# ---- design 1 ----
design_1/pdn.png
Scale bar: 20 um. Pins as bars on the die edge. Tap cells in gray.
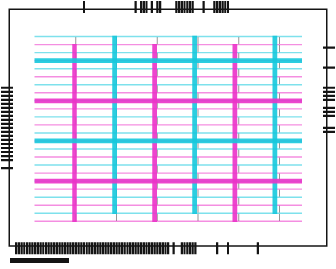
design_1/cell_classes.png
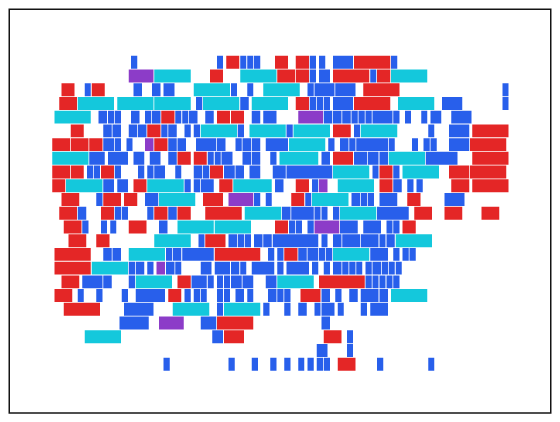
===== src/rtl/reram_xbar_seq_if.sv =====
// Wishbone classic slave bus bundle between the management SoC and the ReRAM pulse sequencer.
interface reram_xbar_seq_if;
  logic        wbs_cyc_i;
  logic        wbs_stb_i;
  logic        wbs_we_i;
  logic [3:0]  wbs_sel_i;
  logic [31:0] wbs_adr_i;
  logic [31:0] wbs_dat_i;
  logic        wbs_ack_o;
  logic [31:0] wbs_dat_o;

  modport slave (
    input  wbs_cyc_i, wbs_stb_i, wbs_we_i, wbs_sel_i, wbs_adr_i, wbs_dat_i,
    output wbs_ack_o, wbs_dat_o
  );

  modport master (
    output wbs_cyc_i, wbs_stb_i, wbs_we_i, wbs_sel_i, wbs_adr_i, wbs_dat_i,
    input  wbs_ack_o, wbs_dat_o
  );
endinterface


===== src/rtl/reram_xbar_seq.sv =====
// ReRAM crossbar pulse sequencer: Wishbone register file plus a SETUP/PULSE/HOLD FSM that
// drives one-hot selects, a timed SET/RESET/READ enable, and samples the sense comparator.
module reram_xbar_seq #(
  parameter int ROWS = 4,
  parameter int COLS = 4,
  parameter int PW_W = 8
) (
  input  logic            wb_clk_i,
  input  logic            wb_rst_i,
  reram_xbar_seq_if.slave wbs,
  output logic [ROWS-1:0] row_sel,
  output logic [COLS-1:0] col_sel,
  output logic            set_en,
  output logic            reset_en,
  output logic            read_en,
  input  logic            sense_i,
  output logic            busy,
  output logic            irq
);

  typedef enum logic [1:0] {S_IDLE, S_SETUP, S_PULSE, S_HOLD} state_t;

  localparam logic [1:0] OP_SET  = 2'b01;
  localparam logic [1:0] OP_RST  = 2'b10;
  localparam logic [1:0] OP_READ = 2'b11;

  state_t r_state, w_state_nx;

  logic            r_ack;
  logic [31:0]     r_dat;
  logic [PW_W-1:0] r_pw;
  logic [PW_W-1:0] r_cnt;
  logic [1:0]      r_op;
  logic [3:0]      r_row, r_col;
  logic            r_done, r_err, r_rbit, r_irq_en;
  logic            r_sense_s1, r_sense_s2;

  logic            w_acc, w_wr;
  logic [1:0]      w_adr;
  logic            w_cmd_wr, w_oor, w_start, w_bad, w_last;
  logic [1:0]      w_op;
  logic [3:0]      w_row, w_col;
  logic [PW_W-1:0] w_pw1;
  logic [31:0]     w_rdata;

  // A transfer is taken on the edge that raises ack; ack low in between enforces spacing.
  assign w_acc    = wbs.wbs_cyc_i & wbs.wbs_stb_i & ~r_ack;
  assign w_wr     = w_acc & wbs.wbs_we_i;
  assign w_adr    = wbs.wbs_adr_i[3:2];
  assign w_op     = wbs.wbs_dat_i[1:0];
  assign w_row    = wbs.wbs_dat_i[7:4];
  assign w_col    = wbs.wbs_dat_i[11:8];
  assign w_cmd_wr = w_wr && (w_adr == 2'd0) && wbs.wbs_sel_i[0] && (r_state == S_IDLE);
  assign w_oor    = (32'(w_row) >= ROWS) || (32'(w_col) >= COLS);
  assign w_start  = w_cmd_wr && (w_op != 2'b00) && !w_oor;
  assign w_bad    = w_cmd_wr && (w_op != 2'b00) && w_oor;
  assign w_pw1    = (r_pw == '0) ? PW_W'(1) : r_pw;
  assign w_last   = (r_state == S_PULSE) && (r_cnt == PW_W'(1));

  assign wbs.wbs_ack_o = r_ack;
  assign wbs.wbs_dat_o = r_dat;
  assign irq           = r_done & r_irq_en;

  always_comb begin
    w_rdata = '0;
    case (w_adr)
      2'd1:    w_rdata = 32'(r_pw);
      2'd2:    w_rdata = {28'd0, r_err, r_rbit, r_done, (r_state != S_IDLE)};
      2'd3:    w_rdata = {31'd0, r_irq_en};
      default: w_rdata = '0;
    endcase
  end

  always_ff @(posedge wb_clk_i) begin
    if (wb_rst_i) r_state <= S_IDLE;
    else          r_state <= w_state_nx;
  end

  always_comb begin
    w_state_nx = r_state;
    row_sel    = '0;
    col_sel    = '0;
    set_en     = 1'b0;
    reset_en   = 1'b0;
    read_en    = 1'b0;
    busy       = (r_state != S_IDLE);
    case (r_state)
      S_IDLE:  if (w_start) w_state_nx = S_SETUP;
      S_SETUP: w_state_nx = S_PULSE;
      S_PULSE: if (w_last) w_state_nx = S_HOLD;
      S_HOLD:  w_state_nx = S_IDLE;
      default: w_state_nx = S_IDLE;
    endcase
    if (r_state != S_IDLE) begin
      row_sel = ROWS'(1) << r_row;
      col_sel = COLS'(1) << r_col;
    end
    if (r_state == S_PULSE) begin
      set_en   = (r_op == OP_SET);
      reset_en = (r_op == OP_RST);
      read_en  = (r_op == OP_READ);
    end
  end

  always_ff @(posedge wb_clk_i) begin
    if (wb_rst_i) begin
      r_ack      <= 1'b0;
      r_dat      <= '0;
      r_pw       <= PW_W'(10);
      r_cnt      <= '0;
      r_op       <= '0;
      r_row      <= '0;
      r_col      <= '0;
      r_done     <= 1'b0;
      r_err      <= 1'b0;
      r_rbit     <= 1'b0;
      r_irq_en   <= 1'b0;
      r_sense_s1 <= 1'b0;
      r_sense_s2 <= 1'b0;
    end else begin
      r_ack      <= w_acc;
      r_dat      <= (w_acc && !wbs.wbs_we_i) ? w_rdata : '0;
      r_sense_s1 <= sense_i;
      r_sense_s2 <= r_sense_s1;

      // Pulse width is snapshotted into the counter at accept, so later PULSE writes wait a command.
      if (w_start) begin
        r_op  <= w_op;
        r_row <= w_row;
        r_col <= w_col;
        r_cnt <= w_pw1;
      end else if (r_state == S_PULSE) begin
        r_cnt <= r_cnt - PW_W'(1);
      end

      if (w_last && (r_op == OP_READ)) r_rbit <= r_sense_s2;

      // HOLD completion outranks a simultaneous W1C clear.
      if (w_start) begin
        r_done <= 1'b0;
        r_err  <= 1'b0;
      end else if (w_bad) begin
        r_done <= 1'b1;
        r_err  <= 1'b1;
      end else if (r_state == S_HOLD) begin
        r_done <= 1'b1;
      end else if (w_wr && (w_adr == 2'd2) && wbs.wbs_sel_i[0] && wbs.wbs_dat_i[1]) begin
        r_done <= 1'b0;
        r_err  <= 1'b0;
      end

      if (w_wr && (w_adr == 2'd1)) begin
        for (int i = 0; i < PW_W; i++)
          if (wbs.wbs_sel_i[i/8]) r_pw[i] <= wbs.wbs_dat_i[i];
      end

      if (w_wr && (w_adr == 2'd3) && wbs.wbs_sel_i[0]) r_irq_en <= wbs.wbs_dat_i[0];
    end
  end

endmodule


===== src/flat_wrapper.sv =====
// flat-port wrapper written by rule: the top's interface ports become plain ports
module reram_xbar_seq_flat 
#(
  parameter int ROWS = 4,
  parameter int COLS = 4,
  parameter int PW_W = 8
)
  (wb_clk_i, wb_rst_i, row_sel, col_sel, set_en, reset_en, read_en, sense_i, busy, irq, wbs_wbs_cyc_i, wbs_wbs_stb_i, wbs_wbs_we_i, wbs_wbs_sel_i, wbs_wbs_adr_i, wbs_wbs_dat_i, wbs_wbs_ack_o, wbs_wbs_dat_o);
  reram_xbar_seq_if wbs_i ();
  input  logic wb_clk_i;
  input  logic wb_rst_i;
  output logic [ROWS-1:0] row_sel;
  output logic [COLS-1:0] col_sel;
  output logic set_en;
  output logic reset_en;
  output logic read_en;
  input  logic sense_i;
  output logic busy;
  output logic irq;
  input wire logic [$bits(wbs_i.wbs_cyc_i)-1:0] wbs_wbs_cyc_i;
  input wire logic [$bits(wbs_i.wbs_stb_i)-1:0] wbs_wbs_stb_i;
  input wire logic [$bits(wbs_i.wbs_we_i)-1:0] wbs_wbs_we_i;
  input wire logic [$bits(wbs_i.wbs_sel_i)-1:0] wbs_wbs_sel_i;
  input wire logic [$bits(wbs_i.wbs_adr_i)-1:0] wbs_wbs_adr_i;
  input wire logic [$bits(wbs_i.wbs_dat_i)-1:0] wbs_wbs_dat_i;
  output wire logic [$bits(wbs_i.wbs_ack_o)-1:0] wbs_wbs_ack_o;
  output wire logic [$bits(wbs_i.wbs_dat_o)-1:0] wbs_wbs_dat_o;
  assign wbs_i.wbs_cyc_i = wbs_wbs_cyc_i;
  assign wbs_i.wbs_stb_i = wbs_wbs_stb_i;
  assign wbs_i.wbs_we_i = wbs_wbs_we_i;
  assign wbs_i.wbs_sel_i = wbs_wbs_sel_i;
  assign wbs_i.wbs_adr_i = wbs_wbs_adr_i;
  assign wbs_i.wbs_dat_i = wbs_wbs_dat_i;
  assign wbs_wbs_ack_o = wbs_i.wbs_ack_o;
  assign wbs_wbs_dat_o = wbs_i.wbs_dat_o;
  reram_xbar_seq #(.ROWS(ROWS), .COLS(COLS), .PW_W(PW_W)) u_core (.wb_clk_i(wb_clk_i), .wb_rst_i(wb_rst_i), .wbs(wbs_i), .row_sel(row_sel), .col_sel(col_sel), .set_en(set_en), .reset_en(reset_en), .read_en(read_en), .sense_i(sense_i), .busy(busy), .irq(irq));
endmodule

===== config.mk =====
export PLATFORM = sky130hd
export DESIGN_NAME = reram_xbar_seq_flat
export DESIGN_NICKNAME = d
export VERILOG_FILES = /design/src/rtl/reram_xbar_seq_if.sv /design/src/rtl/reram_xbar_seq.sv /design/src/flat_wrapper.sv
export SDC_FILE = /design/constraint.sdc
export NUM_CORES = 1
export LEC_CHECK = 0
export ABC_AREA = 1
export CAP_MARGIN = 15
export CORE_ASPECT_RATIO = 0.7
export CORE_MARGIN = 8
export CORE_UTILIZATION = 39
export CTS_CLUSTER_SIZE = 40
export DETAILED_ROUTE_END_ITERATION = 8
export MAX_ROUTING_LAYER = met4
export PLACE_DENSITY = 0.86
export SLEW_MARGIN = 20
export SYNTH_ARGS = -nofsm -noshare
export SYNTH_HDL_FRONTEND = slang
export SYNTH_SLANG_ARGS = --single-unit

===== constraint.sdc =====
create_clock -name wb_clk_i -period 1.77 [get_ports wb_clk_i]
set_input_delay 0.354 -clock wb_clk_i [delete_from_list [all_inputs] [get_ports wb_clk_i]]
set_output_delay 0.354 -clock wb_clk_i [all_outputs]
set_load 0.05 [all_outputs]

==> metrics.yaml <==
post_synth_inst_count: 326
io_pins: 120
status: "complete, but fails checks"
place.detailed.instances: 462
synth_cell_types: 30
drt_iter0_drc: 196
biggestCellCategory: "logic gates"
finClkSkew_ps: 9.07
synthFlopType: "dfxtp_1"
hold_end: "u_core.r_sense_s2$_SDFF_PP0_"
drcViolationCount: 0
topCellsByArea: "dfxtp_1, nor2_1, nand2_1, buf_4, inv_1"
rsz0062_at_grt: "true"
clkbuf_count: 5
combinational_family_with_the_most_area_after_synthesis: "simple AND/OR/NAND/NOR gates"
synth_area_leader_cell: "dfxtp_1"
slowest_delay_ps: 340
path_max_fanout: 4
critical-path-slowest-cell: "dfxtp_2"
setup_ws_ps: -166
drt_pre_antenna_iters: 4
setup_viol: 15
mi_logic_area_um2: 1330
synth.cell_area_um2: 2260
yosysMostFrequentCell: "nor2_1"
layout.sequential_cells: 43
holdCritStartpoint: "u_core.r_sense_s1$_SDFF_PP0_"
io_buffer_count: 42
violated_checks: "setup timing"
leakagePower_nw: 1.53
About design_1/pdn.png:
color	net
cyan	VDD
magenta	VSS
met1 rails	24
met4 straps	6
IR drop worst, VDD: 0.427 mV
die width: 107 um
CORE AREA: 5670 um^2
vertical die dimension: 79.7 um

About design_1/cell_classes.png:
color	class	cells	share of their area
red	other buffers and delay cells	81	27%
blue	all other logic	274	45%
purple	clock drivers and dummy loads	8	2.5%
cyan	flip-flops	43	26%
fraction of standard cell area that is sequential: 0.251
post-route core utilization: 0.608

[where the power goes]
group / leakage [nW] / total [mW] / internal, mW / switching [mW]
logic: 1.13 / 2.30 / 0.942 / 1.36
registers: 0.349 / 1.18 / 1.07 / 0.107
clock network: 0.0477 / 0.629 / 0.271 / 0.358
[routing by layer]
layer / vias to the layer above / routed length (um) / global-route usage
met3: 19 / 391 / 0.0347
met5: - / 0 / -
li1: 1143 / - / -
met4: 0 / 150 / 0.0587
met2: 86 / 3420 / 0.260
met1: 1084 / 2880 / 0.184
[worst min-delay path, cell delays in order (launching register included)]
cell and delay [ps]:
dfxtp_1 310, inv_1 40, nor2_1 30

# ---- design 2 ----
[src/rtl/conv_seq_pkg.sv]
// Shared types and sizing helpers for the convolution layer sequencer.
// LOG2 gives the bit width needed to hold values 0..x-1 (minimum 1).
`ifndef LOG2
`define LOG2(x) (((x) <= 1) ? 1 : $clog2(x))
`endif

package conv_seq_pkg;

  typedef enum logic [1:0] {IDLE, RUN, FLUSH, DONE} state_t;

  function automatic int out_size(input int image_size, input int filter_size, input int stride);
    return (image_size - filter_size) / stride + 1;
  endfunction

endpackage

[src/rtl/seq_out_fifo.sv]
// Two-entry result FIFO; head is visible combinationally, push and pop may share a cycle.
// A push into a full FIFO without a simultaneous pop is dropped; the sequencer's credit rule prevents it.
module seq_out_fifo #(
  parameter int W = 65
) (
  input  logic         clk,
  input  logic         rst,
  input  logic         push,
  input  logic [W-1:0] push_data,
  input  logic         pop,
  output logic         head_valid,
  output logic [W-1:0] head_data,
  output logic [1:0]   count
);

  logic [W-1:0] mem [2];
  logic         rd_ptr;
  logic         wr_ptr;
  logic         do_push;
  logic         do_pop;

  assign do_pop     = pop && (count != 2'd0);
  assign do_push    = push && ((count != 2'd2) || do_pop);
  assign head_valid = (count != 2'd0);
  assign head_data  = mem[rd_ptr];

  always_ff @(posedge clk or posedge rst) begin
    if (rst) begin
      rd_ptr <= 1'b0;
      wr_ptr <= 1'b0;
      count  <= 2'd0;
    end else begin
      if (do_push) wr_ptr <= ~wr_ptr;
      if (do_pop)  rd_ptr <= ~rd_ptr;
      count <= count + 2'(do_push) - 2'(do_pop);
    end
  end

  // Payload storage needs no reset: it is only observed while count != 0.
  always_ff @(posedge clk) begin
    if (do_push) mem[wr_ptr] <= push_data;
  end

endmodule

[src/rtl/conv_layer_sequencer.sv]
// Sequences one conv layer per frame: gates clk_en per accepted pixel, captures windows into a 2-deep FIFO.
// Result appears one cycle after its pixel is accepted; in_ready drops whenever the FIFO could not absorb another result.
module conv_layer_sequencer
  import conv_seq_pkg::*;
#(
  parameter int IMAGE_SIZE   = 8,
  parameter int FILTER_SIZE  = 3,
  parameter int STRIDE       = 1,
  parameter int O_WIDTH      = 16,
  parameter int CHANNELS_OUT = 4
) (
  input  logic                            clk,
  input  logic                            rst,
  input  logic                            start,
  input  logic                            in_valid,
  output logic                            in_ready,
  output logic                            layer_clk_en,
  input  logic                            layer_valid,
  input  logic [O_WIDTH*CHANNELS_OUT-1:0] layer_data,
  output logic                            out_valid,
  input  logic                            out_ready,
  output logic [O_WIDTH*CHANNELS_OUT-1:0] out_data,
  output logic                            out_last,
  output logic                            busy,
  output logic                            done,
  output logic                            count_err
);

  localparam int DW       = O_WIDTH * CHANNELS_OUT;
  localparam int OUT_SIZE = out_size(IMAGE_SIZE, FILTER_SIZE, STRIDE);
  localparam int N_OUT    = OUT_SIZE * OUT_SIZE;
  localparam int CW       = `LOG2(N_OUT + 1);
  localparam int PW       = `LOG2(IMAGE_SIZE);

  localparam logic [CW-1:0] CNT_MAX   = '1;
  localparam logic [CW-1:0] CNT_N     = CW'(N_OUT);
  localparam logic [CW-1:0] CNT_LAST  = CW'(N_OUT - 1);
  localparam logic [PW-1:0] POS_LAST  = PW'(IMAGE_SIZE - 1);

  state_t        state;
  logic [PW-1:0] row;
  logic [PW-1:0] col;
  logic          en_d;
  logic [CW-1:0] out_cnt;
  logic [1:0]    fifo_count;
  logic          push;
  logic          pop;
  logic [2:0]    credit;
  logic [DW:0]   head;

  // Slots already committed: stored entries plus a result still in flight, minus the one leaving now.
  assign pop          = out_valid && out_ready;
  assign push         = en_d && layer_valid;
  assign credit       = {1'b0, fifo_count} + {2'b00, en_d} - {2'b00, pop};
  assign in_ready     = (state == RUN) && (credit < 3'd2);
  assign layer_clk_en = in_valid && in_ready;
  assign busy         = (state != IDLE);
  assign done         = (state == DONE);
  assign out_data     = head[DW-1:0];
  assign out_last     = out_valid && head[DW];

  seq_out_fifo #(.W(DW + 1)) u_fifo (
    .clk       (clk),
    .rst       (rst),
    .push      (push),
    .push_data ({out_cnt == CNT_LAST, layer_data}),
    .pop       (pop),
    .head_valid(out_valid),
    .head_data (head),
    .count     (fifo_count)
  );

  always_ff @(posedge clk or posedge rst) begin
    if (rst) begin
      state     <= IDLE;
      row       <= '0;
      col       <= '0;
      en_d      <= 1'b0;
      out_cnt   <= '0;
      count_err <= 1'b0;
    end else begin
      en_d <= layer_clk_en;
      if (push && out_cnt != CNT_MAX) out_cnt <= out_cnt + 1'b1;
      case (state)
        IDLE: begin
          if (start) begin
            state     <= RUN;
            row       <= '0;
            col       <= '0;
            out_cnt   <= '0;
            count_err <= 1'b0;
          end
        end
        RUN: begin
          if (layer_clk_en) begin
            if (col == POS_LAST) begin
              col <= '0;
              if (row == POS_LAST) state <= FLUSH;
              else                 row   <= row + 1'b1;
            end else begin
              col <= col + 1'b1;
            end
          end
        end
        FLUSH: begin
          if (!en_d && fifo_count == 2'd0) begin
            state     <= DONE;
            count_err <= count_err | (out_cnt != CNT_N);
          end
        end
        DONE:    state <= IDLE;
        default: state <= IDLE;
      endcase
    end
  end

endmodule

[config.mk]
export PLATFORM = sky130hd
export DESIGN_NAME = conv_layer_sequencer
export DESIGN_NICKNAME = d
export VERILOG_FILES = /design/src/rtl/conv_seq_pkg.sv /design/src/rtl/seq_out_fifo.sv /design/src/rtl/conv_layer_sequencer.sv
export SDC_FILE = /design/constraint.sdc
export NUM_CORES = 1
export LEC_CHECK = 0
export CAP_MARGIN = 5
export CELL_PAD_IN_SITES_DETAIL_PLACEMENT = 2
export CELL_PAD_IN_SITES_GLOBAL_PLACEMENT = 2
export CORE_ASPECT_RATIO = 2
export CORE_MARGIN = 2
export CORE_UTILIZATION = 35
export DETAILED_ROUTE_END_ITERATION = 7
export PLACE_DENSITY = 0.81
export SLEW_MARGIN = 25
export SYNTH_ARGS = -nofsm -noshare
export SYNTH_HDL_FRONTEND = slang
export SYNTH_SLANG_ARGS = --single-unit
export TNS_END_PERCENT = 10
[constraint.sdc]
create_clock -name clk -period 4.8 [get_ports clk]
set_input_delay 0.48 -clock clk [delete_from_list [all_inputs] [get_ports clk]]
set_output_delay 0.48 -clock clk [all_outputs]
set_load 0.01 [all_outputs]
design_2/pdn.png
Scale bar: 20 um. Pins as bars on the die edge. Tap cells in gray.
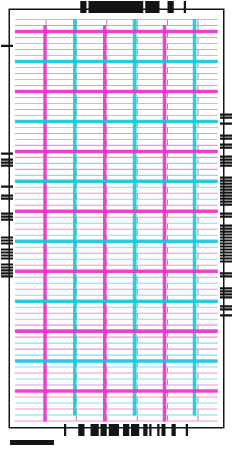
color	net
cyan	VDD
magenta	VSS
met1 rails	68
rows	67
met4 straps	6
CORE AREA: 16800 um^2
die width: 96.7 um

==> metrics.yaml <==
status: "finished, final reports clean"
topCellsByArea: "edfxtp_1, mux2_2, dfrtp_1, ha_1, mux2i_1"
pwr-share-seq: 0.386
detail_route.vias_per_cell: 4.92
synth.cell_area_um2: 6010
synth_flop_count: 150
fp_nets: 422
finalHoldViolations: 0
flow.area_growth_from_synthesis_pct: 36.9
ff_to_ff_path_depth: 11
aoi_share: 0.0283
internal_power_mw: 3.10
finalWirelength_um: 15900
grt_use_met1: 0.181
cts.path.max_buffers: 2
wl_met3_um: 608
io_buffer_count: 140
die-area_um2: 18300
setup_ws_ps: 1090
simple_gate_area_frac: 0.0471
mi_logic_area_um2: 1500
number_of_antenna_violations_at_the_first_check_in_global_routing: 2
holdWs_ps: 544
critical_path.endpoint_type: "output port"
log.warning_count: 31
clock_power_mw: 1.36
data_arrival_time_of_the_critical_path_ps: 3230
power.density_cell_area_nw_per_um2: 522
worstSetupPathType: "reg2out"
cts-htree-levels: 4
maxSlewViolCount: 0
ant_nets: 0
power.share.switching: 0.278
cts.reportedPaths.clkPinSlew_ps: 60
power.clock.fraction: 0.315
globalRoute.busiestLayer: "met2"
final_cell_count_no_fill: 708
timing.max_cap.violations: 0
finClkSkew_ps: 7.93
avgRoutedWirePerCell_um: 22.4
path_max_fanout: 8
min-delay-path-class: "in2async"
design_2/cell_classes.png
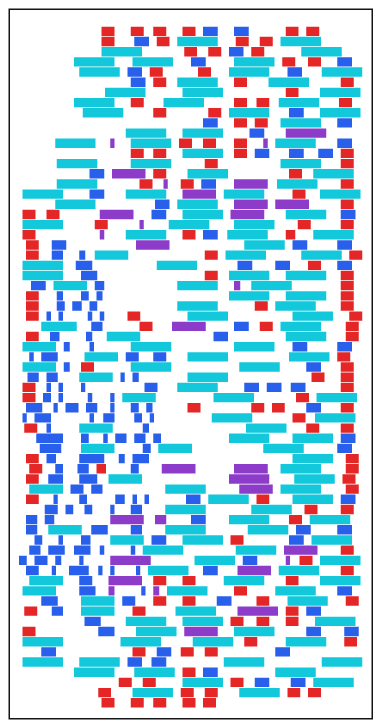
color	class	cells	share of their area
red	other buffers and delay cells	142	18%
cyan	flip-flops	150	55%
blue	all other logic	176	19%
purple	clock drivers and dummy loads	31	7.4%
post-route core utilization: 0.491
final design instance area without fill: 8230 um^2
fraction of standard cell area that is sequential: 0.535

-- layout by cell type, fill, tap and decap left out, drive strengths merged, types with 4 or more instances in the layout --
master and n:
clkinv 9, nor2 11, edfxtp 130, a21oi 5, nand4 5, mux2i 6, clkdlybuf4s50 140, and2 4
dfrtp 20, nand2 9, bufinv 4, inv 13, ha 13, and3 4, mux2 65, clkbuf 18
-- state kept, by name, summed over array words and instances, names as in the netlist --
name and flops:
u_fifo.rd_ptr 1, out_cnt 6, u_fifo.count 2, u_fifo.wr_ptr 1
count_err 1, en_d 1, col 3, u_fifo.mem 130
state 2, row 3

# ---- design 3 ----
===== src/rtl/ram_burst_master.sv =====
// Burst master for a synchronous single-port RAM: write bursts go straight to the
// pins; read bursts return through a credit-limited 4-entry FIFO.
module ram_burst_master #(
  parameter int ADDR_WIDTH = 16,
  parameter int DATA_WIDTH = 16
) (
  input  logic                  clk,
  input  logic                  rst,
  input  logic                  cmd_valid,
  output logic                  cmd_ready,
  input  logic                  cmd_write,
  input  logic [ADDR_WIDTH-1:0] cmd_addr,
  input  logic [3:0]            cmd_len,
  input  logic                  wr_valid,
  output logic                  wr_ready,
  input  logic [DATA_WIDTH-1:0] wr_data,
  output logic                  rd_valid,
  input  logic                  rd_ready,
  output logic [DATA_WIDTH-1:0] rd_data,
  output logic                  ram_cs,
  output logic                  ram_we,
  output logic                  ram_oe,
  output logic [ADDR_WIDTH-1:0] ram_addr,
  output logic [DATA_WIDTH-1:0] ram_wdata,
  input  logic [DATA_WIDTH-1:0] ram_rdata,
  output logic                  busy,
  output logic                  done
);
  localparam int         FIFO_DEPTH = 4;
  localparam logic [2:0] CREDITS    = 3'd4;

  typedef enum logic [1:0] {IDLE, WR, RD, DRAIN} state_t;

  state_t                state;
  logic [ADDR_WIDTH-1:0] addr;
  logic [4:0]            beats;
  logic                  done_q;

  // vld_pipe[0]: read on the pins this cycle; vld_pipe[1]: ram_rdata valid now
  logic [1:0]            vld_pipe;
  logic [2:0]            credit;
  logic [DATA_WIDTH-1:0] fifo_mem [FIFO_DEPTH];
  logic [1:0]            fifo_head, fifo_tail;
  logic [2:0]            fifo_cnt;

  logic issue, push, pop, last_pop;

  assign rd_valid = (fifo_cnt != 3'd0);
  assign rd_data  = fifo_mem[fifo_head];
  assign pop      = rd_valid & rd_ready;
  assign push     = vld_pipe[1];
  assign issue    = (state == RD) && (beats != 5'd0) && (credit < CREDITS);
  // Credit of one while popping means the FIFO holds the final beat and nothing is in flight
  assign last_pop = (state == DRAIN) && pop && (credit == 3'd1);
  assign done     = done_q | last_pop;

  always_ff @(posedge clk or posedge rst) begin
    if (rst) begin
      state     <= IDLE;
      cmd_ready <= 1'b0;
      busy      <= 1'b0;
      wr_ready  <= 1'b0;
      done_q    <= 1'b0;
      ram_cs    <= 1'b0;
      ram_we    <= 1'b0;
      ram_oe    <= 1'b0;
      ram_addr  <= '0;
      ram_wdata <= '0;
      addr      <= '0;
      beats     <= '0;
    end else begin
      done_q <= 1'b0;
      ram_cs <= 1'b0;
      ram_we <= 1'b0;
      ram_oe <= 1'b0;
      case (state)
        IDLE: begin
          cmd_ready <= 1'b1;
          if (cmd_valid && cmd_ready) begin
            cmd_ready <= 1'b0;
            busy      <= 1'b1;
            addr      <= cmd_addr;
            beats     <= 5'(cmd_len) + 5'd1;
            if (cmd_write) begin
              state    <= WR;
              wr_ready <= 1'b1;
            end else begin
              state <= RD;
            end
          end
        end
        WR: begin
          if (wr_valid && wr_ready) begin
            ram_cs    <= 1'b1;
            ram_we    <= 1'b1;
            ram_addr  <= addr;
            ram_wdata <= wr_data;
            addr      <= addr + ADDR_WIDTH'(1);
            beats     <= beats - 5'd1;
            if (beats == 5'd1) begin
              state     <= IDLE;
              wr_ready  <= 1'b0;
              busy      <= 1'b0;
              done_q    <= 1'b1;
              cmd_ready <= 1'b1;
            end
          end
        end
        RD: begin
          if (issue) begin
            ram_cs   <= 1'b1;
            ram_oe   <= 1'b1;
            ram_addr <= addr;
            addr     <= addr + ADDR_WIDTH'(1);
            beats    <= beats - 5'd1;
            if (beats == 5'd1) state <= DRAIN;
          end
        end
        DRAIN: begin
          if (last_pop) begin
            state     <= IDLE;
            busy      <= 1'b0;
            cmd_ready <= 1'b1;
          end
        end
        default: state <= IDLE;
      endcase
    end
  end

  always_ff @(posedge clk or posedge rst) begin
    if (rst) begin
      vld_pipe  <= '0;
      credit    <= '0;
      fifo_head <= '0;
      fifo_tail <= '0;
      fifo_cnt  <= '0;
      for (int i = 0; i < FIFO_DEPTH; i++) fifo_mem[i] <= '0;
    end else begin
      vld_pipe <= {vld_pipe[0], issue};
      credit   <= credit + 3'(issue) - 3'(pop);
      fifo_cnt <= fifo_cnt + 3'(push) - 3'(pop);
      if (push) begin
        fifo_mem[fifo_tail] <= ram_rdata;
        fifo_tail           <= fifo_tail + 2'd1;
      end
      if (pop) fifo_head <= fifo_head + 2'd1;
    end
  end

  // Credit limiting keeps the FIFO from ever being pushed while full
  always_ff @(posedge clk) begin
    if (!rst) begin
      assert (!(push && (fifo_cnt == 3'(FIFO_DEPTH))));
      assert (!(ram_we && ram_oe));
    end
  end

endmodule


===== config.mk =====
export PLATFORM = sky130hd
export DESIGN_NAME = ram_burst_master
export DESIGN_NICKNAME = d
export VERILOG_FILES = /design/src/rtl/ram_burst_master.sv
export SDC_FILE = /design/constraint.sdc
export NUM_CORES = 1
export LEC_CHECK = 0
export CAP_MARGIN = 20
export CORE_AREA = 2 2 119 121
export DETAILED_ROUTE_END_ITERATION = 12
export DIE_AREA = 0 0 121 123
export PLACE_DENSITY_LB_ADDON = 0.1
export SYNTH_ARGS = -nofsm -noshare
export SYNTH_HDL_FRONTEND = slang
export SYNTH_SLANG_ARGS = --single-unit

===== constraint.sdc =====
create_clock -name clk -period 4.5 [get_ports clk]
set_input_delay 0.9 -clock clk [delete_from_list [all_inputs] [get_ports clk]]
set_output_delay 0.9 -clock clk [all_outputs]
set_load 0.05 [all_outputs]

design_3/pdn.png
Scale bar: 20 um. Pins as bars on the die edge. Tap cells in gray.
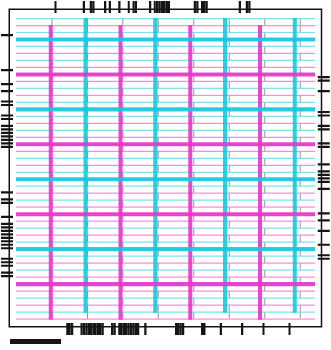
color	net
cyan	VDD
magenta	VSS
met5 straps	8
rows	43
met4 straps	8
die width: 121 um

==> metrics.yaml <==
status: "finished, final reports clean"
grt_pass1_wl_um: 21800
ff_to_ff_path_depth: 11
cts_tree: "yes"
clock-root-buffer: "clkbuf_16"
cts.path.max_buffers: 2
maxSlewViolCount: 0
log.warning_count: 37
layout.nets: 668
layout_top_cells_excl_fill_tap: "dfrtp_1, clkdlybuf4s50_1, mux2_2, nand2_1"
slowest_delay_ps: 800
tns_ps: 0
yosys-mux-area-fraction: 0.240
common_cells: "dfrtp_1, mux2_2, nand2_1"
timing.critical_path.required_ps: 3600
synthFlopType: "dfrtp_1"
max_reg_flops: 64
biggestCellCategory: "sequential cells"
finalCriticalPeriod_ps: 3500
grt_overflow_total: 0
drt_pre_antenna_iters: 4
n_antenna_cell: 0
design_3/cell_classes.png
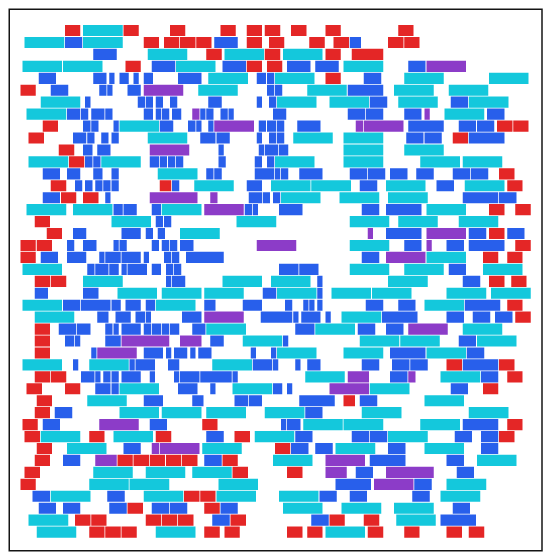
color	class	cells	share of their area
purple	clock drivers and dummy loads	32	7.5%
blue	all other logic	317	35%
red	other buffers and delay cells	116	14%
cyan	flip-flops	138	43%
post-route core utilization: 0.610
fraction of standard cell area that is sequential: 0.416
row cnt: 43
final design instance area without fill: 8310 um^2

-- per-layer routing --
metal | routed length (um) | part of all wire | up-vias
met5 | 0 | 0 | -
met4 | 263 | 0.020 | 0
met3 | 561 | 0.044 | 25
met2 | 6500 | 0.51 | 92
met1 | 5540 | 0.43 | 2079
li1 | - | - | 1972
-- worst register-to-register path, stage by stage (launching register included) --
cell and delay [ps]:
dfrtp_1 390, inv_1 140, ha_1 310, nor3b_2 430, inv_1 90, ha_1 290, inv_1 50, ha_1 130
inv_1 40, fa_1 370, xnor2_1 150, xnor2_1 120

# ---- design 4 ----
<file path="src/rtl/board_io_pkg.sv">
`default_nettype none
// +------------------------------------------------------------------+
// | board_io_pkg: shared LED mode encodings and a width helper for   |
// | the board I/O front end.                                         |
// | Revision: 1.0                                                    |
// +------------------------------------------------------------------+
package board_io_pkg;

    localparam logic [1:0] LED_MODE_DIRECT = 2'd0;
    localparam logic [1:0] LED_MODE_BLINK  = 2'd1;
    localparam logic [1:0] LED_MODE_PWM    = 2'd2;

    // Bits needed to hold values 0..value-1; never less than one bit.
    function automatic int clog2(input int value);
        int result;
        result = 1;
        for (int i = 1; i < 32; i++) begin
            if ((64'd1 << i) < 64'(value)) begin
                result = i + 1;
            end
        end
        return result;
    endfunction

endpackage
`default_nettype wire

</file>
<file path="src/rtl/io_debounce_bit.sv">
`default_nettype none
// +------------------------------------------------------------------+
// | io_debounce_bit: synchroniser, tick-based debouncer and          |
// | registered rise/fall pulses for one board input.                 |
// | Revision: 1.0                                                    |
// +------------------------------------------------------------------+
module io_debounce_bit
    import board_io_pkg::*;
#(
    parameter int SYNC_STAGES  = 2,
    parameter int STABLE_TICKS = 5
) (
    input  logic clk,
    input  logic rst_n,
    input  logic i_tick,
    input  logic i_raw,
    output logic o_level,
    output logic o_rise,
    output logic o_fall
);

    localparam int                 c_CNT_W    = clog2(STABLE_TICKS + 1);
    localparam logic [c_CNT_W-1:0] c_CNT_LAST = c_CNT_W'(STABLE_TICKS - 1);

    logic [SYNC_STAGES-1:0] r_sync;
    logic [c_CNT_W-1:0]     r_cnt;
    logic                   r_level;
    logic                   r_rise;
    logic                   r_fall;
    logic                   w_sync;

    assign w_sync = r_sync[SYNC_STAGES-1];

    always_ff @(posedge clk) begin
        if (!rst_n) begin
            r_sync  <= '0;
            r_cnt   <= '0;
            r_level <= 1'b0;
            r_rise  <= 1'b0;
            r_fall  <= 1'b0;
        end else begin
            r_sync <= {r_sync[SYNC_STAGES-2:0], i_raw};
            r_rise <= 1'b0;
            r_fall <= 1'b0;
            // Any return to the accepted level restarts the stability run.
            if (w_sync == r_level) begin
                r_cnt <= '0;
            end else if (i_tick && (r_cnt == c_CNT_LAST)) begin
                r_level <= w_sync;
                r_cnt   <= '0;
                r_rise  <= w_sync;
                r_fall  <= ~w_sync;
            end else if (i_tick) begin
                r_cnt <= r_cnt + 1'b1;
            end
        end
    end

    assign o_level = r_level;
    assign o_rise  = r_rise;
    assign o_fall  = r_fall;

endmodule
`default_nettype wire

</file>
<file path="src/rtl/board_io_ctrl.sv">
`default_nettype none
// +------------------------------------------------------------------+
// | board_io_ctrl: debounced switch/button inputs with edge pulses   |
// | and a software LED register driven direct, blinking or dimmed.   |
// | Revision: 1.0                                                    |
// +------------------------------------------------------------------+
module board_io_ctrl
    import board_io_pkg::*;
#(
    parameter int NUM_SW       = 16,
    parameter int NUM_PB       = 5,
    parameter int NUM_LED      = 16,
    parameter int SYNC_STAGES  = 2,
    parameter int TICK_DIV     = 50000,
    parameter int STABLE_TICKS = 5,
    parameter int BLINK_TICKS  = 250,
    parameter int PWM_BITS     = 8
) (
    input  logic                SI_ClkIn,
    input  logic                SI_Reset_N,
    input  logic [NUM_SW-1:0]   sw_raw,
    input  logic [NUM_PB-1:0]   pb_raw,
    output logic [NUM_SW-1:0]   sw_db,
    output logic [NUM_PB-1:0]   pb_db,
    output logic [NUM_PB-1:0]   pb_rise,
    output logic [NUM_PB-1:0]   pb_fall,
    output logic                sw_change,
    input  logic [NUM_LED-1:0]  led_wdata,
    input  logic                led_we,
    input  logic [1:0]          led_mode,
    input  logic [PWM_BITS-1:0] led_duty,
    output logic [NUM_LED-1:0]  LED
);

    localparam int                   c_PRESC_W    = clog2(TICK_DIV);
    localparam int                   c_BLINK_W    = clog2(BLINK_TICKS);
    localparam logic [c_PRESC_W-1:0] c_PRESC_LAST = c_PRESC_W'(TICK_DIV - 1);
    localparam logic [c_BLINK_W-1:0] c_BLINK_LAST = c_BLINK_W'(BLINK_TICKS - 1);

    logic [c_PRESC_W-1:0] r_presc;
    logic                 w_tick;
    logic [c_BLINK_W-1:0] r_blink_cnt;
    logic                 r_phase;
    logic [PWM_BITS-1:0]  r_pwm_cnt;
    logic                 w_pwm_on;
    logic [NUM_LED-1:0]   r_led_reg;
    logic [NUM_LED-1:0]   r_led_out;
    logic [NUM_LED-1:0]   w_led_next;
    logic [NUM_SW-1:0]    w_sw_rise;
    logic [NUM_SW-1:0]    w_sw_fall;

    // One prescaler paces every debouncer and the blink timer.
    assign w_tick = (r_presc == c_PRESC_LAST);

    always_ff @(posedge SI_ClkIn) begin
        if (!SI_Reset_N) begin
            r_presc <= '0;
        end else if (w_tick) begin
            r_presc <= '0;
        end else begin
            r_presc <= r_presc + 1'b1;
        end
    end

    genvar gi;
    for (gi = 0; gi < NUM_SW; gi++) begin : g_sw
        io_debounce_bit #(
            .SYNC_STAGES  (SYNC_STAGES),
            .STABLE_TICKS (STABLE_TICKS)
        ) u_db (
            .clk     (SI_ClkIn),
            .rst_n   (SI_Reset_N),
            .i_tick  (w_tick),
            .i_raw   (sw_raw[gi]),
            .o_level (sw_db[gi]),
            .o_rise  (w_sw_rise[gi]),
            .o_fall  (w_sw_fall[gi])
        );
    end

    for (gi = 0; gi < NUM_PB; gi++) begin : g_pb
        io_debounce_bit #(
            .SYNC_STAGES  (SYNC_STAGES),
            .STABLE_TICKS (STABLE_TICKS)
        ) u_db (
            .clk     (SI_ClkIn),
            .rst_n   (SI_Reset_N),
            .i_tick  (w_tick),
            .i_raw   (pb_raw[gi]),
            .o_level (pb_db[gi]),
            .o_rise  (pb_rise[gi]),
            .o_fall  (pb_fall[gi])
        );
    end

    assign sw_change = |(w_sw_rise | w_sw_fall);

    // Blink timer runs in every mode so switching into blink is glitch-free.
    always_ff @(posedge SI_ClkIn) begin
        if (!SI_Reset_N) begin
            r_blink_cnt <= '0;
            r_phase     <= 1'b0;
        end else if (w_tick) begin
            if (r_blink_cnt == c_BLINK_LAST) begin
                r_blink_cnt <= '0;
                r_phase     <= ~r_phase;
            end else begin
                r_blink_cnt <= r_blink_cnt + 1'b1;
            end
        end
    end

    always_ff @(posedge SI_ClkIn) begin
        if (!SI_Reset_N) begin
            r_pwm_cnt <= '0;
        end else begin
            r_pwm_cnt <= r_pwm_cnt + 1'b1;
        end
    end

    assign w_pwm_on = (r_pwm_cnt < led_duty);

    always_ff @(posedge SI_ClkIn) begin
        if (!SI_Reset_N) begin
            r_led_reg <= '0;
        end else if (led_we) begin
            r_led_reg <= led_wdata;
        end
    end

    always_comb begin
        w_led_next = r_led_reg;
        case (led_mode)
            LED_MODE_BLINK: w_led_next = r_led_reg & {NUM_LED{r_phase}};
            LED_MODE_PWM:   w_led_next = r_led_reg & {NUM_LED{w_pwm_on}};
            default:        w_led_next = r_led_reg;
        endcase
    end

    always_ff @(posedge SI_ClkIn) begin
        if (!SI_Reset_N) begin
            r_led_out <= '0;
        end else begin
            r_led_out <= w_led_next;
        end
    end

    assign LED = r_led_out;

endmodule
`default_nettype wire

</file>
<file path="config.mk">
export PLATFORM = sky130hd
export DESIGN_NAME = board_io_ctrl
export DESIGN_NICKNAME = d
export VERILOG_FILES = /design/src/rtl/board_io_pkg.sv /design/src/rtl/io_debounce_bit.sv /design/src/rtl/board_io_ctrl.sv
export SDC_FILE = /design/constraint.sdc
export NUM_CORES = 1
export LEC_CHECK = 0
export ABC_AREA = 1
export CORE_MARGIN = 5
export CORE_UTILIZATION = 35
export CTS_BUF_LIST = sky130_fd_sc_hd__clkbuf_8
export DETAILED_ROUTE_END_ITERATION = 8
export MAX_ROUTING_LAYER = met4
export SLEW_MARGIN = 20
export SYNTH_ARGS = -nofsm -noshare
export SYNTH_HDL_FRONTEND = slang
export SYNTH_HIERARCHICAL = 1
export SYNTH_SLANG_ARGS = --single-unit
export TNS_END_PERCENT = 50
</file>
<file path="constraint.sdc">
create_clock -name SI_ClkIn -period 10.4 [get_ports SI_ClkIn]
set_clock_uncertainty 0.1 [all_clocks]
set_input_delay 1.56 -clock SI_ClkIn [delete_from_list [all_inputs] [get_ports SI_ClkIn]]
set_output_delay 1.56 -clock SI_ClkIn [all_outputs]
set_load 0.02 [all_outputs]
</file>
design_4/cell_classes.png
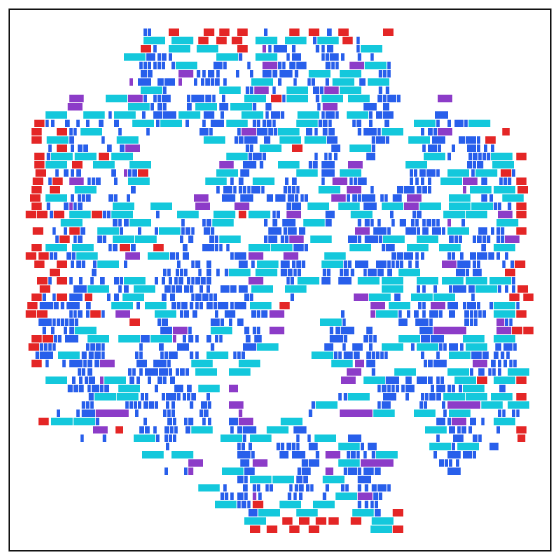
color	class	cells	share of their area
blue	all other logic	979	43%
cyan	flip-flops	233	40%
purple	clock drivers and dummy loads	77	8.5%
red	other buffers and delay cells	101	8.5%
fraction of standard cell area that is sequential: 0.383
row cnt: 61
CORE AREA: 27700 um^2
post-route core utilization: 0.440
final design instance area without fill: 12200 um^2

design_4/clock_map.png
Scale bar: 50 um.
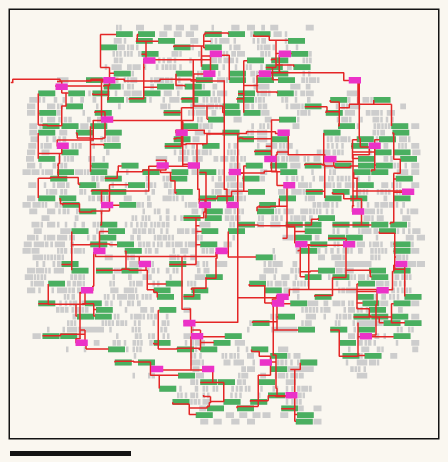
[magenta] cells driving clock nets | count: 42
[green] flip-flops | count: 233
[red] clock wires | length: 3250 um
flops lie	spread over the die
routed clock nets	43
clock network fraction of total power: 0.495
Late-Pin Clk Latency: 530 ps
clock network power consumption: 0.976 mW

design_4/metal_stack.png
Scale bar: 50 um. Only two layers are drawn.
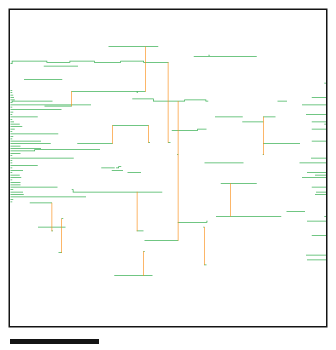
color	layer	wire length
orange	met4	307 um
green	met3	1290 um
Total GRT Usage: 0.127
routed wirelength normalized by instance count: 10.8 um

per-layer routing:
metal | vias up | share of wire
li1 | 4122 | -
met1 | 3451 | 0.47
met2 | 135 | 0.44
met3 | 30 | 0.068
met4 | 0 | 0.016
met5 | - | 0
logic make-up after synthesis:
kind of cell | share of synthesized area
XOR/XNOR | 0.0438
buffers and inverters | 0.0742
AND-OR/OR-AND | 0.0616
AND/OR/NAND/NOR | 0.275
flip-flops | 0.476
adder cells (fa/ha/maj) | 0.0690
power by group:
part,switching (mW),internal [mW]
registers,0.0107,0.910
logic,0.0410,0.0366
clock network,0.375,0.601
==> metrics.yaml <==
slowest_delay_ps: 530
post_route_cells_drive_above_1_share: 0.108
final_cell_count_no_fill: 1768
layout.nets: 1461
cts.repair.resized: 0
critical-path-top-cell-by-count: "nand2_1"
area_share_clock_buf_inv: 0.0813
status: "finished, final reports clean"
registers.top_by_ff_count: "g_sw.u_db/r_cnt"
post_synth_inst_count: 1225
grt_use_met1: 0.159
dpl_cell_area_um2: 11200
critical_path.endpoint_type: "output port"
grt_overflow_total: 0
holdCritStartpoint: "g_sw[3].u_db/r_sync[0]$_SDFF_PN0_"
dieHeight_um: 177
cts.reportedPaths.clkPinSlew_ps: 60
crit_path_start: "g_sw[4].u_db/o_fall$_SDFF_PP0_"

# ---- design 5 ----
[src/rtl/programmable_divider_pkg.sv]
// Shared constants and helpers for the programmable clock divider.
// MODE encoding and the channel-index width used by the LOAD_CH port.
package programmable_divider_pkg;

    localparam logic MODE_PULSE  = 1'b0;
    localparam logic MODE_SQUARE = 1'b1;

    // A single-channel build still gets a 1-bit LOAD_CH so the port never collapses.
    function automatic int ch_idx_w(input int channels);
        return (channels <= 1) ? 1 : $clog2(channels);
    endfunction

endpackage

[src/rtl/programmable_divider_channel.sv]
// One divider channel: applied/shadow divisor, counter and square toggle.
// Shadow divisor is applied at terminal count so a retune never produces a runt period.
module divider_channel
    import programmable_divider_pkg::*;
#(
    parameter int               WIDTH     = 16,
    parameter logic [WIDTH-1:0] RESET_DIV = WIDTH'(1000)
) (
    input  logic             clk,
    input  logic             rst,
    input  logic             en,
    input  logic             sync,
    input  logic             load,
    input  logic [WIDTH-1:0] load_div,
    input  logic             mode,
    output logic             tick,
    output logic             divided_clk,
    output logic             active
);

    localparam logic [WIDTH-1:0] ONE = WIDTH'(1);

    logic [WIDTH-1:0] d_q, s_q, c_q;
    logic [WIDTH-1:0] d_n, s_n, c_n;
    logic [WIDTH-1:0] eff_s;
    logic             q_q, q_n;
    logic             tick_q, tick_n;
    logic             dclk_q, dclk_n;
    logic             tc;

    // A write landing in the same cycle as SYNC or TC is seen through eff_s.
    always_comb begin
        eff_s  = load ? load_div : s_q;
        tc     = en && (d_q != '0) && (c_q == d_q - ONE);
        d_n    = d_q;
        s_n    = eff_s;
        c_n    = c_q;
        q_n    = q_q;
        tick_n = 1'b0;

        if (sync) begin
            d_n = eff_s;
            c_n = '0;
            q_n = 1'b0;
        end else if (d_q == '0) begin
            if (load) begin
                d_n = load_div;
                c_n = '0;
                q_n = 1'b0;
            end
        end else if (en) begin
            if (tc) begin
                tick_n = 1'b1;
                d_n    = eff_s;
                c_n    = '0;
                q_n    = (eff_s == '0) ? 1'b0 : ~q_q;
            end else begin
                c_n = c_q + ONE;
            end
        end

        dclk_n = (mode == MODE_PULSE) ? tick_n : q_n;
    end

    always_ff @(posedge clk or posedge rst) begin
        if (rst) begin
            d_q    <= RESET_DIV;
            s_q    <= RESET_DIV;
            c_q    <= '0;
            q_q    <= 1'b0;
            tick_q <= 1'b0;
            dclk_q <= 1'b0;
        end else begin
            d_q    <= d_n;
            s_q    <= s_n;
            c_q    <= c_n;
            q_q    <= q_n;
            tick_q <= tick_n;
            dclk_q <= dclk_n;
        end
    end

    assign tick        = tick_q;
    assign divided_clk = dclk_q;
    assign active      = (d_q != '0);

endmodule

[src/rtl/programmable_divider.sv]
// Multi-channel programmable divider: decodes the shared LOAD bus into
// per-channel write strobes and fans SYNC out to every channel.
module programmable_divider
    import programmable_divider_pkg::*;
#(
    parameter int CHANNELS  = 4,
    parameter int WIDTH     = 16,
    parameter int RESET_DIV = 1000
) (
    input  logic                             CLK,
    input  logic                             RST,
    input  logic [CHANNELS-1:0]              EN,
    input  logic                             SYNC,
    input  logic                             LOAD,
    input  logic [ch_idx_w(CHANNELS)-1:0]    LOAD_CH,
    input  logic [WIDTH-1:0]                 LOAD_DIV,
    input  logic [CHANNELS-1:0]              MODE,
    output logic [CHANNELS-1:0]              TICK,
    output logic [CHANNELS-1:0]              DIVIDED_CLK,
    output logic [CHANNELS-1:0]              ACTIVE
);

    localparam int CH_W = ch_idx_w(CHANNELS);

    logic [CHANNELS-1:0] load_strobe;

    // Addresses at or beyond CHANNELS match no channel, so those writes vanish.
    for (genvar gi = 0; gi < CHANNELS; gi++) begin : g_ch
        assign load_strobe[gi] = LOAD && (LOAD_CH == CH_W'(gi));

        divider_channel #(
            .WIDTH     (WIDTH),
            .RESET_DIV (WIDTH'(RESET_DIV))
        ) u_channel (
            .clk         (CLK),
            .rst         (RST),
            .en          (EN[gi]),
            .sync        (SYNC),
            .load        (load_strobe[gi]),
            .load_div    (LOAD_DIV),
            .mode        (MODE[gi]),
            .tick        (TICK[gi]),
            .divided_clk (DIVIDED_CLK[gi]),
            .active      (ACTIVE[gi])
        );
    end

endmodule

[config.mk]
export PLATFORM = sky130hd
export DESIGN_NAME = programmable_divider
export DESIGN_NICKNAME = d
export VERILOG_FILES = /design/src/rtl/programmable_divider_pkg.sv /design/src/rtl/programmable_divider_channel.sv /design/src/rtl/programmable_divider.sv
export SDC_FILE = /design/constraint.sdc
export NUM_CORES = 1
export LEC_CHECK = 0
export CAP_MARGIN = 10
export CORE_AREA = 2 2 292 150
export CTS_CLUSTER_SIZE = 12
export DETAILED_ROUTE_END_ITERATION = 10
export DIE_AREA = 0 0 294 152
export GPL_TIMING_DRIVEN = 0
export SYNTH_ARGS = -nofsm -noshare
export SYNTH_HDL_FRONTEND = slang
export SYNTH_SLANG_ARGS = --single-unit
[constraint.sdc]
create_clock -name CLK -period 8.1 [get_ports CLK]
set_clock_uncertainty 0.1 [all_clocks]
set_input_delay 1.62 -clock CLK [delete_from_list [all_inputs] [get_ports CLK]]
set_output_delay 1.62 -clock CLK [all_outputs]
set_load 0.02 [all_outputs]
design_5/pdn.png
Scale bar: 100 um. Pins as bars on the die edge. Tap cells in gray.
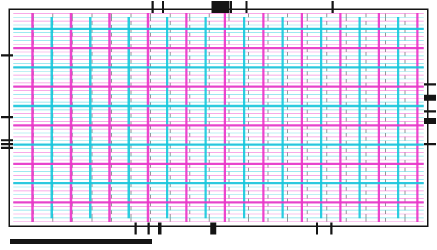
color	net
cyan	VDD
magenta	VSS
met5 straps	10
met4 straps	21
signal pins	42
tap cells	560
vertical die dimension: 152 um
die width: 294 um

==> metrics.yaml <==
synth_cell_types: 78
postLayoutCoreUtil: 0.333
log.warning_count: 32
drcViolationCount: 0
crit_path_start: "g_ch[1].u_channel.d_q[4]$_DFFE_PP0P_"
die-area_um2: 44700
status: "finished, final reports clean"
area.sequential_um2: 5160
yosysSeqAreaShare: 0.412
cts.repair.resized: 0
critical_path.endpoint_type: "output port"
fmax_mhz: 204
max-slew-margin-rel: 0.235
yosys.stat.chipArea_um2: 12500
synth.yosys.num_cells: 1240
synth_area_leader_cell: "dfrtp_1"
worstSetupPathType: "reg2out"
ff_to_ff_path_depth: 8
[cell type report]
cell class / instances / area share
plain buffers: 79 / 0.0322
clock buffers: 36 / 0.0425
clock inverters: 1 / 0.000354
inverters: 50 / 0.0138
multi-input cells: 907 / 0.475
flip-flops and latches: 204 / 0.365
well taps: 560 / 0.0495
repair buffers: 30 / 0.0218
[flip-flops by register name, indices dropped and copies added (netlist names)]
register,count
g_ch.u_channel.c_q,64
g_ch.u_channel.d_q,64
g_ch.u_channel.s_q,64
g_ch.u_channel.divided_clk,4
g_ch.u_channel.q_q,4
g_ch.u_channel.tick,4

# ---- design 6 ----
### config.mk
export PLATFORM = sky130hd
export DESIGN_NAME = uart_baud_ctrl
export DESIGN_NICKNAME = d
export VERILOG_FILES = /design/src/rtl/uart_pkg.sv /design/src/rtl/uart_tick_cnt.sv /design/src/rtl/uart_baud_ctrl.sv
export SDC_FILE = /design/constraint.sdc
export NUM_CORES = 1
export LEC_CHECK = 0
export CAP_MARGIN = 10
export CORE_ASPECT_RATIO = 0.9
export CORE_MARGIN = 2
export CORE_UTILIZATION = 36
export CTS_CLUSTER_SIZE = 25
export DETAILED_ROUTE_END_ITERATION = 10
export SLEW_MARGIN = 10
export SYNTH_ARGS = -nofsm -noshare
export SYNTH_HDL_FRONTEND = slang
export SYNTH_SLANG_ARGS = --single-unit
### constraint.sdc
create_clock -name clk -period 2.65 [get_ports clk]
set_input_delay 0.53 -clock clk [delete_from_list [all_inputs] [get_ports clk]]
set_output_delay 0.53 -clock clk [all_outputs]
set_load 0.1 [all_outputs]
### src/rtl/uart_pkg.sv
// Shared UART constants: counter width, default divisors for 115200 baud at 50 MHz, FSM encoding.
package uart_pkg;

  localparam int CNT_W   = 16;
  localparam int CLK_HZ  = 50_000_000;
  localparam int BAUD    = 115_200;
  localparam int OS_RATE = 16;

  // Divisors are stored as period minus one.
  localparam int DEF_DIV    = CLK_HZ / BAUD - 1;
  localparam int DEF_DIV_OS = CLK_HZ / (BAUD * OS_RATE) - 1;

  localparam logic [1:0] IDLE = 2'd0;
  localparam logic [1:0] RUN  = 2'd1;
  localparam logic [1:0] PEND = 2'd2;

endpackage

### src/rtl/uart_tick_cnt.sv
// Free-running divisor counter: wraps at div, tick is combinational from the count (no added latency).
// No backpressure; clr or !run force the count to 0 on the next edge.
module uart_tick_cnt #(
  parameter int CNT_W = uart_pkg::CNT_W
) (
  input  logic             clk,
  input  logic             rst_n,
  input  logic             run,
  input  logic             clr,
  input  logic [CNT_W-1:0] div,
  output logic             tick
);

  logic [CNT_W-1:0] cnt;
  logic             at_top;

  assign at_top = (cnt == div);
  assign tick   = run && at_top;

  always_ff @(posedge clk or negedge rst_n) begin
    if (!rst_n) begin
      cnt <= '0;
    end else if (clr || !run || at_top) begin
      cnt <= '0;
    end else begin
      cnt <= cnt + CNT_W'(1);
    end
  end

endmodule

### src/rtl/uart_baud_ctrl.sv
// Baud tick controller with shadowed divisors applied only on a bit boundary; ticks have zero latency.
// No backpressure; cfg_wr is always accepted, last write wins while an update is pending.
module uart_baud_ctrl #(
  parameter int CNT_W      = uart_pkg::CNT_W,
  parameter int DEF_DIV    = uart_pkg::DEF_DIV,
  parameter int DEF_DIV_OS = uart_pkg::DEF_DIV_OS
) (
  input  logic             clk,
  input  logic             rst_n,
  input  logic             enable,
  input  logic             cfg_wr,
  input  logic [CNT_W-1:0] cfg_div,
  input  logic [CNT_W-1:0] cfg_div_os,
  input  logic             phase_rst,
  output logic             baud_en,
  output logic             baud_en_16x,
  output logic             cfg_pending,
  output logic             cfg_ack,
  output logic [CNT_W-1:0] div_act,
  output logic [CNT_W-1:0] div_os_act
);

  import uart_pkg::*;

  logic [1:0]       state;
  logic [1:0]       state_nxt;
  logic [CNT_W-1:0] shadow_div;
  logic [CNT_W-1:0] shadow_div_os;
  logic             run;
  logic             apply_direct;
  logic             apply_shadow;
  logic             cnt_clr;

  assign run         = (state != IDLE);
  assign cfg_pending = (state == PEND);

  // A write seen while idle (or while dropping to idle) bypasses the shadow; there is no bit to protect.
  assign apply_direct = cfg_wr && ((state == IDLE) || !enable);
  assign apply_shadow = (state == PEND) && (baud_en || !enable) && !apply_direct;
  assign cnt_clr      = apply_direct || apply_shadow || phase_rst || !enable;

  uart_tick_cnt #(.CNT_W(CNT_W)) u_bit_cnt (
    .clk   (clk),
    .rst_n (rst_n),
    .run   (run),
    .clr   (cnt_clr),
    .div   (div_act),
    .tick  (baud_en)
  );

  uart_tick_cnt #(.CNT_W(CNT_W)) u_os_cnt (
    .clk   (clk),
    .rst_n (rst_n),
    .run   (run),
    .clr   (cnt_clr),
    .div   (div_os_act),
    .tick  (baud_en_16x)
  );

  always_comb begin
    state_nxt = state;
    case (state)
      IDLE:    if (enable) state_nxt = RUN;
      RUN:     if (cfg_wr) state_nxt = PEND;
      PEND:    if (baud_en && !cfg_wr) state_nxt = RUN;
      default: state_nxt = IDLE;
    endcase
    if (!enable) state_nxt = IDLE;
  end

  always_ff @(posedge clk or negedge rst_n) begin
    if (!rst_n) begin
      state         <= IDLE;
      shadow_div    <= '0;
      shadow_div_os <= '0;
      div_act       <= CNT_W'(DEF_DIV);
      div_os_act    <= CNT_W'(DEF_DIV_OS);
      cfg_ack       <= 1'b0;
    end else begin
      state   <= state_nxt;
      cfg_ack <= apply_direct || apply_shadow;
      if (cfg_wr) begin
        shadow_div    <= cfg_div;
        shadow_div_os <= cfg_div_os;
      end
      // Shadow is applied before the same-cycle write overwrites it.
      if (apply_direct) begin
        div_act    <= cfg_div;
        div_os_act <= cfg_div_os;
      end else if (apply_shadow) begin
        div_act    <= shadow_div;
        div_os_act <= shadow_div_os;
      end
    end
  end

endmodule

design_6/pdn.png
Scale bar: 50 um. Pins as bars on the die edge. Tap cells in gray.
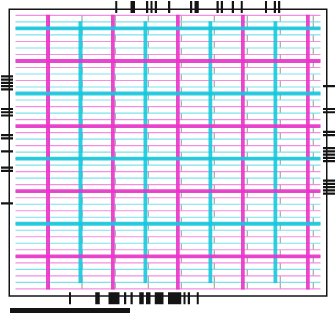
color	net
cyan	VDD
magenta	VSS
met1 rails	43
rows	42
tap cells	198
met4 straps	9
signal pins	73
IR drop worst, VDD: 0.335 mV
CORE AREA: 14600 um^2
die width: 132 um
vertical die dimension: 119 um

==> metrics.yaml <==
finalWirelength_um: 14900
critical_path.n_buffers_inverters: 2
worstSetupPathType: "reg2out"
power.density_cell_area_nw_per_um2: 701
leakagePower_nw: 2.72
critical_path.startpoint_type: "flop"
synth_flop_count: 99
numCtsBuffers: 9
combinational_family_with_the_most_area_after_synthesis: "simple AND/OR/NAND/NOR gates"
net-switching-power_mw: 1.79
simple_gate_area_frac: 0.280
layout_top_cells_excl_fill_tap: "nor3_1, dfrtp_1, nor2_1, buf_4, xor2_1"
synth_cell_types: 36
power.share.switching: 0.383
grtUsageTotal: 0.193
status: "finished, final reports clean"
stages_on_worst_setup_path: 6
met2RoutedLength_um: 7000
met3_usage: 0.0396
design_6/cell_classes.png
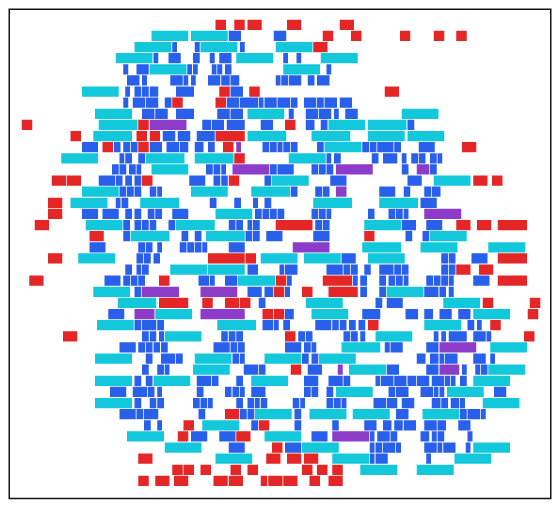
color	class	cells	share of their area
blue	all other logic	427	41%
cyan	flip-flops	99	39%
purple	clock drivers and dummy loads	16	4.8%
red	other buffers and delay cells	100	15%
final design instance area without fill: 6670 um^2
row cnt: 42
post-route core utilization: 0.458
fraction of standard cell area that is sequential: 0.375

-- area by class of cell --
class,instances,area share
Tap cell,198,0.0372
Sequential cell,99,0.375
Clock buffer,13,0.0390
Multi-Input combinational cell,420,0.395
Inverter,7,0.00394
Timing Repair Buffer,100,0.143
Clock inverter,3,0.00694
-- flip-flops by register name, summed over array words and instances (netlist names) --
name / count
cfg_ack: 1
div_os_act: 16
u_os_cnt.cnt: 16
shadow_div: 16
u_bit_cnt.cnt: 16
div_act: 16
state: 2
shadow_div_os: 16

# ---- design 7 ----
design_7/metal_stack.png
Scale bar: 20 um. Only two layers are drawn.
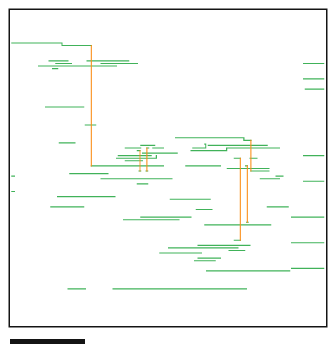
===== src/rtl/tmds_channel_decoder.sv =====
// rtl/tmds_channel_decoder.sv - TMDS channel receiver: bit-slip alignment, lock monitor, symbol decode
module tmds_channel_decoder #(
    parameter int CTRL_RUN_LOCK = 4,
    parameter int SEARCH_DWELL  = 1024,
    parameter int LOCK_TIMEOUT  = 2048
) (
    input  logic       clk_pixel,
    input  logic       rst,
    input  logic [9:0] raw_word,
    output logic       de,
    output logic [1:0] ctrl,
    output logic [7:0] data,
    output logic       locked,
    output logic [3:0] slip_offset,
    output logic       sym_ctrl
);
    localparam int RUN_W   = $clog2(CTRL_RUN_LOCK + 1);
    localparam int DWELL_W = $clog2(SEARCH_DWELL);
    localparam int TMO_W   = $clog2(LOCK_TIMEOUT);

    localparam logic [RUN_W-1:0]   RUN_LAST   = RUN_W'(CTRL_RUN_LOCK - 1);
    localparam logic [DWELL_W-1:0] DWELL_LAST = DWELL_W'(SEARCH_DWELL - 1);
    localparam logic [TMO_W-1:0]   TMO_LAST   = TMO_W'(LOCK_TIMEOUT - 1);

    typedef enum logic {SEARCH, LOCKED} state_t;

    state_t             state, state_n;
    logic [9:0]         prev_word;
    logic [9:0]         sym;
    logic [RUN_W-1:0]   run_cnt, run_n;
    logic [DWELL_W-1:0] dwell_cnt, dwell_n;
    logic [TMO_W-1:0]   timeout_cnt, tmo_n;
    logic [3:0]         slip_n;
    logic               is_tok;
    logic [1:0]         tok_val;
    logic [7:0]         d_raw, dec;
    logic               de_n, sym_ctrl_n, locked_n;
    logic [1:0]         ctrl_n;
    logic [7:0]         data_n;

    // Earlier bits live in prev_word, so the window slides toward later bits as the offset grows
    assign sym = 10'({raw_word, prev_word} >> slip_offset);

    always_comb begin
        is_tok  = 1'b1;
        tok_val = 2'b00;
        case (sym)
            10'b1101010100: tok_val = 2'b00;
            10'b0010101011: tok_val = 2'b01;
            10'b0101010100: tok_val = 2'b10;
            10'b1010101011: tok_val = 2'b11;
            default:        is_tok  = 1'b0;
        endcase
    end

    always_comb begin
        d_raw  = sym[9] ? ~sym[7:0] : sym[7:0];
        dec    = 8'h00;
        dec[0] = d_raw[0];
        for (int i = 1; i < 8; i++) begin
            dec[i] = sym[8] ? (d_raw[i] ^ d_raw[i-1]) : ~(d_raw[i] ^ d_raw[i-1]);
        end
    end

    always_ff @(posedge clk_pixel) begin
        if (rst) begin
            state       <= SEARCH;
            prev_word   <= 10'd0;
            slip_offset <= 4'd0;
            run_cnt     <= '0;
            dwell_cnt   <= '0;
            timeout_cnt <= '0;
            de          <= 1'b0;
            ctrl        <= 2'b00;
            data        <= 8'h00;
            locked      <= 1'b0;
            sym_ctrl    <= 1'b0;
        end else begin
            state       <= state_n;
            prev_word   <= raw_word;
            slip_offset <= slip_n;
            run_cnt     <= run_n;
            dwell_cnt   <= dwell_n;
            timeout_cnt <= tmo_n;
            de          <= de_n;
            ctrl        <= ctrl_n;
            data        <= data_n;
            locked      <= locked_n;
            sym_ctrl    <= sym_ctrl_n;
        end
    end

    always_comb begin
        state_n = state;
        slip_n  = slip_offset;
        run_n   = run_cnt;
        dwell_n = dwell_cnt;
        tmo_n   = timeout_cnt;
        case (state)
            SEARCH: begin
                tmo_n = '0;
                // A completed run takes priority over dwell expiry on the same cycle
                if (is_tok && run_cnt == RUN_LAST) begin
                    state_n = LOCKED;
                    run_n   = '0;
                    dwell_n = '0;
                end else if (dwell_cnt == DWELL_LAST) begin
                    slip_n  = (slip_offset == 4'd9) ? 4'd0 : slip_offset + 4'd1;
                    dwell_n = '0;
                    run_n   = '0;
                end else begin
                    dwell_n = dwell_cnt + 1'b1;
                    run_n   = is_tok ? run_cnt + 1'b1 : '0;
                end
            end
            LOCKED: begin
                if (is_tok) begin
                    tmo_n = '0;
                end else if (timeout_cnt == TMO_LAST) begin
                    state_n = SEARCH;
                    tmo_n   = '0;
                    run_n   = '0;
                    dwell_n = '0;
                end else begin
                    tmo_n = timeout_cnt + 1'b1;
                end
            end
            default: state_n = SEARCH;
        endcase
    end

    always_comb begin
        de_n       = de;
        ctrl_n     = ctrl;
        data_n     = data;
        locked_n   = locked;
        sym_ctrl_n = 1'b0;
        if (state == SEARCH) begin
            de_n     = 1'b0;
            data_n   = 8'h00;
            ctrl_n   = 2'b00;
            locked_n = 1'b0;
            if (state_n == LOCKED) begin
                locked_n   = 1'b1;
                ctrl_n     = tok_val;
                sym_ctrl_n = 1'b1;
            end
        end else if (is_tok) begin
            de_n       = 1'b0;
            ctrl_n     = tok_val;
            sym_ctrl_n = 1'b1;
            locked_n   = 1'b1;
        end else if (state_n == SEARCH) begin
            de_n     = 1'b0;
            data_n   = 8'h00;
            ctrl_n   = 2'b00;
            locked_n = 1'b0;
        end else begin
            de_n     = 1'b1;
            data_n   = dec;
            locked_n = 1'b1;
        end
    end
endmodule


===== config.mk =====
export PLATFORM = sky130hd
export DESIGN_NAME = tmds_channel_decoder
export DESIGN_NICKNAME = d
export VERILOG_FILES = /design/src/rtl/tmds_channel_decoder.sv
export SDC_FILE = /design/constraint.sdc
export NUM_CORES = 1
export LEC_CHECK = 0
export ABC_AREA = 1
export CAP_MARGIN = 40
export CORE_MARGIN = 5
export CORE_UTILIZATION = 60
export DETAILED_ROUTE_END_ITERATION = 12
export GPL_TIMING_DRIVEN = 0
export PLACE_DENSITY_LB_ADDON = 0.05
export RECOVER_POWER = 50
export SYNTH_ARGS = -nofsm -noshare
export SYNTH_HDL_FRONTEND = slang
export SYNTH_SLANG_ARGS = --single-unit
export TNS_END_PERCENT = 100

===== constraint.sdc =====
create_clock -name clk_pixel -period 3.8 [get_ports clk_pixel]
set_input_delay 0.95 -clock clk_pixel [delete_from_list [all_inputs] [get_ports clk_pixel]]
set_output_delay 0.95 -clock clk_pixel [all_outputs]
set_load 0.005 [all_outputs]

==> metrics.yaml <==
postSynth.asyncResetShare: 0
synth_flop_count: 52
seq-power_mw: 0.559
layout.nets: 544
dr_total_vias: 3319
clock.latency.late_pin_ps: 310
fmax_mhz: 304
critical_path.n_buffers_inverters: 3
yosys.area_share.adder: 0.0458
area.sequential_um2: 1040
synth.yosys.warnings: 0
top_power_group: "registers"
synth_area_leader_cell: "dfxtp_1"
path_max_fanout: 10
synth-edff-count: 0
die-area_um2: 7040
clock-root-buffer: "clkbuf_8"
cts.hold.buffers_added: 0
area_share_clock_buf_inv: 0.0261
status: "finished, final reports clean"
finalCriticalPeriod_ps: 3280
clkbuf_count: 5
registers.top_by_ff_count: "timeout_cnt"
critical-path-slowest-cell: "dlygate4sd3_1"
ant_nets: 0
num_rows: 27
part_of_the_total_power_dissipated_in_combinational_logic: 0.097
min-delay-path-class: "reg2reg"
data_arrival_time_of_the_critical_path_ps: 3470
cts.repair.resized: 0
drt_pre_antenna_iters: 6
timing.max_cap.violations: 0
synth.yosys.num_cells: 485
combinational_family_with_the_most_area_after_synthesis: "simple AND/OR/NAND/NOR gates"
aoi_share: 0.0802
synth.avg_cell_area_um2: 6.76
pwr-share-seq: 0.555
clock_power_mw: 0.351
cts.reportedPaths.clkPinSlew_ps: 110
internal_power_mw: 0.732
power.share.switching: 0.273
Notes on design_7/metal_stack.png above:
color	layer	wire length
green	met3	554 um
orange	met4	88.4 um
wirelength, routed: 8230 um
Total GRT Usage: 0.243

-- through the flow --
step                hold WS [ps]  power [mW]   util  cell area, um^2  setup slack, ps
floorplan                    417       0.634      -             3280             1230
global placement             429       0.666  0.675             3650              453
detailed placement           440       0.667  0.675             3650              413
CTS                          455        1.01  0.693             3740              726
global route                 493        1.05  0.692             3740              301
finish                       450        1.01  0.692             3740              515
-- layer usage --
metal / vias up / track usage / routed length [um]
met5: - / 0 / 0
met4: 0 / 0.0716 / 88
met2: 116 / 0.426 / 4030
li1: 1677 / - / -
met3: 12 / 0.0415 / 553
met1: 1514 / 0.303 / 3560

# ---- design 8 ----
design_8/pdn.png
Scale bar: 100 um. Pins as bars on the die edge. Tap cells in gray.
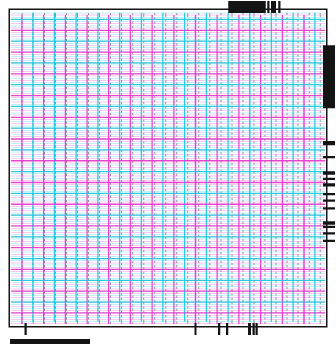
design_8/cell_classes.png
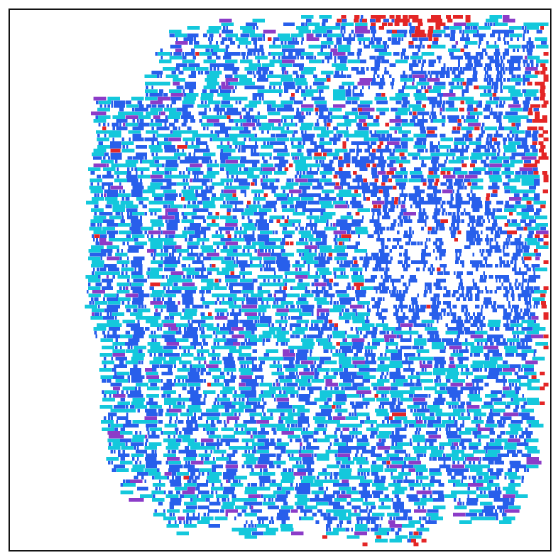
[config.mk]
export PLATFORM = sky130hd
export DESIGN_NAME = mcpu_multicycle
export DESIGN_NICKNAME = d
export VERILOG_FILES = /design/src/rtl/mcpu_pkg.sv /design/src/rtl/mcpu_alu.sv /design/src/rtl/mcpu_multicycle.sv
export SDC_FILE = /design/constraint.sdc
export NUM_CORES = 2
export LEC_CHECK = 0
export CORE_MARGIN = 1
export CORE_UTILIZATION = 45
export DETAILED_ROUTE_END_ITERATION = 8
export HOLD_SLACK_MARGIN = 0.06
export PLACE_DENSITY = 0.63
export SLEW_MARGIN = 20
export SYNTH_ARGS = -nofsm -noshare
export SYNTH_HDL_FRONTEND = slang
export SYNTH_HIERARCHICAL = 1
export SYNTH_SLANG_ARGS = --single-unit
[constraint.sdc]
create_clock -name clk -period 57.1 [get_ports clk]
set_input_delay 11.42 -clock clk [delete_from_list [all_inputs] [get_ports clk]]
set_output_delay 11.42 -clock clk [all_outputs]
set_load 0.02 [all_outputs]
[src/rtl/mcpu_pkg.sv]
`default_nettype none
// ============================================================================
// Module   : mcpu_pkg
// Brief    : Shared opcode/funct constants, ALU operation and FSM state types
//            for the multi-cycle MIPS-I subset core.
// Revision : 1.0 - initial release
// ============================================================================
package mcpu_pkg;

  // Primary opcodes (instruction bits [31:26])
  localparam logic [5:0] OP_RTYPE = 6'h00;
  localparam logic [5:0] OP_J     = 6'h02;
  localparam logic [5:0] OP_BEQ   = 6'h04;
  localparam logic [5:0] OP_ADDI  = 6'h08;
  localparam logic [5:0] OP_LW    = 6'h23;
  localparam logic [5:0] OP_SW    = 6'h2B;

  // R-type funct codes (instruction bits [5:0])
  localparam logic [5:0] FN_ADD = 6'h20;
  localparam logic [5:0] FN_SUB = 6'h22;
  localparam logic [5:0] FN_AND = 6'h24;
  localparam logic [5:0] FN_OR  = 6'h25;
  localparam logic [5:0] FN_SLT = 6'h2A;

  typedef enum logic [2:0] {
    ALU_ADD = 3'd0,
    ALU_SUB = 3'd1,
    ALU_AND = 3'd2,
    ALU_OR  = 3'd3,
    ALU_SLT = 3'd4
  } alu_op_e;

  typedef enum logic [2:0] {
    ST_FETCH  = 3'd0,
    ST_DECODE = 3'd1,
    ST_EXEC   = 3'd2,
    ST_MEM    = 3'd3,
    ST_WB     = 3'd4
  } state_e;

  // True for the R-type funct codes this core implements
  function automatic logic funct_supported(input logic [5:0] fn);
    return (fn == FN_ADD) || (fn == FN_SUB) || (fn == FN_AND) ||
           (fn == FN_OR)  || (fn == FN_SLT);
  endfunction

  // Maps an R-type funct code onto the ALU operation
  function automatic alu_op_e alu_op_from_funct(input logic [5:0] fn);
    case (fn)
      FN_SUB:  return ALU_SUB;
      FN_AND:  return ALU_AND;
      FN_OR:   return ALU_OR;
      FN_SLT:  return ALU_SLT;
      default: return ALU_ADD;
    endcase
  endfunction

endpackage
`default_nettype wire

[src/rtl/mcpu_alu.sv]
`default_nettype none
// ============================================================================
// Module   : mcpu_alu
// Brief    : Combinational 32-bit ALU (add, sub, and, or, signed slt) with a
//            zero flag used for beq comparison.
// Revision : 1.0 - initial release
// ============================================================================
module mcpu_alu
  import mcpu_pkg::*;
(
  input  logic [31:0] a_i,
  input  logic [31:0] b_i,
  input  alu_op_e     op_i,
  output logic [31:0] result_o,
  output logic        zero_o
);

  // Result selection; arithmetic wraps at 32 bits
  always_comb begin
    result_o = a_i + b_i;
    case (op_i)
      ALU_ADD: result_o = a_i + b_i;
      ALU_SUB: result_o = a_i - b_i;
      ALU_AND: result_o = a_i & b_i;
      ALU_OR:  result_o = a_i | b_i;
      ALU_SLT: result_o = {31'd0, ($signed(a_i) < $signed(b_i))};
      default: result_o = a_i + b_i;
    endcase
  end

  assign zero_o = (result_o == 32'd0);

endmodule
`default_nettype wire

[src/rtl/mcpu_multicycle.sv]
`default_nettype none
// ============================================================================
// Module   : mcpu_multicycle
// Brief    : Multi-cycle MIPS-I subset core. Five-state control FSM sharing a
//            single instruction/data memory port with a ready handshake.
//            Optional feature macro: MCPU_JUMP_EN (enables op 0x02, j).
// Revision : 1.0 - initial release
// ============================================================================
module mcpu_multicycle
  import mcpu_pkg::*;
#(
  parameter logic [31:0] RESET_PC   = 32'h0000_0000,
  parameter int          ADDR_WIDTH = 32
) (
  input  logic                  clk,
  input  logic                  rst,
  output logic                  mem_req,
  output logic                  mem_we,
  output logic [ADDR_WIDTH-1:0] mem_addr,
  output logic [31:0]           mem_wdata,
  input  logic [31:0]           mem_rdata,
  input  logic                  mem_ready,
  output logic [31:0]           pc,
  output logic                  retire,
  output logic                  illegal
);

  state_e      state_q;
  logic [31:0] pc_q, ir_q, a_q, b_q, t_q, r_q, mdr_q;
  logic        retire_q, illegal_q;
  logic [31:0] rf_q [32];

  // Instruction fields
  logic [5:0]  w_op, w_funct;
  logic [4:0]  w_rs, w_rt, w_rd, w_dest;
  logic [31:0] w_sext, w_rs_val, w_rt_val, w_wb_val, w_addr_full;
  logic        w_unused;

  assign w_op     = ir_q[31:26];
  assign w_rs     = ir_q[25:21];
  assign w_rt     = ir_q[20:16];
  assign w_rd     = ir_q[15:11];
  assign w_funct  = ir_q[5:0];
  assign w_sext   = {{16{ir_q[15]}}, ir_q[15:0]};
  assign w_unused = ^ir_q[10:6];

  // r0 is never written, but the explicit zero keeps the read path obvious
  assign w_rs_val = (w_rs == 5'd0) ? 32'd0 : rf_q[w_rs];
  assign w_rt_val = (w_rt == 5'd0) ? 32'd0 : rf_q[w_rt];
  assign w_dest   = (w_op == OP_RTYPE) ? w_rd : w_rt;
  assign w_wb_val = (w_op == OP_LW) ? mdr_q : r_q;

  logic    w_legal;
  alu_op_e w_alu_op;
  logic [31:0] w_alu_b, w_alu_res;
  logic        w_alu_zero;

  // Opcode legality and ALU operand/operation selection
  always_comb begin
    w_legal  = 1'b0;
    w_alu_op = ALU_ADD;
    w_alu_b  = w_sext;
    case (w_op)
      OP_RTYPE: begin
        w_legal  = funct_supported(w_funct);
        w_alu_op = alu_op_from_funct(w_funct);
        w_alu_b  = b_q;
      end
      OP_BEQ: begin
        w_legal  = 1'b1;
        w_alu_op = ALU_SUB;
        w_alu_b  = b_q;
      end
      OP_ADDI, OP_LW, OP_SW: w_legal = 1'b1;
`ifdef MCPU_JUMP_EN
      OP_J: w_legal = 1'b1;
`else
      OP_J: w_legal = 1'b0;
`endif
      default: w_legal = 1'b0;
    endcase
  end

  mcpu_alu u_alu (
    .a_i      (a_q),
    .b_i      (w_alu_b),
    .op_i     (w_alu_op),
    .result_o (w_alu_res),
    .zero_o   (w_alu_zero)
  );

  // Memory port: driven purely from held registers so it stays stable during waits
  assign w_addr_full = (state_q == ST_FETCH) ? pc_q : {r_q[31:2], 2'b00};
  assign mem_addr    = w_addr_full[ADDR_WIDTH-1:0];
  assign mem_req     = ~rst & ((state_q == ST_FETCH) | (state_q == ST_MEM));
  assign mem_we      = ~rst & (state_q == ST_MEM) & (w_op == OP_SW);
  assign mem_wdata   = b_q;

  assign pc      = pc_q;
  assign retire  = retire_q;
  assign illegal = illegal_q;

  // Control FSM, datapath registers and register file
  always_ff @(posedge clk or posedge rst) begin
    if (rst) begin
      state_q   <= ST_FETCH;
      pc_q      <= RESET_PC;
      ir_q      <= '0;
      a_q       <= '0;
      b_q       <= '0;
      t_q       <= '0;
      r_q       <= '0;
      mdr_q     <= '0;
      retire_q  <= 1'b0;
      illegal_q <= 1'b0;
      for (int i = 0; i < 32; i++) rf_q[i] <= '0;
    end else begin
      retire_q <= 1'b0;
      case (state_q)
        ST_FETCH: begin
          if (mem_ready) begin
            ir_q    <= mem_rdata;
            pc_q    <= pc_q + 32'd4;
            state_q <= ST_DECODE;
          end
        end
        ST_DECODE: begin
          a_q <= w_rs_val;
          b_q <= w_rt_val;
          t_q <= pc_q + {w_sext[29:0], 2'b00};
          if (!w_legal) begin
            illegal_q <= 1'b1;
            state_q   <= ST_FETCH;
          end else if (w_op == OP_J) begin
            pc_q     <= {pc_q[31:28], ir_q[25:0], 2'b00};
            retire_q <= 1'b1;
            state_q  <= ST_FETCH;
          end else begin
            state_q <= ST_EXEC;
          end
        end
        ST_EXEC: begin
          r_q <= w_alu_res;
          if (w_op == OP_BEQ) begin
            if (w_alu_zero) pc_q <= t_q;
            retire_q <= 1'b1;
            state_q  <= ST_FETCH;
          end else if ((w_op == OP_LW) || (w_op == OP_SW)) begin
            state_q <= ST_MEM;
          end else begin
            state_q <= ST_WB;
          end
        end
        ST_MEM: begin
          if (mem_ready) begin
            if (w_op == OP_SW) begin
              retire_q <= 1'b1;
              state_q  <= ST_FETCH;
            end else begin
              mdr_q   <= mem_rdata;
              state_q <= ST_WB;
            end
          end
        end
        ST_WB: begin
          if (w_dest != 5'd0) rf_q[w_dest] <= w_wb_val;
          retire_q <= 1'b1;
          state_q  <= ST_FETCH;
        end
        default: state_q <= ST_FETCH;
      endcase
    end
  end

endmodule
`default_nettype wire

==> metrics.yaml <==
grt_use_met1: 0.407
min-delay-path-class: "reg2reg"
maxSlewViolCount: 0
dr_total_vias: 53400
drcViolationCount: 0
postCtsSetupBuffers: 0
cts.repair.resized: 0
met2RoutedLength_um: 108000
clock-root-buffer: "clkbuf_16"
io_buffer_count: 134
clock.latency.late_pin_ps: 800
status: "finished, final reports clean"
layout.sequential_cells: 1253
postSynth.asyncResetShare: 1.00
power.share.switching: 0.424
mi_logic_area_um2: 35500
finalHoldViolations: 0
critical_path.n_buffers_inverters: 2
tns_ps: 0
top_signal_layer_used: "met5"
critical-path-top-delay-family: "buffers and inverters"
path_max_fanout: 3
fp_nets: 6612
synth_flop_count: 1253
dp_worst_setup_slack_ps: 32270
final_cell_count_no_fill: 8363
wl_met1_um: 94500
critical_path.endpoint_type: "output port"
yosysMostFrequentCell: "dfrtp_1"
io_pins: 135
synth.cell_area_um2: 69600
finalClockPeriodUsage: 0.435
non_clock_buffer_area_share: 0.0312
critical-path-top-cell-by-count: "clkdlybuf4s50_1"
n_antenna_cell: 3
stages_on_worst_setup_path: 3
About design_8/pdn.png:
color	net
cyan	VDD
magenta	VSS
met1 rails	144
rows	143
met5 straps	28
signal pins	135
IR drop worst, VDD: 0.0472 mV
die width: 395 um
CORE AREA: 153000 um^2
vertical die dimension: 395 um

About design_8/cell_classes.png:
color	class	cells	share of their area
blue	all other logic	4573	48%
purple	clock drivers and dummy loads	243	6.2%
red	other buffers and delay cells	261	3.2%
cyan	flip-flops	1253	42%
row cnt: 143
final design instance area without fill: 76900 um^2
post-route core utilization: 0.504
fraction of standard cell area that is sequential: 0.408

worst max-delay path by stage:
stage          start            endpoint
2_1_floorplan    rst  a_q[0]$_DFFE_PP0P_
3_5_place_dp     rst              mem_we
4_1_cts          rst              mem_we
6_report         rst              mem_we
5_1_grt          rst              mem_we
3_3_place_gp     rst              mem_we
power by group through the flow:
stage	logic, mW	clock network (mW)	registers (mW)
floorplan	1.14	0	1.16
global placement	1.64	0	1.25
detailed placement	1.65	0	1.26
CTS	1.66	0.933	1.24
global route	1.78	0.969	1.26
finish	1.68	0.921	1.25

# ---- design 9 ----
File: src/rtl/trojan1_pipelined_fsm_host.sv
// Handshaked multi-stage word processor hosting Trojan1; r1 comes from an LFSR,
// trigger is folded into the final-stage result. One word in flight at a time.

module Trojan1 (
  input  logic clk,
  input  logic rst,
  input  logic r1,
  output logic trigger
);
  logic [3:0] hist_q, hist_d;
  logic       trig_q, trig_d;

  // Fires one cycle after the r1 history shows the 1010 pattern.
  always_comb begin
    hist_d = {hist_q[2:0], r1};
    trig_d = (hist_d == 4'b1010);
  end

  always_ff @(posedge clk) begin
    if (rst) begin
      hist_q <= 4'd0;
      trig_q <= 1'b0;
    end else begin
      hist_q <= hist_d;
      trig_q <= trig_d;
    end
  end

  assign trigger = trig_q;
endmodule

module trojan1_pipelined_fsm_host #(
  parameter int unsigned            DATA_WIDTH = 8,
  parameter int unsigned            NUM_STAGES = 3,
  parameter int unsigned            LFSR_WIDTH = 8,
  parameter logic [LFSR_WIDTH-1:0]  INIT_SEED  = 8'hA5,
  parameter logic [LFSR_WIDTH-1:0]  LFSR_TAPS  = 8'h88
) (
  input  logic                  clk,
  input  logic                  rst,
  input  logic                  in_valid,
  output logic                  in_ready,
  input  logic [DATA_WIDTH-1:0] data_in,
  input  logic                  mode,
  input  logic                  hold,
  input  logic                  abort,
  output logic                  out_valid,
  input  logic                  out_ready,
  output logic [DATA_WIDTH-1:0] data_out,
  output logic                  busy,
  output logic [3:0]            stage_idx,
  output logic [15:0]           done_count
);
  typedef enum logic [1:0] {IDLE, PROC, OUTPUT} state_e;

  localparam logic [DATA_WIDTH-1:0] HALF_MASK = {DATA_WIDTH{1'b1}} >> 1;
  localparam logic [DATA_WIDTH-1:0] ONE       = {{(DATA_WIDTH-1){1'b0}}, 1'b1};
  localparam logic [3:0]            LAST_IDX  = 4'(NUM_STAGES - 1);

  state_e                state_q, state_d;
  logic [DATA_WIDTH-1:0] data_reg_q, data_reg_d;
  logic                  mode_q, mode_d;
  logic [3:0]            stage_idx_q, stage_idx_d;
  logic [DATA_WIDTH-1:0] data_out_q, data_out_d;
  logic [15:0]           done_count_q, done_count_d;
  logic [LFSR_WIDTH-1:0] lfsr_q, lfsr_d;

  logic                  trojan_r1;
  logic                  trojan_trigger;
  logic [3:0]            k_mod3;
  logic [DATA_WIDTH-1:0] op_res;

  Trojan1 u_trojan1 (
    .clk     (clk),
    .rst     (rst),
    .r1      (trojan_r1),
    .trigger (trojan_trigger)
  );

  assign trojan_r1 = lfsr_q[0];
  assign k_mod3    = stage_idx_q % 4'd3;

  always_comb begin
    op_res = data_reg_q;
    case (k_mod3)
      4'd0:    op_res = data_reg_q + ONE;
      4'd1:    op_res = data_reg_q ^ HALF_MASK;
      default: op_res = mode_q ? {data_reg_q[DATA_WIDTH-2:0], data_reg_q[DATA_WIDTH-1]}
                               : {data_reg_q[DATA_WIDTH-2:0], 1'b0};
    endcase
  end

  always_comb begin
    state_d      = state_q;
    data_reg_d   = data_reg_q;
    mode_d       = mode_q;
    stage_idx_d  = stage_idx_q;
    data_out_d   = data_out_q;
    done_count_d = done_count_q;
    lfsr_d       = lfsr_q;

    // LFSR advances on every unstalled PROC cycle, including an aborting one.
    if (state_q == PROC && !hold) begin
      lfsr_d = {lfsr_q[LFSR_WIDTH-2:0], ^(lfsr_q & LFSR_TAPS)};
    end

    case (state_q)
      IDLE: begin
        if (in_valid) begin
          data_reg_d  = data_in;
          mode_d      = mode;
          stage_idx_d = 4'd0;
          state_d     = PROC;
        end
      end
      PROC: begin
        if (abort) begin
          stage_idx_d = 4'd0;
          state_d     = IDLE;
        end else if (!hold) begin
          if (stage_idx_q == LAST_IDX) begin
            data_out_d  = op_res ^ {DATA_WIDTH{trojan_trigger}};
            stage_idx_d = 4'd0;
            state_d     = OUTPUT;
          end else begin
            data_reg_d  = op_res;
            stage_idx_d = stage_idx_q + 4'd1;
          end
        end
      end
      OUTPUT: begin
        if (abort) begin
          state_d = IDLE;
        end else if (out_ready) begin
          done_count_d = done_count_q + 16'd1;
          state_d      = IDLE;
        end
      end
      default: state_d = IDLE;
    endcase
  end

  always_ff @(posedge clk) begin
    if (rst) begin
      state_q      <= IDLE;
      data_reg_q   <= '0;
      mode_q       <= 1'b0;
      stage_idx_q  <= 4'd0;
      data_out_q   <= '0;
      done_count_q <= 16'd0;
      lfsr_q       <= INIT_SEED;
    end else begin
      state_q      <= state_d;
      data_reg_q   <= data_reg_d;
      mode_q       <= mode_d;
      stage_idx_q  <= stage_idx_d;
      data_out_q   <= data_out_d;
      done_count_q <= done_count_d;
      lfsr_q       <= lfsr_d;
    end
  end

  assign in_ready   = (state_q == IDLE);
  assign busy       = (state_q != IDLE);
  assign out_valid  = (state_q == OUTPUT);
  assign data_out   = data_out_q;
  assign stage_idx  = stage_idx_q;
  assign done_count = done_count_q;
endmodule

File: config.mk
export PLATFORM = sky130hd
export DESIGN_NAME = trojan1_pipelined_fsm_host
export DESIGN_NICKNAME = d
export VERILOG_FILES = /design/src/rtl/trojan1_pipelined_fsm_host.sv
export SDC_FILE = /design/constraint.sdc
export NUM_CORES = 1
export LEC_CHECK = 0
export CAP_MARGIN = 0
export CORE_MARGIN = 2
export CORE_UTILIZATION = 50
export CTS_CLUSTER_SIZE = 28
export DETAILED_ROUTE_END_ITERATION = 7
export PLACE_DENSITY = 0.72
export SETUP_SLACK_MARGIN = 0.1
export SYNTH_ARGS = -nofsm -noshare
export SYNTH_HDL_FRONTEND = slang
export SYNTH_SLANG_ARGS = --single-unit
File: constraint.sdc
create_clock -name clk -period 5 [get_ports clk]
set_clock_uncertainty 0.1 [all_clocks]
set_input_delay 0.5 -clock clk [delete_from_list [all_inputs] [get_ports clk]]
set_output_delay 0.5 -clock clk [all_outputs]
set_load 0.03 [all_outputs]
design_9/clock_map.png
Scale bar: 20 um.
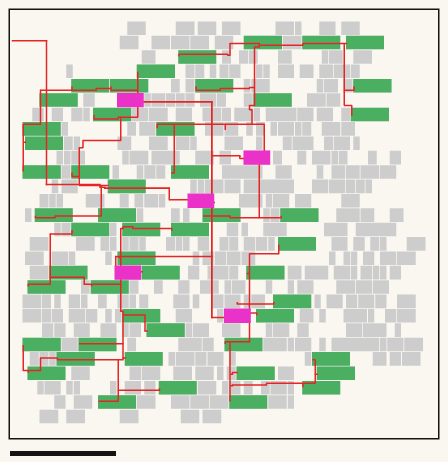
[green] flip-flops | count: 51
[magenta] cells driving clock nets | count: 5
[red] clock wires | length: 620 um
flops lie	spread over the die
clock network fraction of total power: 0.302
Late-Pin Clk Latency: 320 ps

design_9/metal_stack.png
Scale bar: 20 um. Only two layers are drawn.
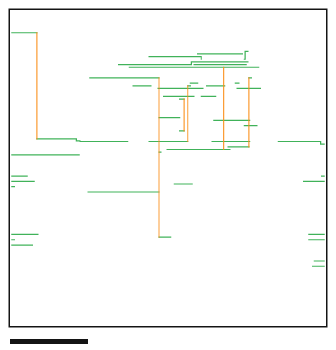
color	layer	wire length
orange	met4	129 um
green	met3	358 um
Total GRT Usage: 0.222
Via Count: 2697
routed wirelength normalized by instance count: 15.1 um

==> metrics.yaml <==
status: "finished, final reports clean"
dpl.hpwl_um: 5060
pwr-share-seq: 0.534
met2_usage: 0.358
drt_iter0_drc: 178
min-delay-path-class: "reg2reg"
mi_logic_area_um2: 1790
numCtsBuffers: 5
rsz0062_at_grt: "false"
critical-path-top-cell-by-count: "ha_1"
synth_cell_types: 67
ff_to_ff_path_depth: 14
crit_path_start: "stage_idx[3]$_SDFFE_PP0P_"
setup_ws_ps: 1030
cts_num_sinks: 51
num_rows: 28
synthFlopType: "dfxtp_1"
clock_power_mw: 0.250
critical_path.endpoint_type: "flop"
wl_met3_um: 358
postSynth.asyncResetShare: 0
yosys.area.top_type_share: 0.345
net-switching-power_mw: 0.249
data_arrival_time_of_the_critical_path_ps: 4120
synth.yosys.num_cells: 355
io_pins: 46
clock-root-buffer: "clkbuf_8"
well_tap_cell_count: 75
top_signal_layer_used: "met4"
hold_end: "lfsr_q[6]$_SDFFE_PP0P_"
finalHoldViolations: 0
cts.hold.buffers_added: 0
synth-edff-count: 0
seq-power_mw: 0.442
nNonClkInverters: 12
globalRoute.busiestLayer: "met2"
initial_utilization: 0.509
path_max_fanout: 17
yosys.stat.chipArea_um2: 2960
synth_area_leader_cell: "dfxtp_1"
flow.area_growth_from_synthesis_pct: 18.3
synth.avg_cell_area_um2: 8.34
grt_max_degree: 37
grt_pass1_wl_um: 11400
area.sequential_um2: 1020
[logic make-up (layout without fill, tap and decap cells)]
group                    after synthesis  count (layout)  synth area share
AND/OR/NAND/NOR                      159             159             0.289
AND-OR/OR-AND                         86              86             0.223
flip-flops                            51              51             0.345
buffers and inverters                 31              66            0.0499
XOR/XNOR                              18              18            0.0532
adder cells (fa/ha/maj)                7               7            0.0296
multiplexers                           3               3            0.0101
[flip-flops by register name, summed over array words and instances, names as in the netlist]
name	cells
u_trojan1.trigger	1
lfsr_q	8
data_reg_q	8
mode_q	1
state_q	2
done_count	16
u_trojan1.hist_q	3
data_out	8
stage_idx	4

# ---- design 10 ----
design_10/cell_classes.png
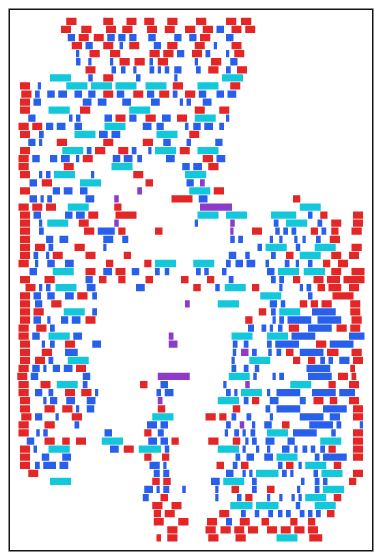
design_10/clock_map.png
Scale bar: 20 um.
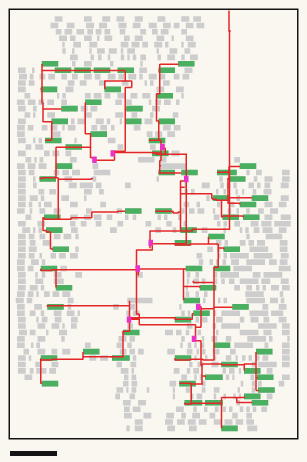
design_10/pdn.png
Scale bar: 20 um. Pins as bars on the die edge. Tap cells in gray.
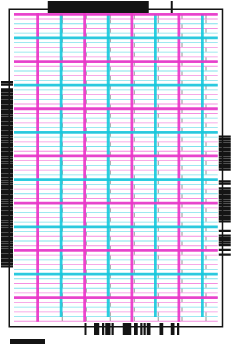
--- config.mk ---
export PLATFORM = sky130hd
export DESIGN_NAME = rf_write_arbiter
export DESIGN_NICKNAME = d
export VERILOG_FILES = /design/src/rtl/rf_write_arbiter_pkg.sv /design/src/rtl/rf_write_arbiter_rr_arbiter.sv /design/src/rtl/rf_write_arbiter.sv
export SDC_FILE = /design/constraint.sdc
export NUM_CORES = 1
export LEC_CHECK = 0
export CAP_MARGIN = 5
export CELL_PAD_IN_SITES_DETAIL_PLACEMENT = 1
export CELL_PAD_IN_SITES_GLOBAL_PLACEMENT = 2
export CORE_AREA = 2 2 120 180
export CTS_BUF_LIST = sky130_fd_sc_hd__clkbuf_2
export DETAILED_ROUTE_END_ITERATION = 12
export DIE_AREA = 0 0 122 182
export GPL_ROUTABILITY_DRIVEN = 0
export PLACE_DENSITY = 0.84
export SKIP_CTS_REPAIR_TIMING = 1
export SKIP_LAST_GASP = 1
export SLEW_MARGIN = 25
export SYNTH_ARGS = -nofsm -noshare
export SYNTH_HDL_FRONTEND = slang
export SYNTH_HIERARCHICAL = 1
export SYNTH_SLANG_ARGS = --single-unit
export TNS_END_PERCENT = 1
--- constraint.sdc ---
create_clock -name clk -period 2.5 [get_ports clk]
set_clock_uncertainty 0.2 [all_clocks]
set_input_delay 0.5 -clock clk [delete_from_list [all_inputs] [get_ports clk]]
set_output_delay 0.5 -clock clk [all_outputs]
set_load 0.005 [all_outputs]
--- src/rtl/rf_write_arbiter_pkg.sv ---
// Shared register-file constants: data/index widths, register count, x0 index and writeback requester slots.
package rf_pkg;
    localparam int DATA_W   = 32;
    localparam int ADDR_W   = 5;
    localparam int NUM_REGS = 2 ** ADDR_W;
    localparam int REG_X0   = 0;

    localparam int REQ_ALU  = 0;
    localparam int REQ_LOAD = 1;
    localparam int REQ_CSR  = 2;
endpackage

--- src/rtl/rf_write_arbiter_rr_arbiter.sv ---
// Round-robin arbiter: combinational one-hot grant, pointer moves to the winner at posedge.
// Latency: grant in the same cycle as the request; no backpressure of its own (pointer holds when idle).
module rr_arbiter #(
    parameter int NUM_REQ = 3
) (
    input  logic               clk,
    input  logic               rst,
    input  logic [NUM_REQ-1:0] req,
    output logic [NUM_REQ-1:0] grant
);
    localparam int PTR_W = (NUM_REQ > 1) ? $clog2(NUM_REQ) : 1;
    localparam logic [PTR_W-1:0] LAST = PTR_W'(NUM_REQ - 1);

    logic [PTR_W-1:0] ptr;
    logic [PTR_W-1:0] idx;
    logic [PTR_W-1:0] win_idx;
    logic             win_any;

    // Search starts one past the last winner; wrap is an explicit compare so non-power-of-two counts work.
    always_comb begin
        grant   = '0;
        idx     = ptr;
        win_idx = ptr;
        win_any = 1'b0;
        for (int k = 0; k < NUM_REQ; k++) begin
            idx = (idx == LAST) ? '0 : idx + PTR_W'(1);
            if (!win_any && req[idx]) begin
                win_any = 1'b1;
                win_idx = idx;
            end
        end
        if (win_any) grant[win_idx] = 1'b1;
    end

    always_ff @(posedge clk) begin
        if (rst) begin
            ptr <= LAST;
        end else if (win_any) begin
            ptr <= win_idx;
        end
    end
endmodule

--- src/rtl/rf_write_arbiter.sv ---
// Shares the register-file write port among NUM_REQ writeback sources and tracks pending destinations.
// Latency: grant at t, rf_* valid at t+1; never stalls, so one write is accepted every cycle.
module rf_write_arbiter #(
    parameter int NUM_REQ = 3,
    parameter int DATA_W  = rf_pkg::DATA_W,
    parameter int ADDR_W  = rf_pkg::ADDR_W
) (
    input  logic                      clk,
    input  logic                      rst,
    input  logic [NUM_REQ-1:0]        req_valid,
    input  logic [NUM_REQ*ADDR_W-1:0] req_addr,
    input  logic [NUM_REQ*DATA_W-1:0] req_data,
    output logic [NUM_REQ-1:0]        req_ready,
    output logic                      rf_reg_write,
    output logic [ADDR_W-1:0]         rf_write_register,
    output logic [DATA_W-1:0]         rf_write_data,
    input  logic                      rsv_valid,
    input  logic [ADDR_W-1:0]         rsv_addr,
    input  logic [ADDR_W-1:0]         rs1_addr,
    input  logic [ADDR_W-1:0]         rs2_addr,
    output logic                      rs1_busy,
    output logic                      rs2_busy,
    output logic [(2**ADDR_W)-1:0]    pending
);
    import rf_pkg::*;

    localparam logic [ADDR_W-1:0] X0 = ADDR_W'(REG_X0);

    logic [NUM_REQ-1:0]     grant;
    logic                   grant_any;
    logic [ADDR_W-1:0]      sel_addr;
    logic [DATA_W-1:0]      sel_data;
    logic                   sel_write;
    logic [(2**ADDR_W)-1:0] pending_nxt;

    rr_arbiter #(.NUM_REQ(NUM_REQ)) u_rr (
        .clk   (clk),
        .rst   (rst),
        .req   (req_valid),
        .grant (grant)
    );

    assign req_ready = grant;
    assign grant_any = |grant;

    always_comb begin
        sel_addr = '0;
        sel_data = '0;
        for (int i = 0; i < NUM_REQ; i++) begin
            if (grant[i]) begin
                sel_addr = req_addr[i*ADDR_W +: ADDR_W];
                sel_data = req_data[i*DATA_W +: DATA_W];
            end
        end
    end

    // x0 writes are accepted from the requester but never reach the register file.
    assign sel_write = grant_any && (sel_addr != X0);

    always_ff @(posedge clk) begin
        if (rst) begin
            rf_reg_write      <= 1'b0;
            rf_write_register <= '0;
            rf_write_data     <= '0;
        end else begin
            rf_reg_write <= sel_write;
            if (sel_write) begin
                rf_write_register <= sel_addr;
                rf_write_data     <= sel_data;
            end
        end
    end

    // Clear before set so a reservation made on the commit edge survives.
    always_comb begin
        pending_nxt = pending;
        if (rf_reg_write) pending_nxt[rf_write_register] = 1'b0;
        if (rsv_valid && (rsv_addr != X0)) pending_nxt[rsv_addr] = 1'b1;
        pending_nxt[REG_X0] = 1'b0;
    end

    always_ff @(posedge clk) begin
        if (rst) begin
            pending <= '0;
        end else begin
            pending <= pending_nxt;
        end
    end

    assign rs1_busy = pending[rs1_addr];
    assign rs2_busy = pending[rs2_addr];
endmodule

==> metrics.yaml <==
status: "complete, but fails checks"
violated_checks: "setup timing"
timing.critical_path.cells: "mux4_2 > mux4_2 > mux2_4 > clkbuf_2"
cts-htree-levels: 3
crit_path_start: "pending[31]$_SDFF_PP0_"
ff_to_ff_path_depth: 9
setup_ws_ps: -496
max-slew-margin-rel: 0.589
dpl.hpwl_um: 14300
critical_path.startpoint_type: "flop"
dr_total_vias: 4776
synth-edff-count: 0
synthFlopType: "dfxtp_1"
yosysSeqAreaShare: 0.349
grtUsageTotal: 0.161
synth.avg_cell_area_um2: 8.56
setup_viol: 29
tns_ps: -2830
layout_top_cell: "clkdlybuf4s50_1"
fmax_mhz: 334
top_power_group: "registers"
aoi_share: 0.274
xor_share: 0
log.warning_count: 28
## Picture notes: design_10/cell_classes.png
color	class	cells	share of their area
blue	all other logic	356	37%
red	other buffers and delay cells	271	39%
cyan	flip-flops	71	22%
purple	clock drivers and dummy loads	15	2.0%
fraction of standard cell area that is sequential: 0.206
post-route core utilization: 0.334
final design instance area without fill: 6940 um^2
CORE AREA: 20700 um^2
row cnt: 65

## Picture notes: design_10/clock_map.png
[magenta] cells driving clock nets | count: 9
[green] flip-flops | count: 71
[red] clock wires | length: 1300 um
routed clock nets	10
clock network fraction of total power: 0.269
Late-Pin Clk Latency: 540 ps

## Picture notes: design_10/pdn.png
color	net
cyan	VDD
magenta	VSS
signal pins	207
tap cells	268
met5 straps	13
vertical die dimension: 182 um
die width: 122 um
IR drop worst, VDD: 0.215 mV

[metal layers]
metal / part of all wire / wire length, um
met5: 0 / 0
met2: 0.54 / 9770
met3: 0.051 / 927
met4: 0.030 / 541
met1: 0.38 / 6760
[area by class of cell]
cell class | instances | area share
timing repair buffer | 271 | 0.374
multi-input combinational | 350 | 0.349
sequential | 71 | 0.206
tap | 268 | 0.0483
clock inverter | 6 | 0.0123
clock buffer | 9 | 0.00649
inverter | 6 | 0.00325
antenna | 1 | 0.000361
[flip-flops by register name, indices dropped and copies added, names as in the netlist]
register	count
rf_reg_write	1
rf_write_register	5
rf_write_data	32
pending	31
u_rr/ptr	2

# ---- design 11 ----
[config.mk]
export PLATFORM = sky130hd
export DESIGN_NAME = decode_table
export DESIGN_NICKNAME = d
export VERILOG_FILES = /design/src/rtl/decode_table_pkg.sv /design/src/rtl/decode_table_mem.sv /design/src/rtl/decode_table.sv
export SDC_FILE = /design/constraint.sdc
export NUM_CORES = 1
export LEC_CHECK = 0
export CAP_MARGIN = 20
export CORE_UTILIZATION = 59
export CTS_CLUSTER_DIAMETER = 200
export DETAILED_ROUTE_END_ITERATION = 8
export PLACE_DENSITY = 0.73
export SYNTH_ARGS = -nofsm -noshare
export SYNTH_HDL_FRONTEND = slang
export SYNTH_SLANG_ARGS = --single-unit
[constraint.sdc]
create_clock -name clk -period 5.6 [get_ports clk]
set_clock_uncertainty 0.15 [all_clocks]
set_input_delay 0.84 -clock clk [delete_from_list [all_inputs] [get_ports clk]]
set_output_delay 0.84 -clock clk [all_outputs]
set_load 0.05 [all_outputs]
[src/rtl/decode_table_pkg.sv]
`default_nettype none
// ----------------------------------------------------------------------------
// decode_table_pkg - default table contents, entry helper, FSM state. Rev 1.0
// ----------------------------------------------------------------------------
package decode_table_pkg;

  localparam int unsigned DEFAULT_ENTRIES = 16;

  // Element 0 sits in the least-significant byte.
  localparam logic [15:0][7:0] DEFAULT_TABLE = {
    8'd108, 8'd89, 8'd80, 8'd70, 8'd61, 8'd54, 8'd49, 8'd44,
    8'd42,  8'd37, 8'd30, 8'd25, 8'd20, 8'd13, 8'd8,  8'd3
  };

  typedef enum logic [0:0] {
    INIT = 1'b0,
    RUN  = 1'b1
  } state_e;

  // Entries beyond the default table read as zero; callers size-cast to DATA_W.
  function automatic logic [7:0] default_entry(input int unsigned idx);
    logic [7:0] val;
    val = 8'd0;
    if (idx < DEFAULT_ENTRIES) val = DEFAULT_TABLE[idx[3:0]];
    return val;
  endfunction

endpackage
`default_nettype wire

[src/rtl/decode_table_mem.sv]
`default_nettype none
// ----------------------------------------------------------------------------
// decode_table_mem - 1W/1R table storage with write-first read bypass. Rev 1.0
// ----------------------------------------------------------------------------
module decode_table_mem #(
  parameter int ADDR_W = 4,
  parameter int DATA_W = 8
) (
  input  logic              clk,
  input  logic              wr_en_i,
  input  logic [ADDR_W-1:0] wr_addr_i,
  input  logic [DATA_W-1:0] wr_data_i,
  input  logic [ADDR_W-1:0] rd_addr_i,
  output logic [DATA_W-1:0] rd_data_o
);

  localparam int DEPTH = 1 << ADDR_W;

  logic [DATA_W-1:0] mem_q [DEPTH];

  always_ff @(posedge clk) begin
    if (wr_en_i) mem_q[wr_addr_i] <= wr_data_i;
  end

  // A same-cycle write to the read index wins over the stored value.
  assign rd_data_o = (wr_en_i && (wr_addr_i == rd_addr_i)) ? wr_data_i : mem_q[rd_addr_i];

endmodule
`default_nettype wire

[src/rtl/decode_table.sv]
`default_nettype none
// ----------------------------------------------------------------------------
// decode_table - self-initialising lookup table, 2-stage valid/ready pipeline.
// Optional runtime writes when DECODE_TABLE_WR_EN is defined.  Rev 1.0
// ----------------------------------------------------------------------------
module decode_table
  import decode_table_pkg::*;
#(
  parameter int ADDR_W = 4,
  parameter int DATA_W = 8
) (
  input  logic              clk,
  input  logic              rst,
  input  logic              en_i,
  input  logic              rd_valid_i,
  output logic              rd_ready_o,
  input  logic [ADDR_W-1:0] rd_addr_i,
  output logic              out_valid_o,
  input  logic              out_ready_i,
  output logic [DATA_W-1:0] out_data_o,
`ifdef DECODE_TABLE_WR_EN
  input  logic              wr_en_i,
  input  logic [ADDR_W-1:0] wr_addr_i,
  input  logic [DATA_W-1:0] wr_data_i,
`endif
  output logic              busy_o
);

  state_e            state_q, state_d;
  logic [ADDR_W-1:0] cnt_q, cnt_d;
  logic              s1_valid_q, s1_valid_d;
  logic [ADDR_W-1:0] s1_addr_q, s1_addr_d;
  logic              out_valid_q, out_valid_d;
  logic [DATA_W-1:0] out_data_q, out_data_d;

  logic              advance;
  logic              mem_we;
  logic [ADDR_W-1:0] mem_waddr;
  logic [DATA_W-1:0] mem_wdata;
  logic [DATA_W-1:0] mem_rdata;

  assign advance     = en_i && (!out_valid_q || out_ready_i);
  assign rd_ready_o  = (state_q == RUN) && advance;
  assign busy_o      = (state_q == INIT);
  assign out_valid_o = out_valid_q;
  assign out_data_o  = out_data_q;

  // The init walk owns the write port until the table is populated.
  always_comb begin
    mem_we    = 1'b0;
    mem_waddr = cnt_q;
    mem_wdata = DATA_W'(default_entry(32'(cnt_q)));
    if (state_q == INIT) begin
      mem_we = 1'b1;
    end
`ifdef DECODE_TABLE_WR_EN
    else begin
      mem_we    = wr_en_i;
      mem_waddr = wr_addr_i;
      mem_wdata = wr_data_i;
    end
`endif
  end

  always_comb begin
    state_d = state_q;
    cnt_d   = cnt_q;
    if (state_q == INIT) begin
      cnt_d = cnt_q + 1'b1;
      if (cnt_q == {ADDR_W{1'b1}}) state_d = RUN;
    end
  end

  always_comb begin
    s1_valid_d  = s1_valid_q;
    s1_addr_d   = s1_addr_q;
    out_valid_d = out_valid_q;
    out_data_d  = out_data_q;
    if (advance) begin
      s1_valid_d  = rd_valid_i && rd_ready_o;
      s1_addr_d   = rd_addr_i;
      out_valid_d = s1_valid_q;
      if (s1_valid_q) out_data_d = mem_rdata;
    end
  end

  always_ff @(posedge clk or posedge rst) begin
    if (rst) begin
      state_q     <= INIT;
      cnt_q       <= '0;
      s1_valid_q  <= 1'b0;
      s1_addr_q   <= '0;
      out_valid_q <= 1'b0;
      out_data_q  <= '0;
    end else begin
      state_q     <= state_d;
      cnt_q       <= cnt_d;
      s1_valid_q  <= s1_valid_d;
      s1_addr_q   <= s1_addr_d;
      out_valid_q <= out_valid_d;
      out_data_q  <= out_data_d;
    end
  end

  decode_table_mem #(
    .ADDR_W (ADDR_W),
    .DATA_W (DATA_W)
  ) u_mem (
    .clk       (clk),
    .wr_en_i   (mem_we),
    .wr_addr_i (mem_waddr),
    .wr_data_i (mem_wdata),
    .rd_addr_i (s1_addr_q),
    .rd_data_o (mem_rdata)
  );

endmodule
`default_nettype wire
==> metrics.yaml <==
status: "finished, final reports clean"
avgRoutedWirePerCell_um: 23.5
pwr-share-seq: 0.443
path_max_fanout: 8
post_route_cells_drive_above_1_share: 0.207
synth.yosys.warnings: 0
dpl.hpwl_um: 6460
max-slew-margin-rel: 0.306
non_clock_buffer_count: 27
yosys.area_share.adder: 0.0163
holdWs_ps: 343
registers.top_by_ff_count: "u_mem.mem_q"
grt_max_degree: 31
synth.avg_cell_area_um2: 18.1
synth_cell_types: 33
dpl_cell_area_um2: 5640
totalPowerFinal_mw: 2.52
area.sequential_um2: 3810
io_pins: 20
cts_tree: "yes"
num_rows: 34
power.density_cell_area_nw_per_um2: 403
[worst max-delay path by stage]
stage	end	slack (ps)	cells past startpoint
after floorplan	rd_ready_o	2680	3
after global placement	rd_ready_o	2110	5
after detailed placement	rd_ready_o	2090	5
after CTS	rd_ready_o	2080	5
after global routing	rd_ready_o	1940	5
final	rd_ready_o	2070	5
[routing by layer]
layer	track usage	routed length, um	vias up
met5	0	0	-
met4	0.105	147	0
met3	0.0511	623	17
met2	0.368	5240	102
met1	0.348	4460	1370
li1	-	-	1235
design_11/pdn.png
Scale bar: 20 um. Pins as bars on the die edge. Tap cells in gray.
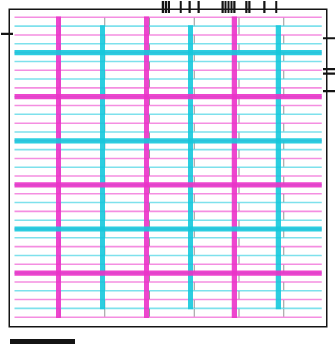
color	net
cyan	VDD
magenta	VSS
tap cells	108
rows	34
met1 rails	35
met5 straps	6
signal pins	20
CORE AREA: 8760 um^2
die width: 97.5 um
vertical die dimension: 97.5 um
IR drop worst, VDD: 0.356 mV


# ---- design 12 ----
===== config.mk =====
export PLATFORM = sky130hd
export DESIGN_NAME = pwm_deadtime
export DESIGN_NICKNAME = d
export VERILOG_FILES = /design/src/rtl/pwm_pkg.sv /design/src/rtl/pwm_dt_cnt.sv /design/src/rtl/pwm_deadtime.sv
export SDC_FILE = /design/constraint.sdc
export NUM_CORES = 1
export LEC_CHECK = 0
export CORE_ASPECT_RATIO = 1.4
export CORE_MARGIN = 5
export CORE_UTILIZATION = 57
export DETAILED_ROUTE_END_ITERATION = 10
export PLACE_DENSITY = 0.85
export SETUP_SLACK_MARGIN = 0.5
export SLEW_MARGIN = 0
export SYNTH_ARGS = -nofsm -noshare
export SYNTH_HDL_FRONTEND = slang
export SYNTH_SLANG_ARGS = --single-unit

===== constraint.sdc =====
create_clock -name clk -period 4.6 [get_ports clk]
set_input_delay 0.92 -clock clk [delete_from_list [all_inputs] [get_ports clk]]
set_output_delay 0.92 -clock clk [all_outputs]
set_load 0.005 [all_outputs]

===== src/rtl/pwm_pkg.sv =====
// Shared types and constants for the PWM dead-time path.
// Field widths here are also used by the register file.
package pwm_pkg;

  localparam int DT_W_DEF = 8;

  typedef enum logic [2:0] {
    ST_OFF    = 3'd0,
    ST_LO_ON  = 3'd1,
    ST_DEAD_R = 3'd2,
    ST_HI_ON  = 3'd3,
    ST_DEAD_F = 3'd4
  } pwm_st_e;

endpackage


===== src/rtl/pwm_dt_cnt.sv =====
// Loadable dead-time down-counter with zero flag.
// Clear wins over load, load wins over decrement.
module pwm_dt_cnt
  import pwm_pkg::*;
#(
  parameter int DT_W = DT_W_DEF
) (
  input  logic            clk,
  input  logic            rst,
  input  logic            i_clr,
  input  logic            i_load,
  input  logic [DT_W-1:0] i_val,
  input  logic            i_dec,
  output logic            o_zero
);

  logic [DT_W-1:0] r_cnt;

  assign o_zero = (r_cnt == '0);

  // count register: clear / load / saturating decrement
  always_ff @(posedge clk) begin
    if (rst || i_clr) begin
      r_cnt <= '0;
    end else if (i_load) begin
      r_cnt <= i_val;
    end else if (i_dec && !o_zero) begin
      r_cnt <= r_cnt - DT_W'(1);
    end
  end

endmodule


===== src/rtl/pwm_deadtime.sv =====
// Complementary gate drive with per-edge dead time.
// Optional fault latch when DT_FAULT_EN is defined.
module pwm_deadtime
  import pwm_pkg::*;
#(
  parameter int DT_W = DT_W_DEF
) (
  input  logic            clk,
  input  logic            rst,
  input  logic            dt_en,
  input  logic            pwm_in,
  input  logic [DT_W-1:0] dt_rise,
  input  logic [DT_W-1:0] dt_fall,
`ifdef DT_FAULT_EN
  input  logic            fault,
  input  logic            flt_clr,
  output logic            flt_lat,
`endif
  output logic            gate_hi,
  output logic            gate_lo,
  output logic            dead
);

  logic    r_pwm_q;
  pwm_st_e r_state;
  pwm_st_e w_next;
  logic    w_load;
  logic    w_dec;
  logic    w_zero;
  logic    w_force_off;
  logic    w_flt_block;
  logic    w_hi;
  logic    w_lo;
  logic    w_dead;
  logic    r_hi;
  logic    r_lo;
  logic    r_dead;
  logic [DT_W-1:0] w_ld_val;

`ifdef DT_FAULT_EN
  logic r_flt_s1;
  logic r_flt_s2;
  logic r_flt_lat;

  // fault synchroniser and sticky latch; a live fault beats a clear
  always_ff @(posedge clk) begin
    if (rst) begin
      r_flt_s1  <= 1'b0;
      r_flt_s2  <= 1'b0;
      r_flt_lat <= 1'b0;
    end else begin
      r_flt_s1 <= fault;
      r_flt_s2 <= r_flt_s1;
      if (r_flt_s2) begin
        r_flt_lat <= 1'b1;
      end else if (flt_clr && !fault
                   && !r_flt_s1) begin
        r_flt_lat <= 1'b0;
      end
    end
  end

  assign w_flt_block = r_flt_s2 | r_flt_lat;
  assign flt_lat     = r_flt_lat;
`else
  assign w_flt_block = 1'b0;
`endif

  assign w_force_off = !dt_en || w_flt_block;

  // input register and state register
  always_ff @(posedge clk) begin
    if (rst) begin
      r_pwm_q <= 1'b0;
      r_state <= ST_OFF;
    end else begin
      r_pwm_q <= pwm_in;
      r_state <= w_next;
    end
  end

  // next state; a zero dead time swaps sides directly
  always_comb begin
    w_next   = r_state;
    w_load   = 1'b0;
    w_dec    = 1'b0;
    w_ld_val = '0;
    if (w_force_off) begin
      w_next = ST_OFF;
    end else begin
      unique case (r_state)
        ST_OFF, ST_LO_ON: begin
          if (!r_pwm_q) begin
            w_next = ST_LO_ON;
          end else if (dt_rise == '0) begin
            w_next = ST_HI_ON;
          end else begin
            w_next   = ST_DEAD_R;
            w_load   = 1'b1;
            w_ld_val = dt_rise - DT_W'(1);
          end
        end
        ST_DEAD_R: begin
          if (!r_pwm_q) begin
            w_next = ST_LO_ON;
          end else if (w_zero) begin
            w_next = ST_HI_ON;
          end else begin
            w_dec = 1'b1;
          end
        end
        ST_HI_ON: begin
          if (r_pwm_q) begin
            w_next = ST_HI_ON;
          end else if (dt_fall == '0) begin
            w_next = ST_LO_ON;
          end else begin
            w_next   = ST_DEAD_F;
            w_load   = 1'b1;
            w_ld_val = dt_fall - DT_W'(1);
          end
        end
        ST_DEAD_F: begin
          if (r_pwm_q) begin
            w_next = ST_HI_ON;
          end else if (w_zero) begin
            w_next = ST_LO_ON;
          end else begin
            w_dec = 1'b1;
          end
        end
        default: w_next = ST_OFF;
      endcase
    end
  end

  pwm_dt_cnt #(
    .DT_W (DT_W)
  ) u_cnt (
    .clk    (clk),
    .rst    (rst),
    .i_clr  (w_force_off),
    .i_load (w_load),
    .i_val  (w_ld_val),
    .i_dec  (w_dec),
    .o_zero (w_zero)
  );

  // output decode from the state being entered
  always_comb begin
    w_hi   = (w_next == ST_HI_ON);
    w_lo   = (w_next == ST_LO_ON);
    w_dead = (w_next == ST_DEAD_R)
          || (w_next == ST_DEAD_F);
  end

  // registered gate drives, aligned with the state register
  always_ff @(posedge clk) begin
    if (rst) begin
      r_hi   <= 1'b0;
      r_lo   <= 1'b0;
      r_dead <= 1'b0;
    end else begin
      r_hi   <= w_hi;
      r_lo   <= w_lo;
      r_dead <= w_dead;
    end
  end

  assign gate_hi = r_hi;
  assign gate_lo = r_lo;
  assign dead    = r_dead;

  a_no_overlap: assert property (
    @(posedge clk) !(r_hi && r_lo)
  );

endmodule


design_12/pdn.png
Scale bar: 20 um. Pins as bars on the die edge. Tap cells in gray.
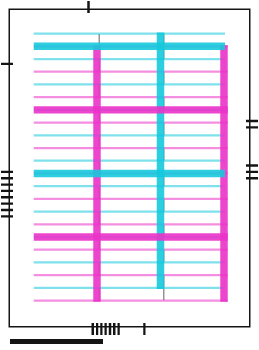
color	net
cyan	VDD
magenta	VSS
met5 straps	4
tap cells	23
die width: 51.2 um
IR drop worst, VDD: 0.118 mV
vertical die dimension: 67.6 um

design_12/clock_map.png
Scale bar: 20 um.
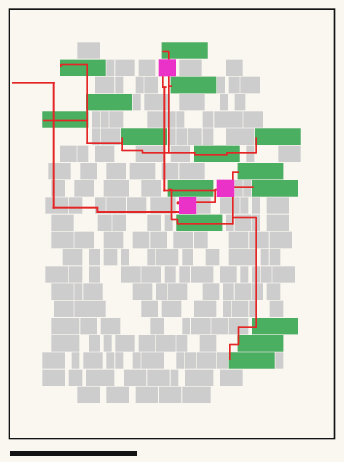
[green] flip-flops | count: 15
[magenta] cells driving clock nets | count: 3
[red] clock wires | length: 216 um
routed clock nets	4
setup skew after layout: 2.46 ps
clock network power consumption: 0.0774 mW
clock network fraction of total power: 0.260
Late-Pin Clk Latency: 290 ps

design_12/final_clocks.png
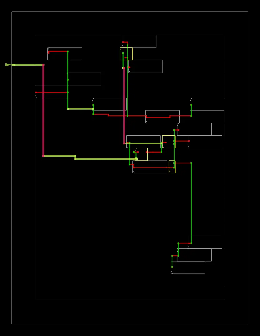
TritonCTS buffer count: 3
total number of clock tree sinks: 15

==> metrics.yaml <==
num_rows: 21
clock-root-buffer: "clkbuf_4"
cts.reportedPaths.clkPinSlew_ps: 90
non_clock_buffer_count: 22
ant_nets: 0
max-slew-margin-rel: 0.309
synth-edff-count: 0
synth.yosys.num_cells: 166
power.share.switching: 0.304
initial_utilization: 0.578
drt_pre_antenna_iters: 4
yosys.stat.chipArea_um2: 1350
io_pins: 23
yosysMostFrequentCell: "dfxtp_1"
fp_nets: 192
io_buffer_count: 22
dr_total_vias: 1426
synth.avg_cell_area_um2: 8.14
status: "finished, final reports clean"
flow.area_growth_from_synthesis_pct: 17.0
leakagePower_nw: 0.593
synth_flop_count: 15
well_tap_cell_count: 23
timing.critical_path.required_ps: 4790
nNonClkInverters: 11
worstSetupPathType: "in2reg"
yosys.area_share.adder: 0.0556
simple_gate_area_frac: 0.260
maxSlewViolCount: 0
finalWirelength_um: 3620
timing_worst_slew_pin_value_ps: 1040
fmax_mhz: 302
combinational_family_with_the_most_area_after_synthesis: "AND-OR/OR-AND gates"
part_of_the_total_power_dissipated_in_combinational_logic: 0.275
timing.critical_path.cells: "clkdlybuf4s50_1 > inv_1 > ha_1 > nor3b_1 > a21o_1 > a222oi_1 > o211ai_2 > o32ai_1"
critical_path.endpoint_type: "flop"
nMultiInputCombCells: 134
postCtsSetupBuffers: 0
postSynth.asyncResetShare: 0
xor_share: 0.0843
synth_cell_types: 56
cts-htree-levels: 1
layout.sequential_cells: 15
## through the flow
stage	instance area, um^2	hold slack [ps]	power [mW]	instances	setup WS, ps
5_1_grt	1580	568	0.310	209	1100
3_5_place_dp	1560	515	0.221	205	1040
4_1_cts	1580	530	0.298	209	1320
6_report	1580	538	0.297	209	1290
3_3_place_gp	1560	504	0.218	205	1200
2_1_floorplan	1350	472	0.187	166	1920
## registers in the layout, indices dropped and copies added (netlist names)
register,flops
dead,1
gate_hi,1
gate_lo,1
r_pwm_q,1
r_state,3
u_cnt.r_cnt,8


## Gallery

PDN straps and rails.
shot_01.png
Scale bar: 20 um. Pins as bars on the die edge. Tap cells in gray.
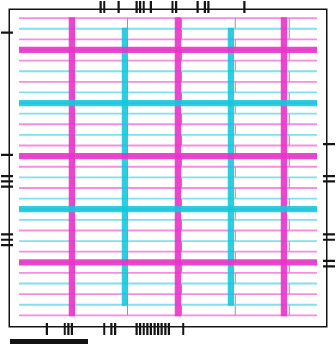
shot_02.png
Scale bar: 50 um. Pins as bars on the die edge. Tap cells in gray.
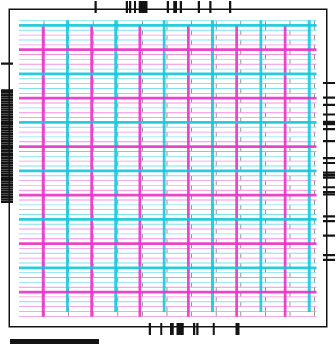
shot_03.png
Scale bar: 20 um. Pins as bars on the die edge. Tap cells in gray.
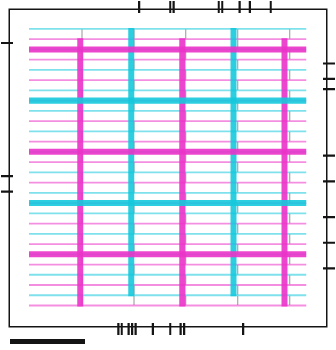
- shot_03.png = design 7
- shot_01.png = design 9
- shot_02.png = design 4


==> screenshots <==
Metal layers overlaid.
picture 1
Scale bar: 20 um. Only two layers are drawn.
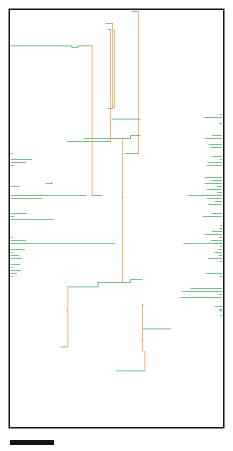
picture 2
Scale bar: 20 um. Only two layers are drawn.
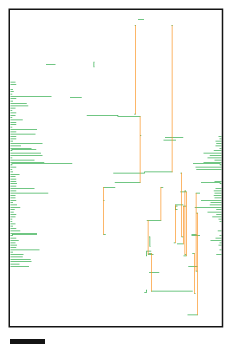
picture 3
Scale bar: 20 um. Only two layers are drawn.
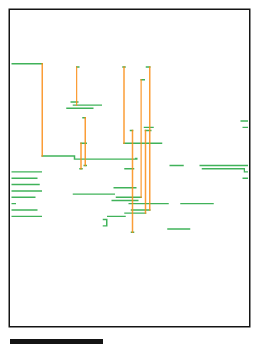
picture 4
Scale bar: 50 um. Only two layers are drawn.
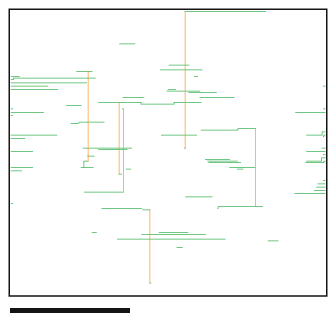
picture 5
Scale bar: 20 um. Only two layers are drawn.
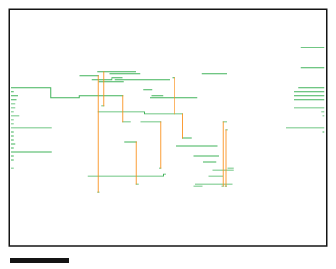
picture 6
Scale bar: 100 um. Only two layers are drawn.
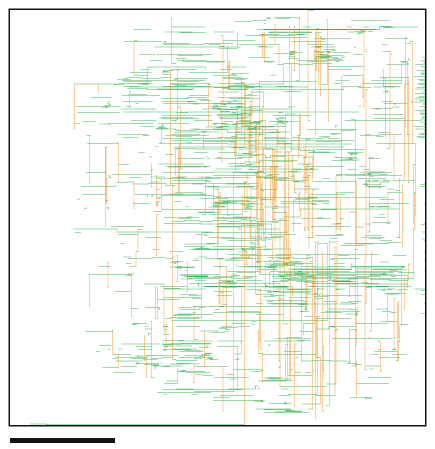
Of these, largest die: picture 6
Of these, least wire: picture 3
picture 6: design 8
picture 4: design 6
picture 2: design 10
picture 3: design 12
picture 1: design 2
picture 5: design 1

Key to picture 5:
color	layer	wire length
orange	met4	151 um
green	met3	391 um

No activity file was given, so power comes from the tool's default toggle rates.
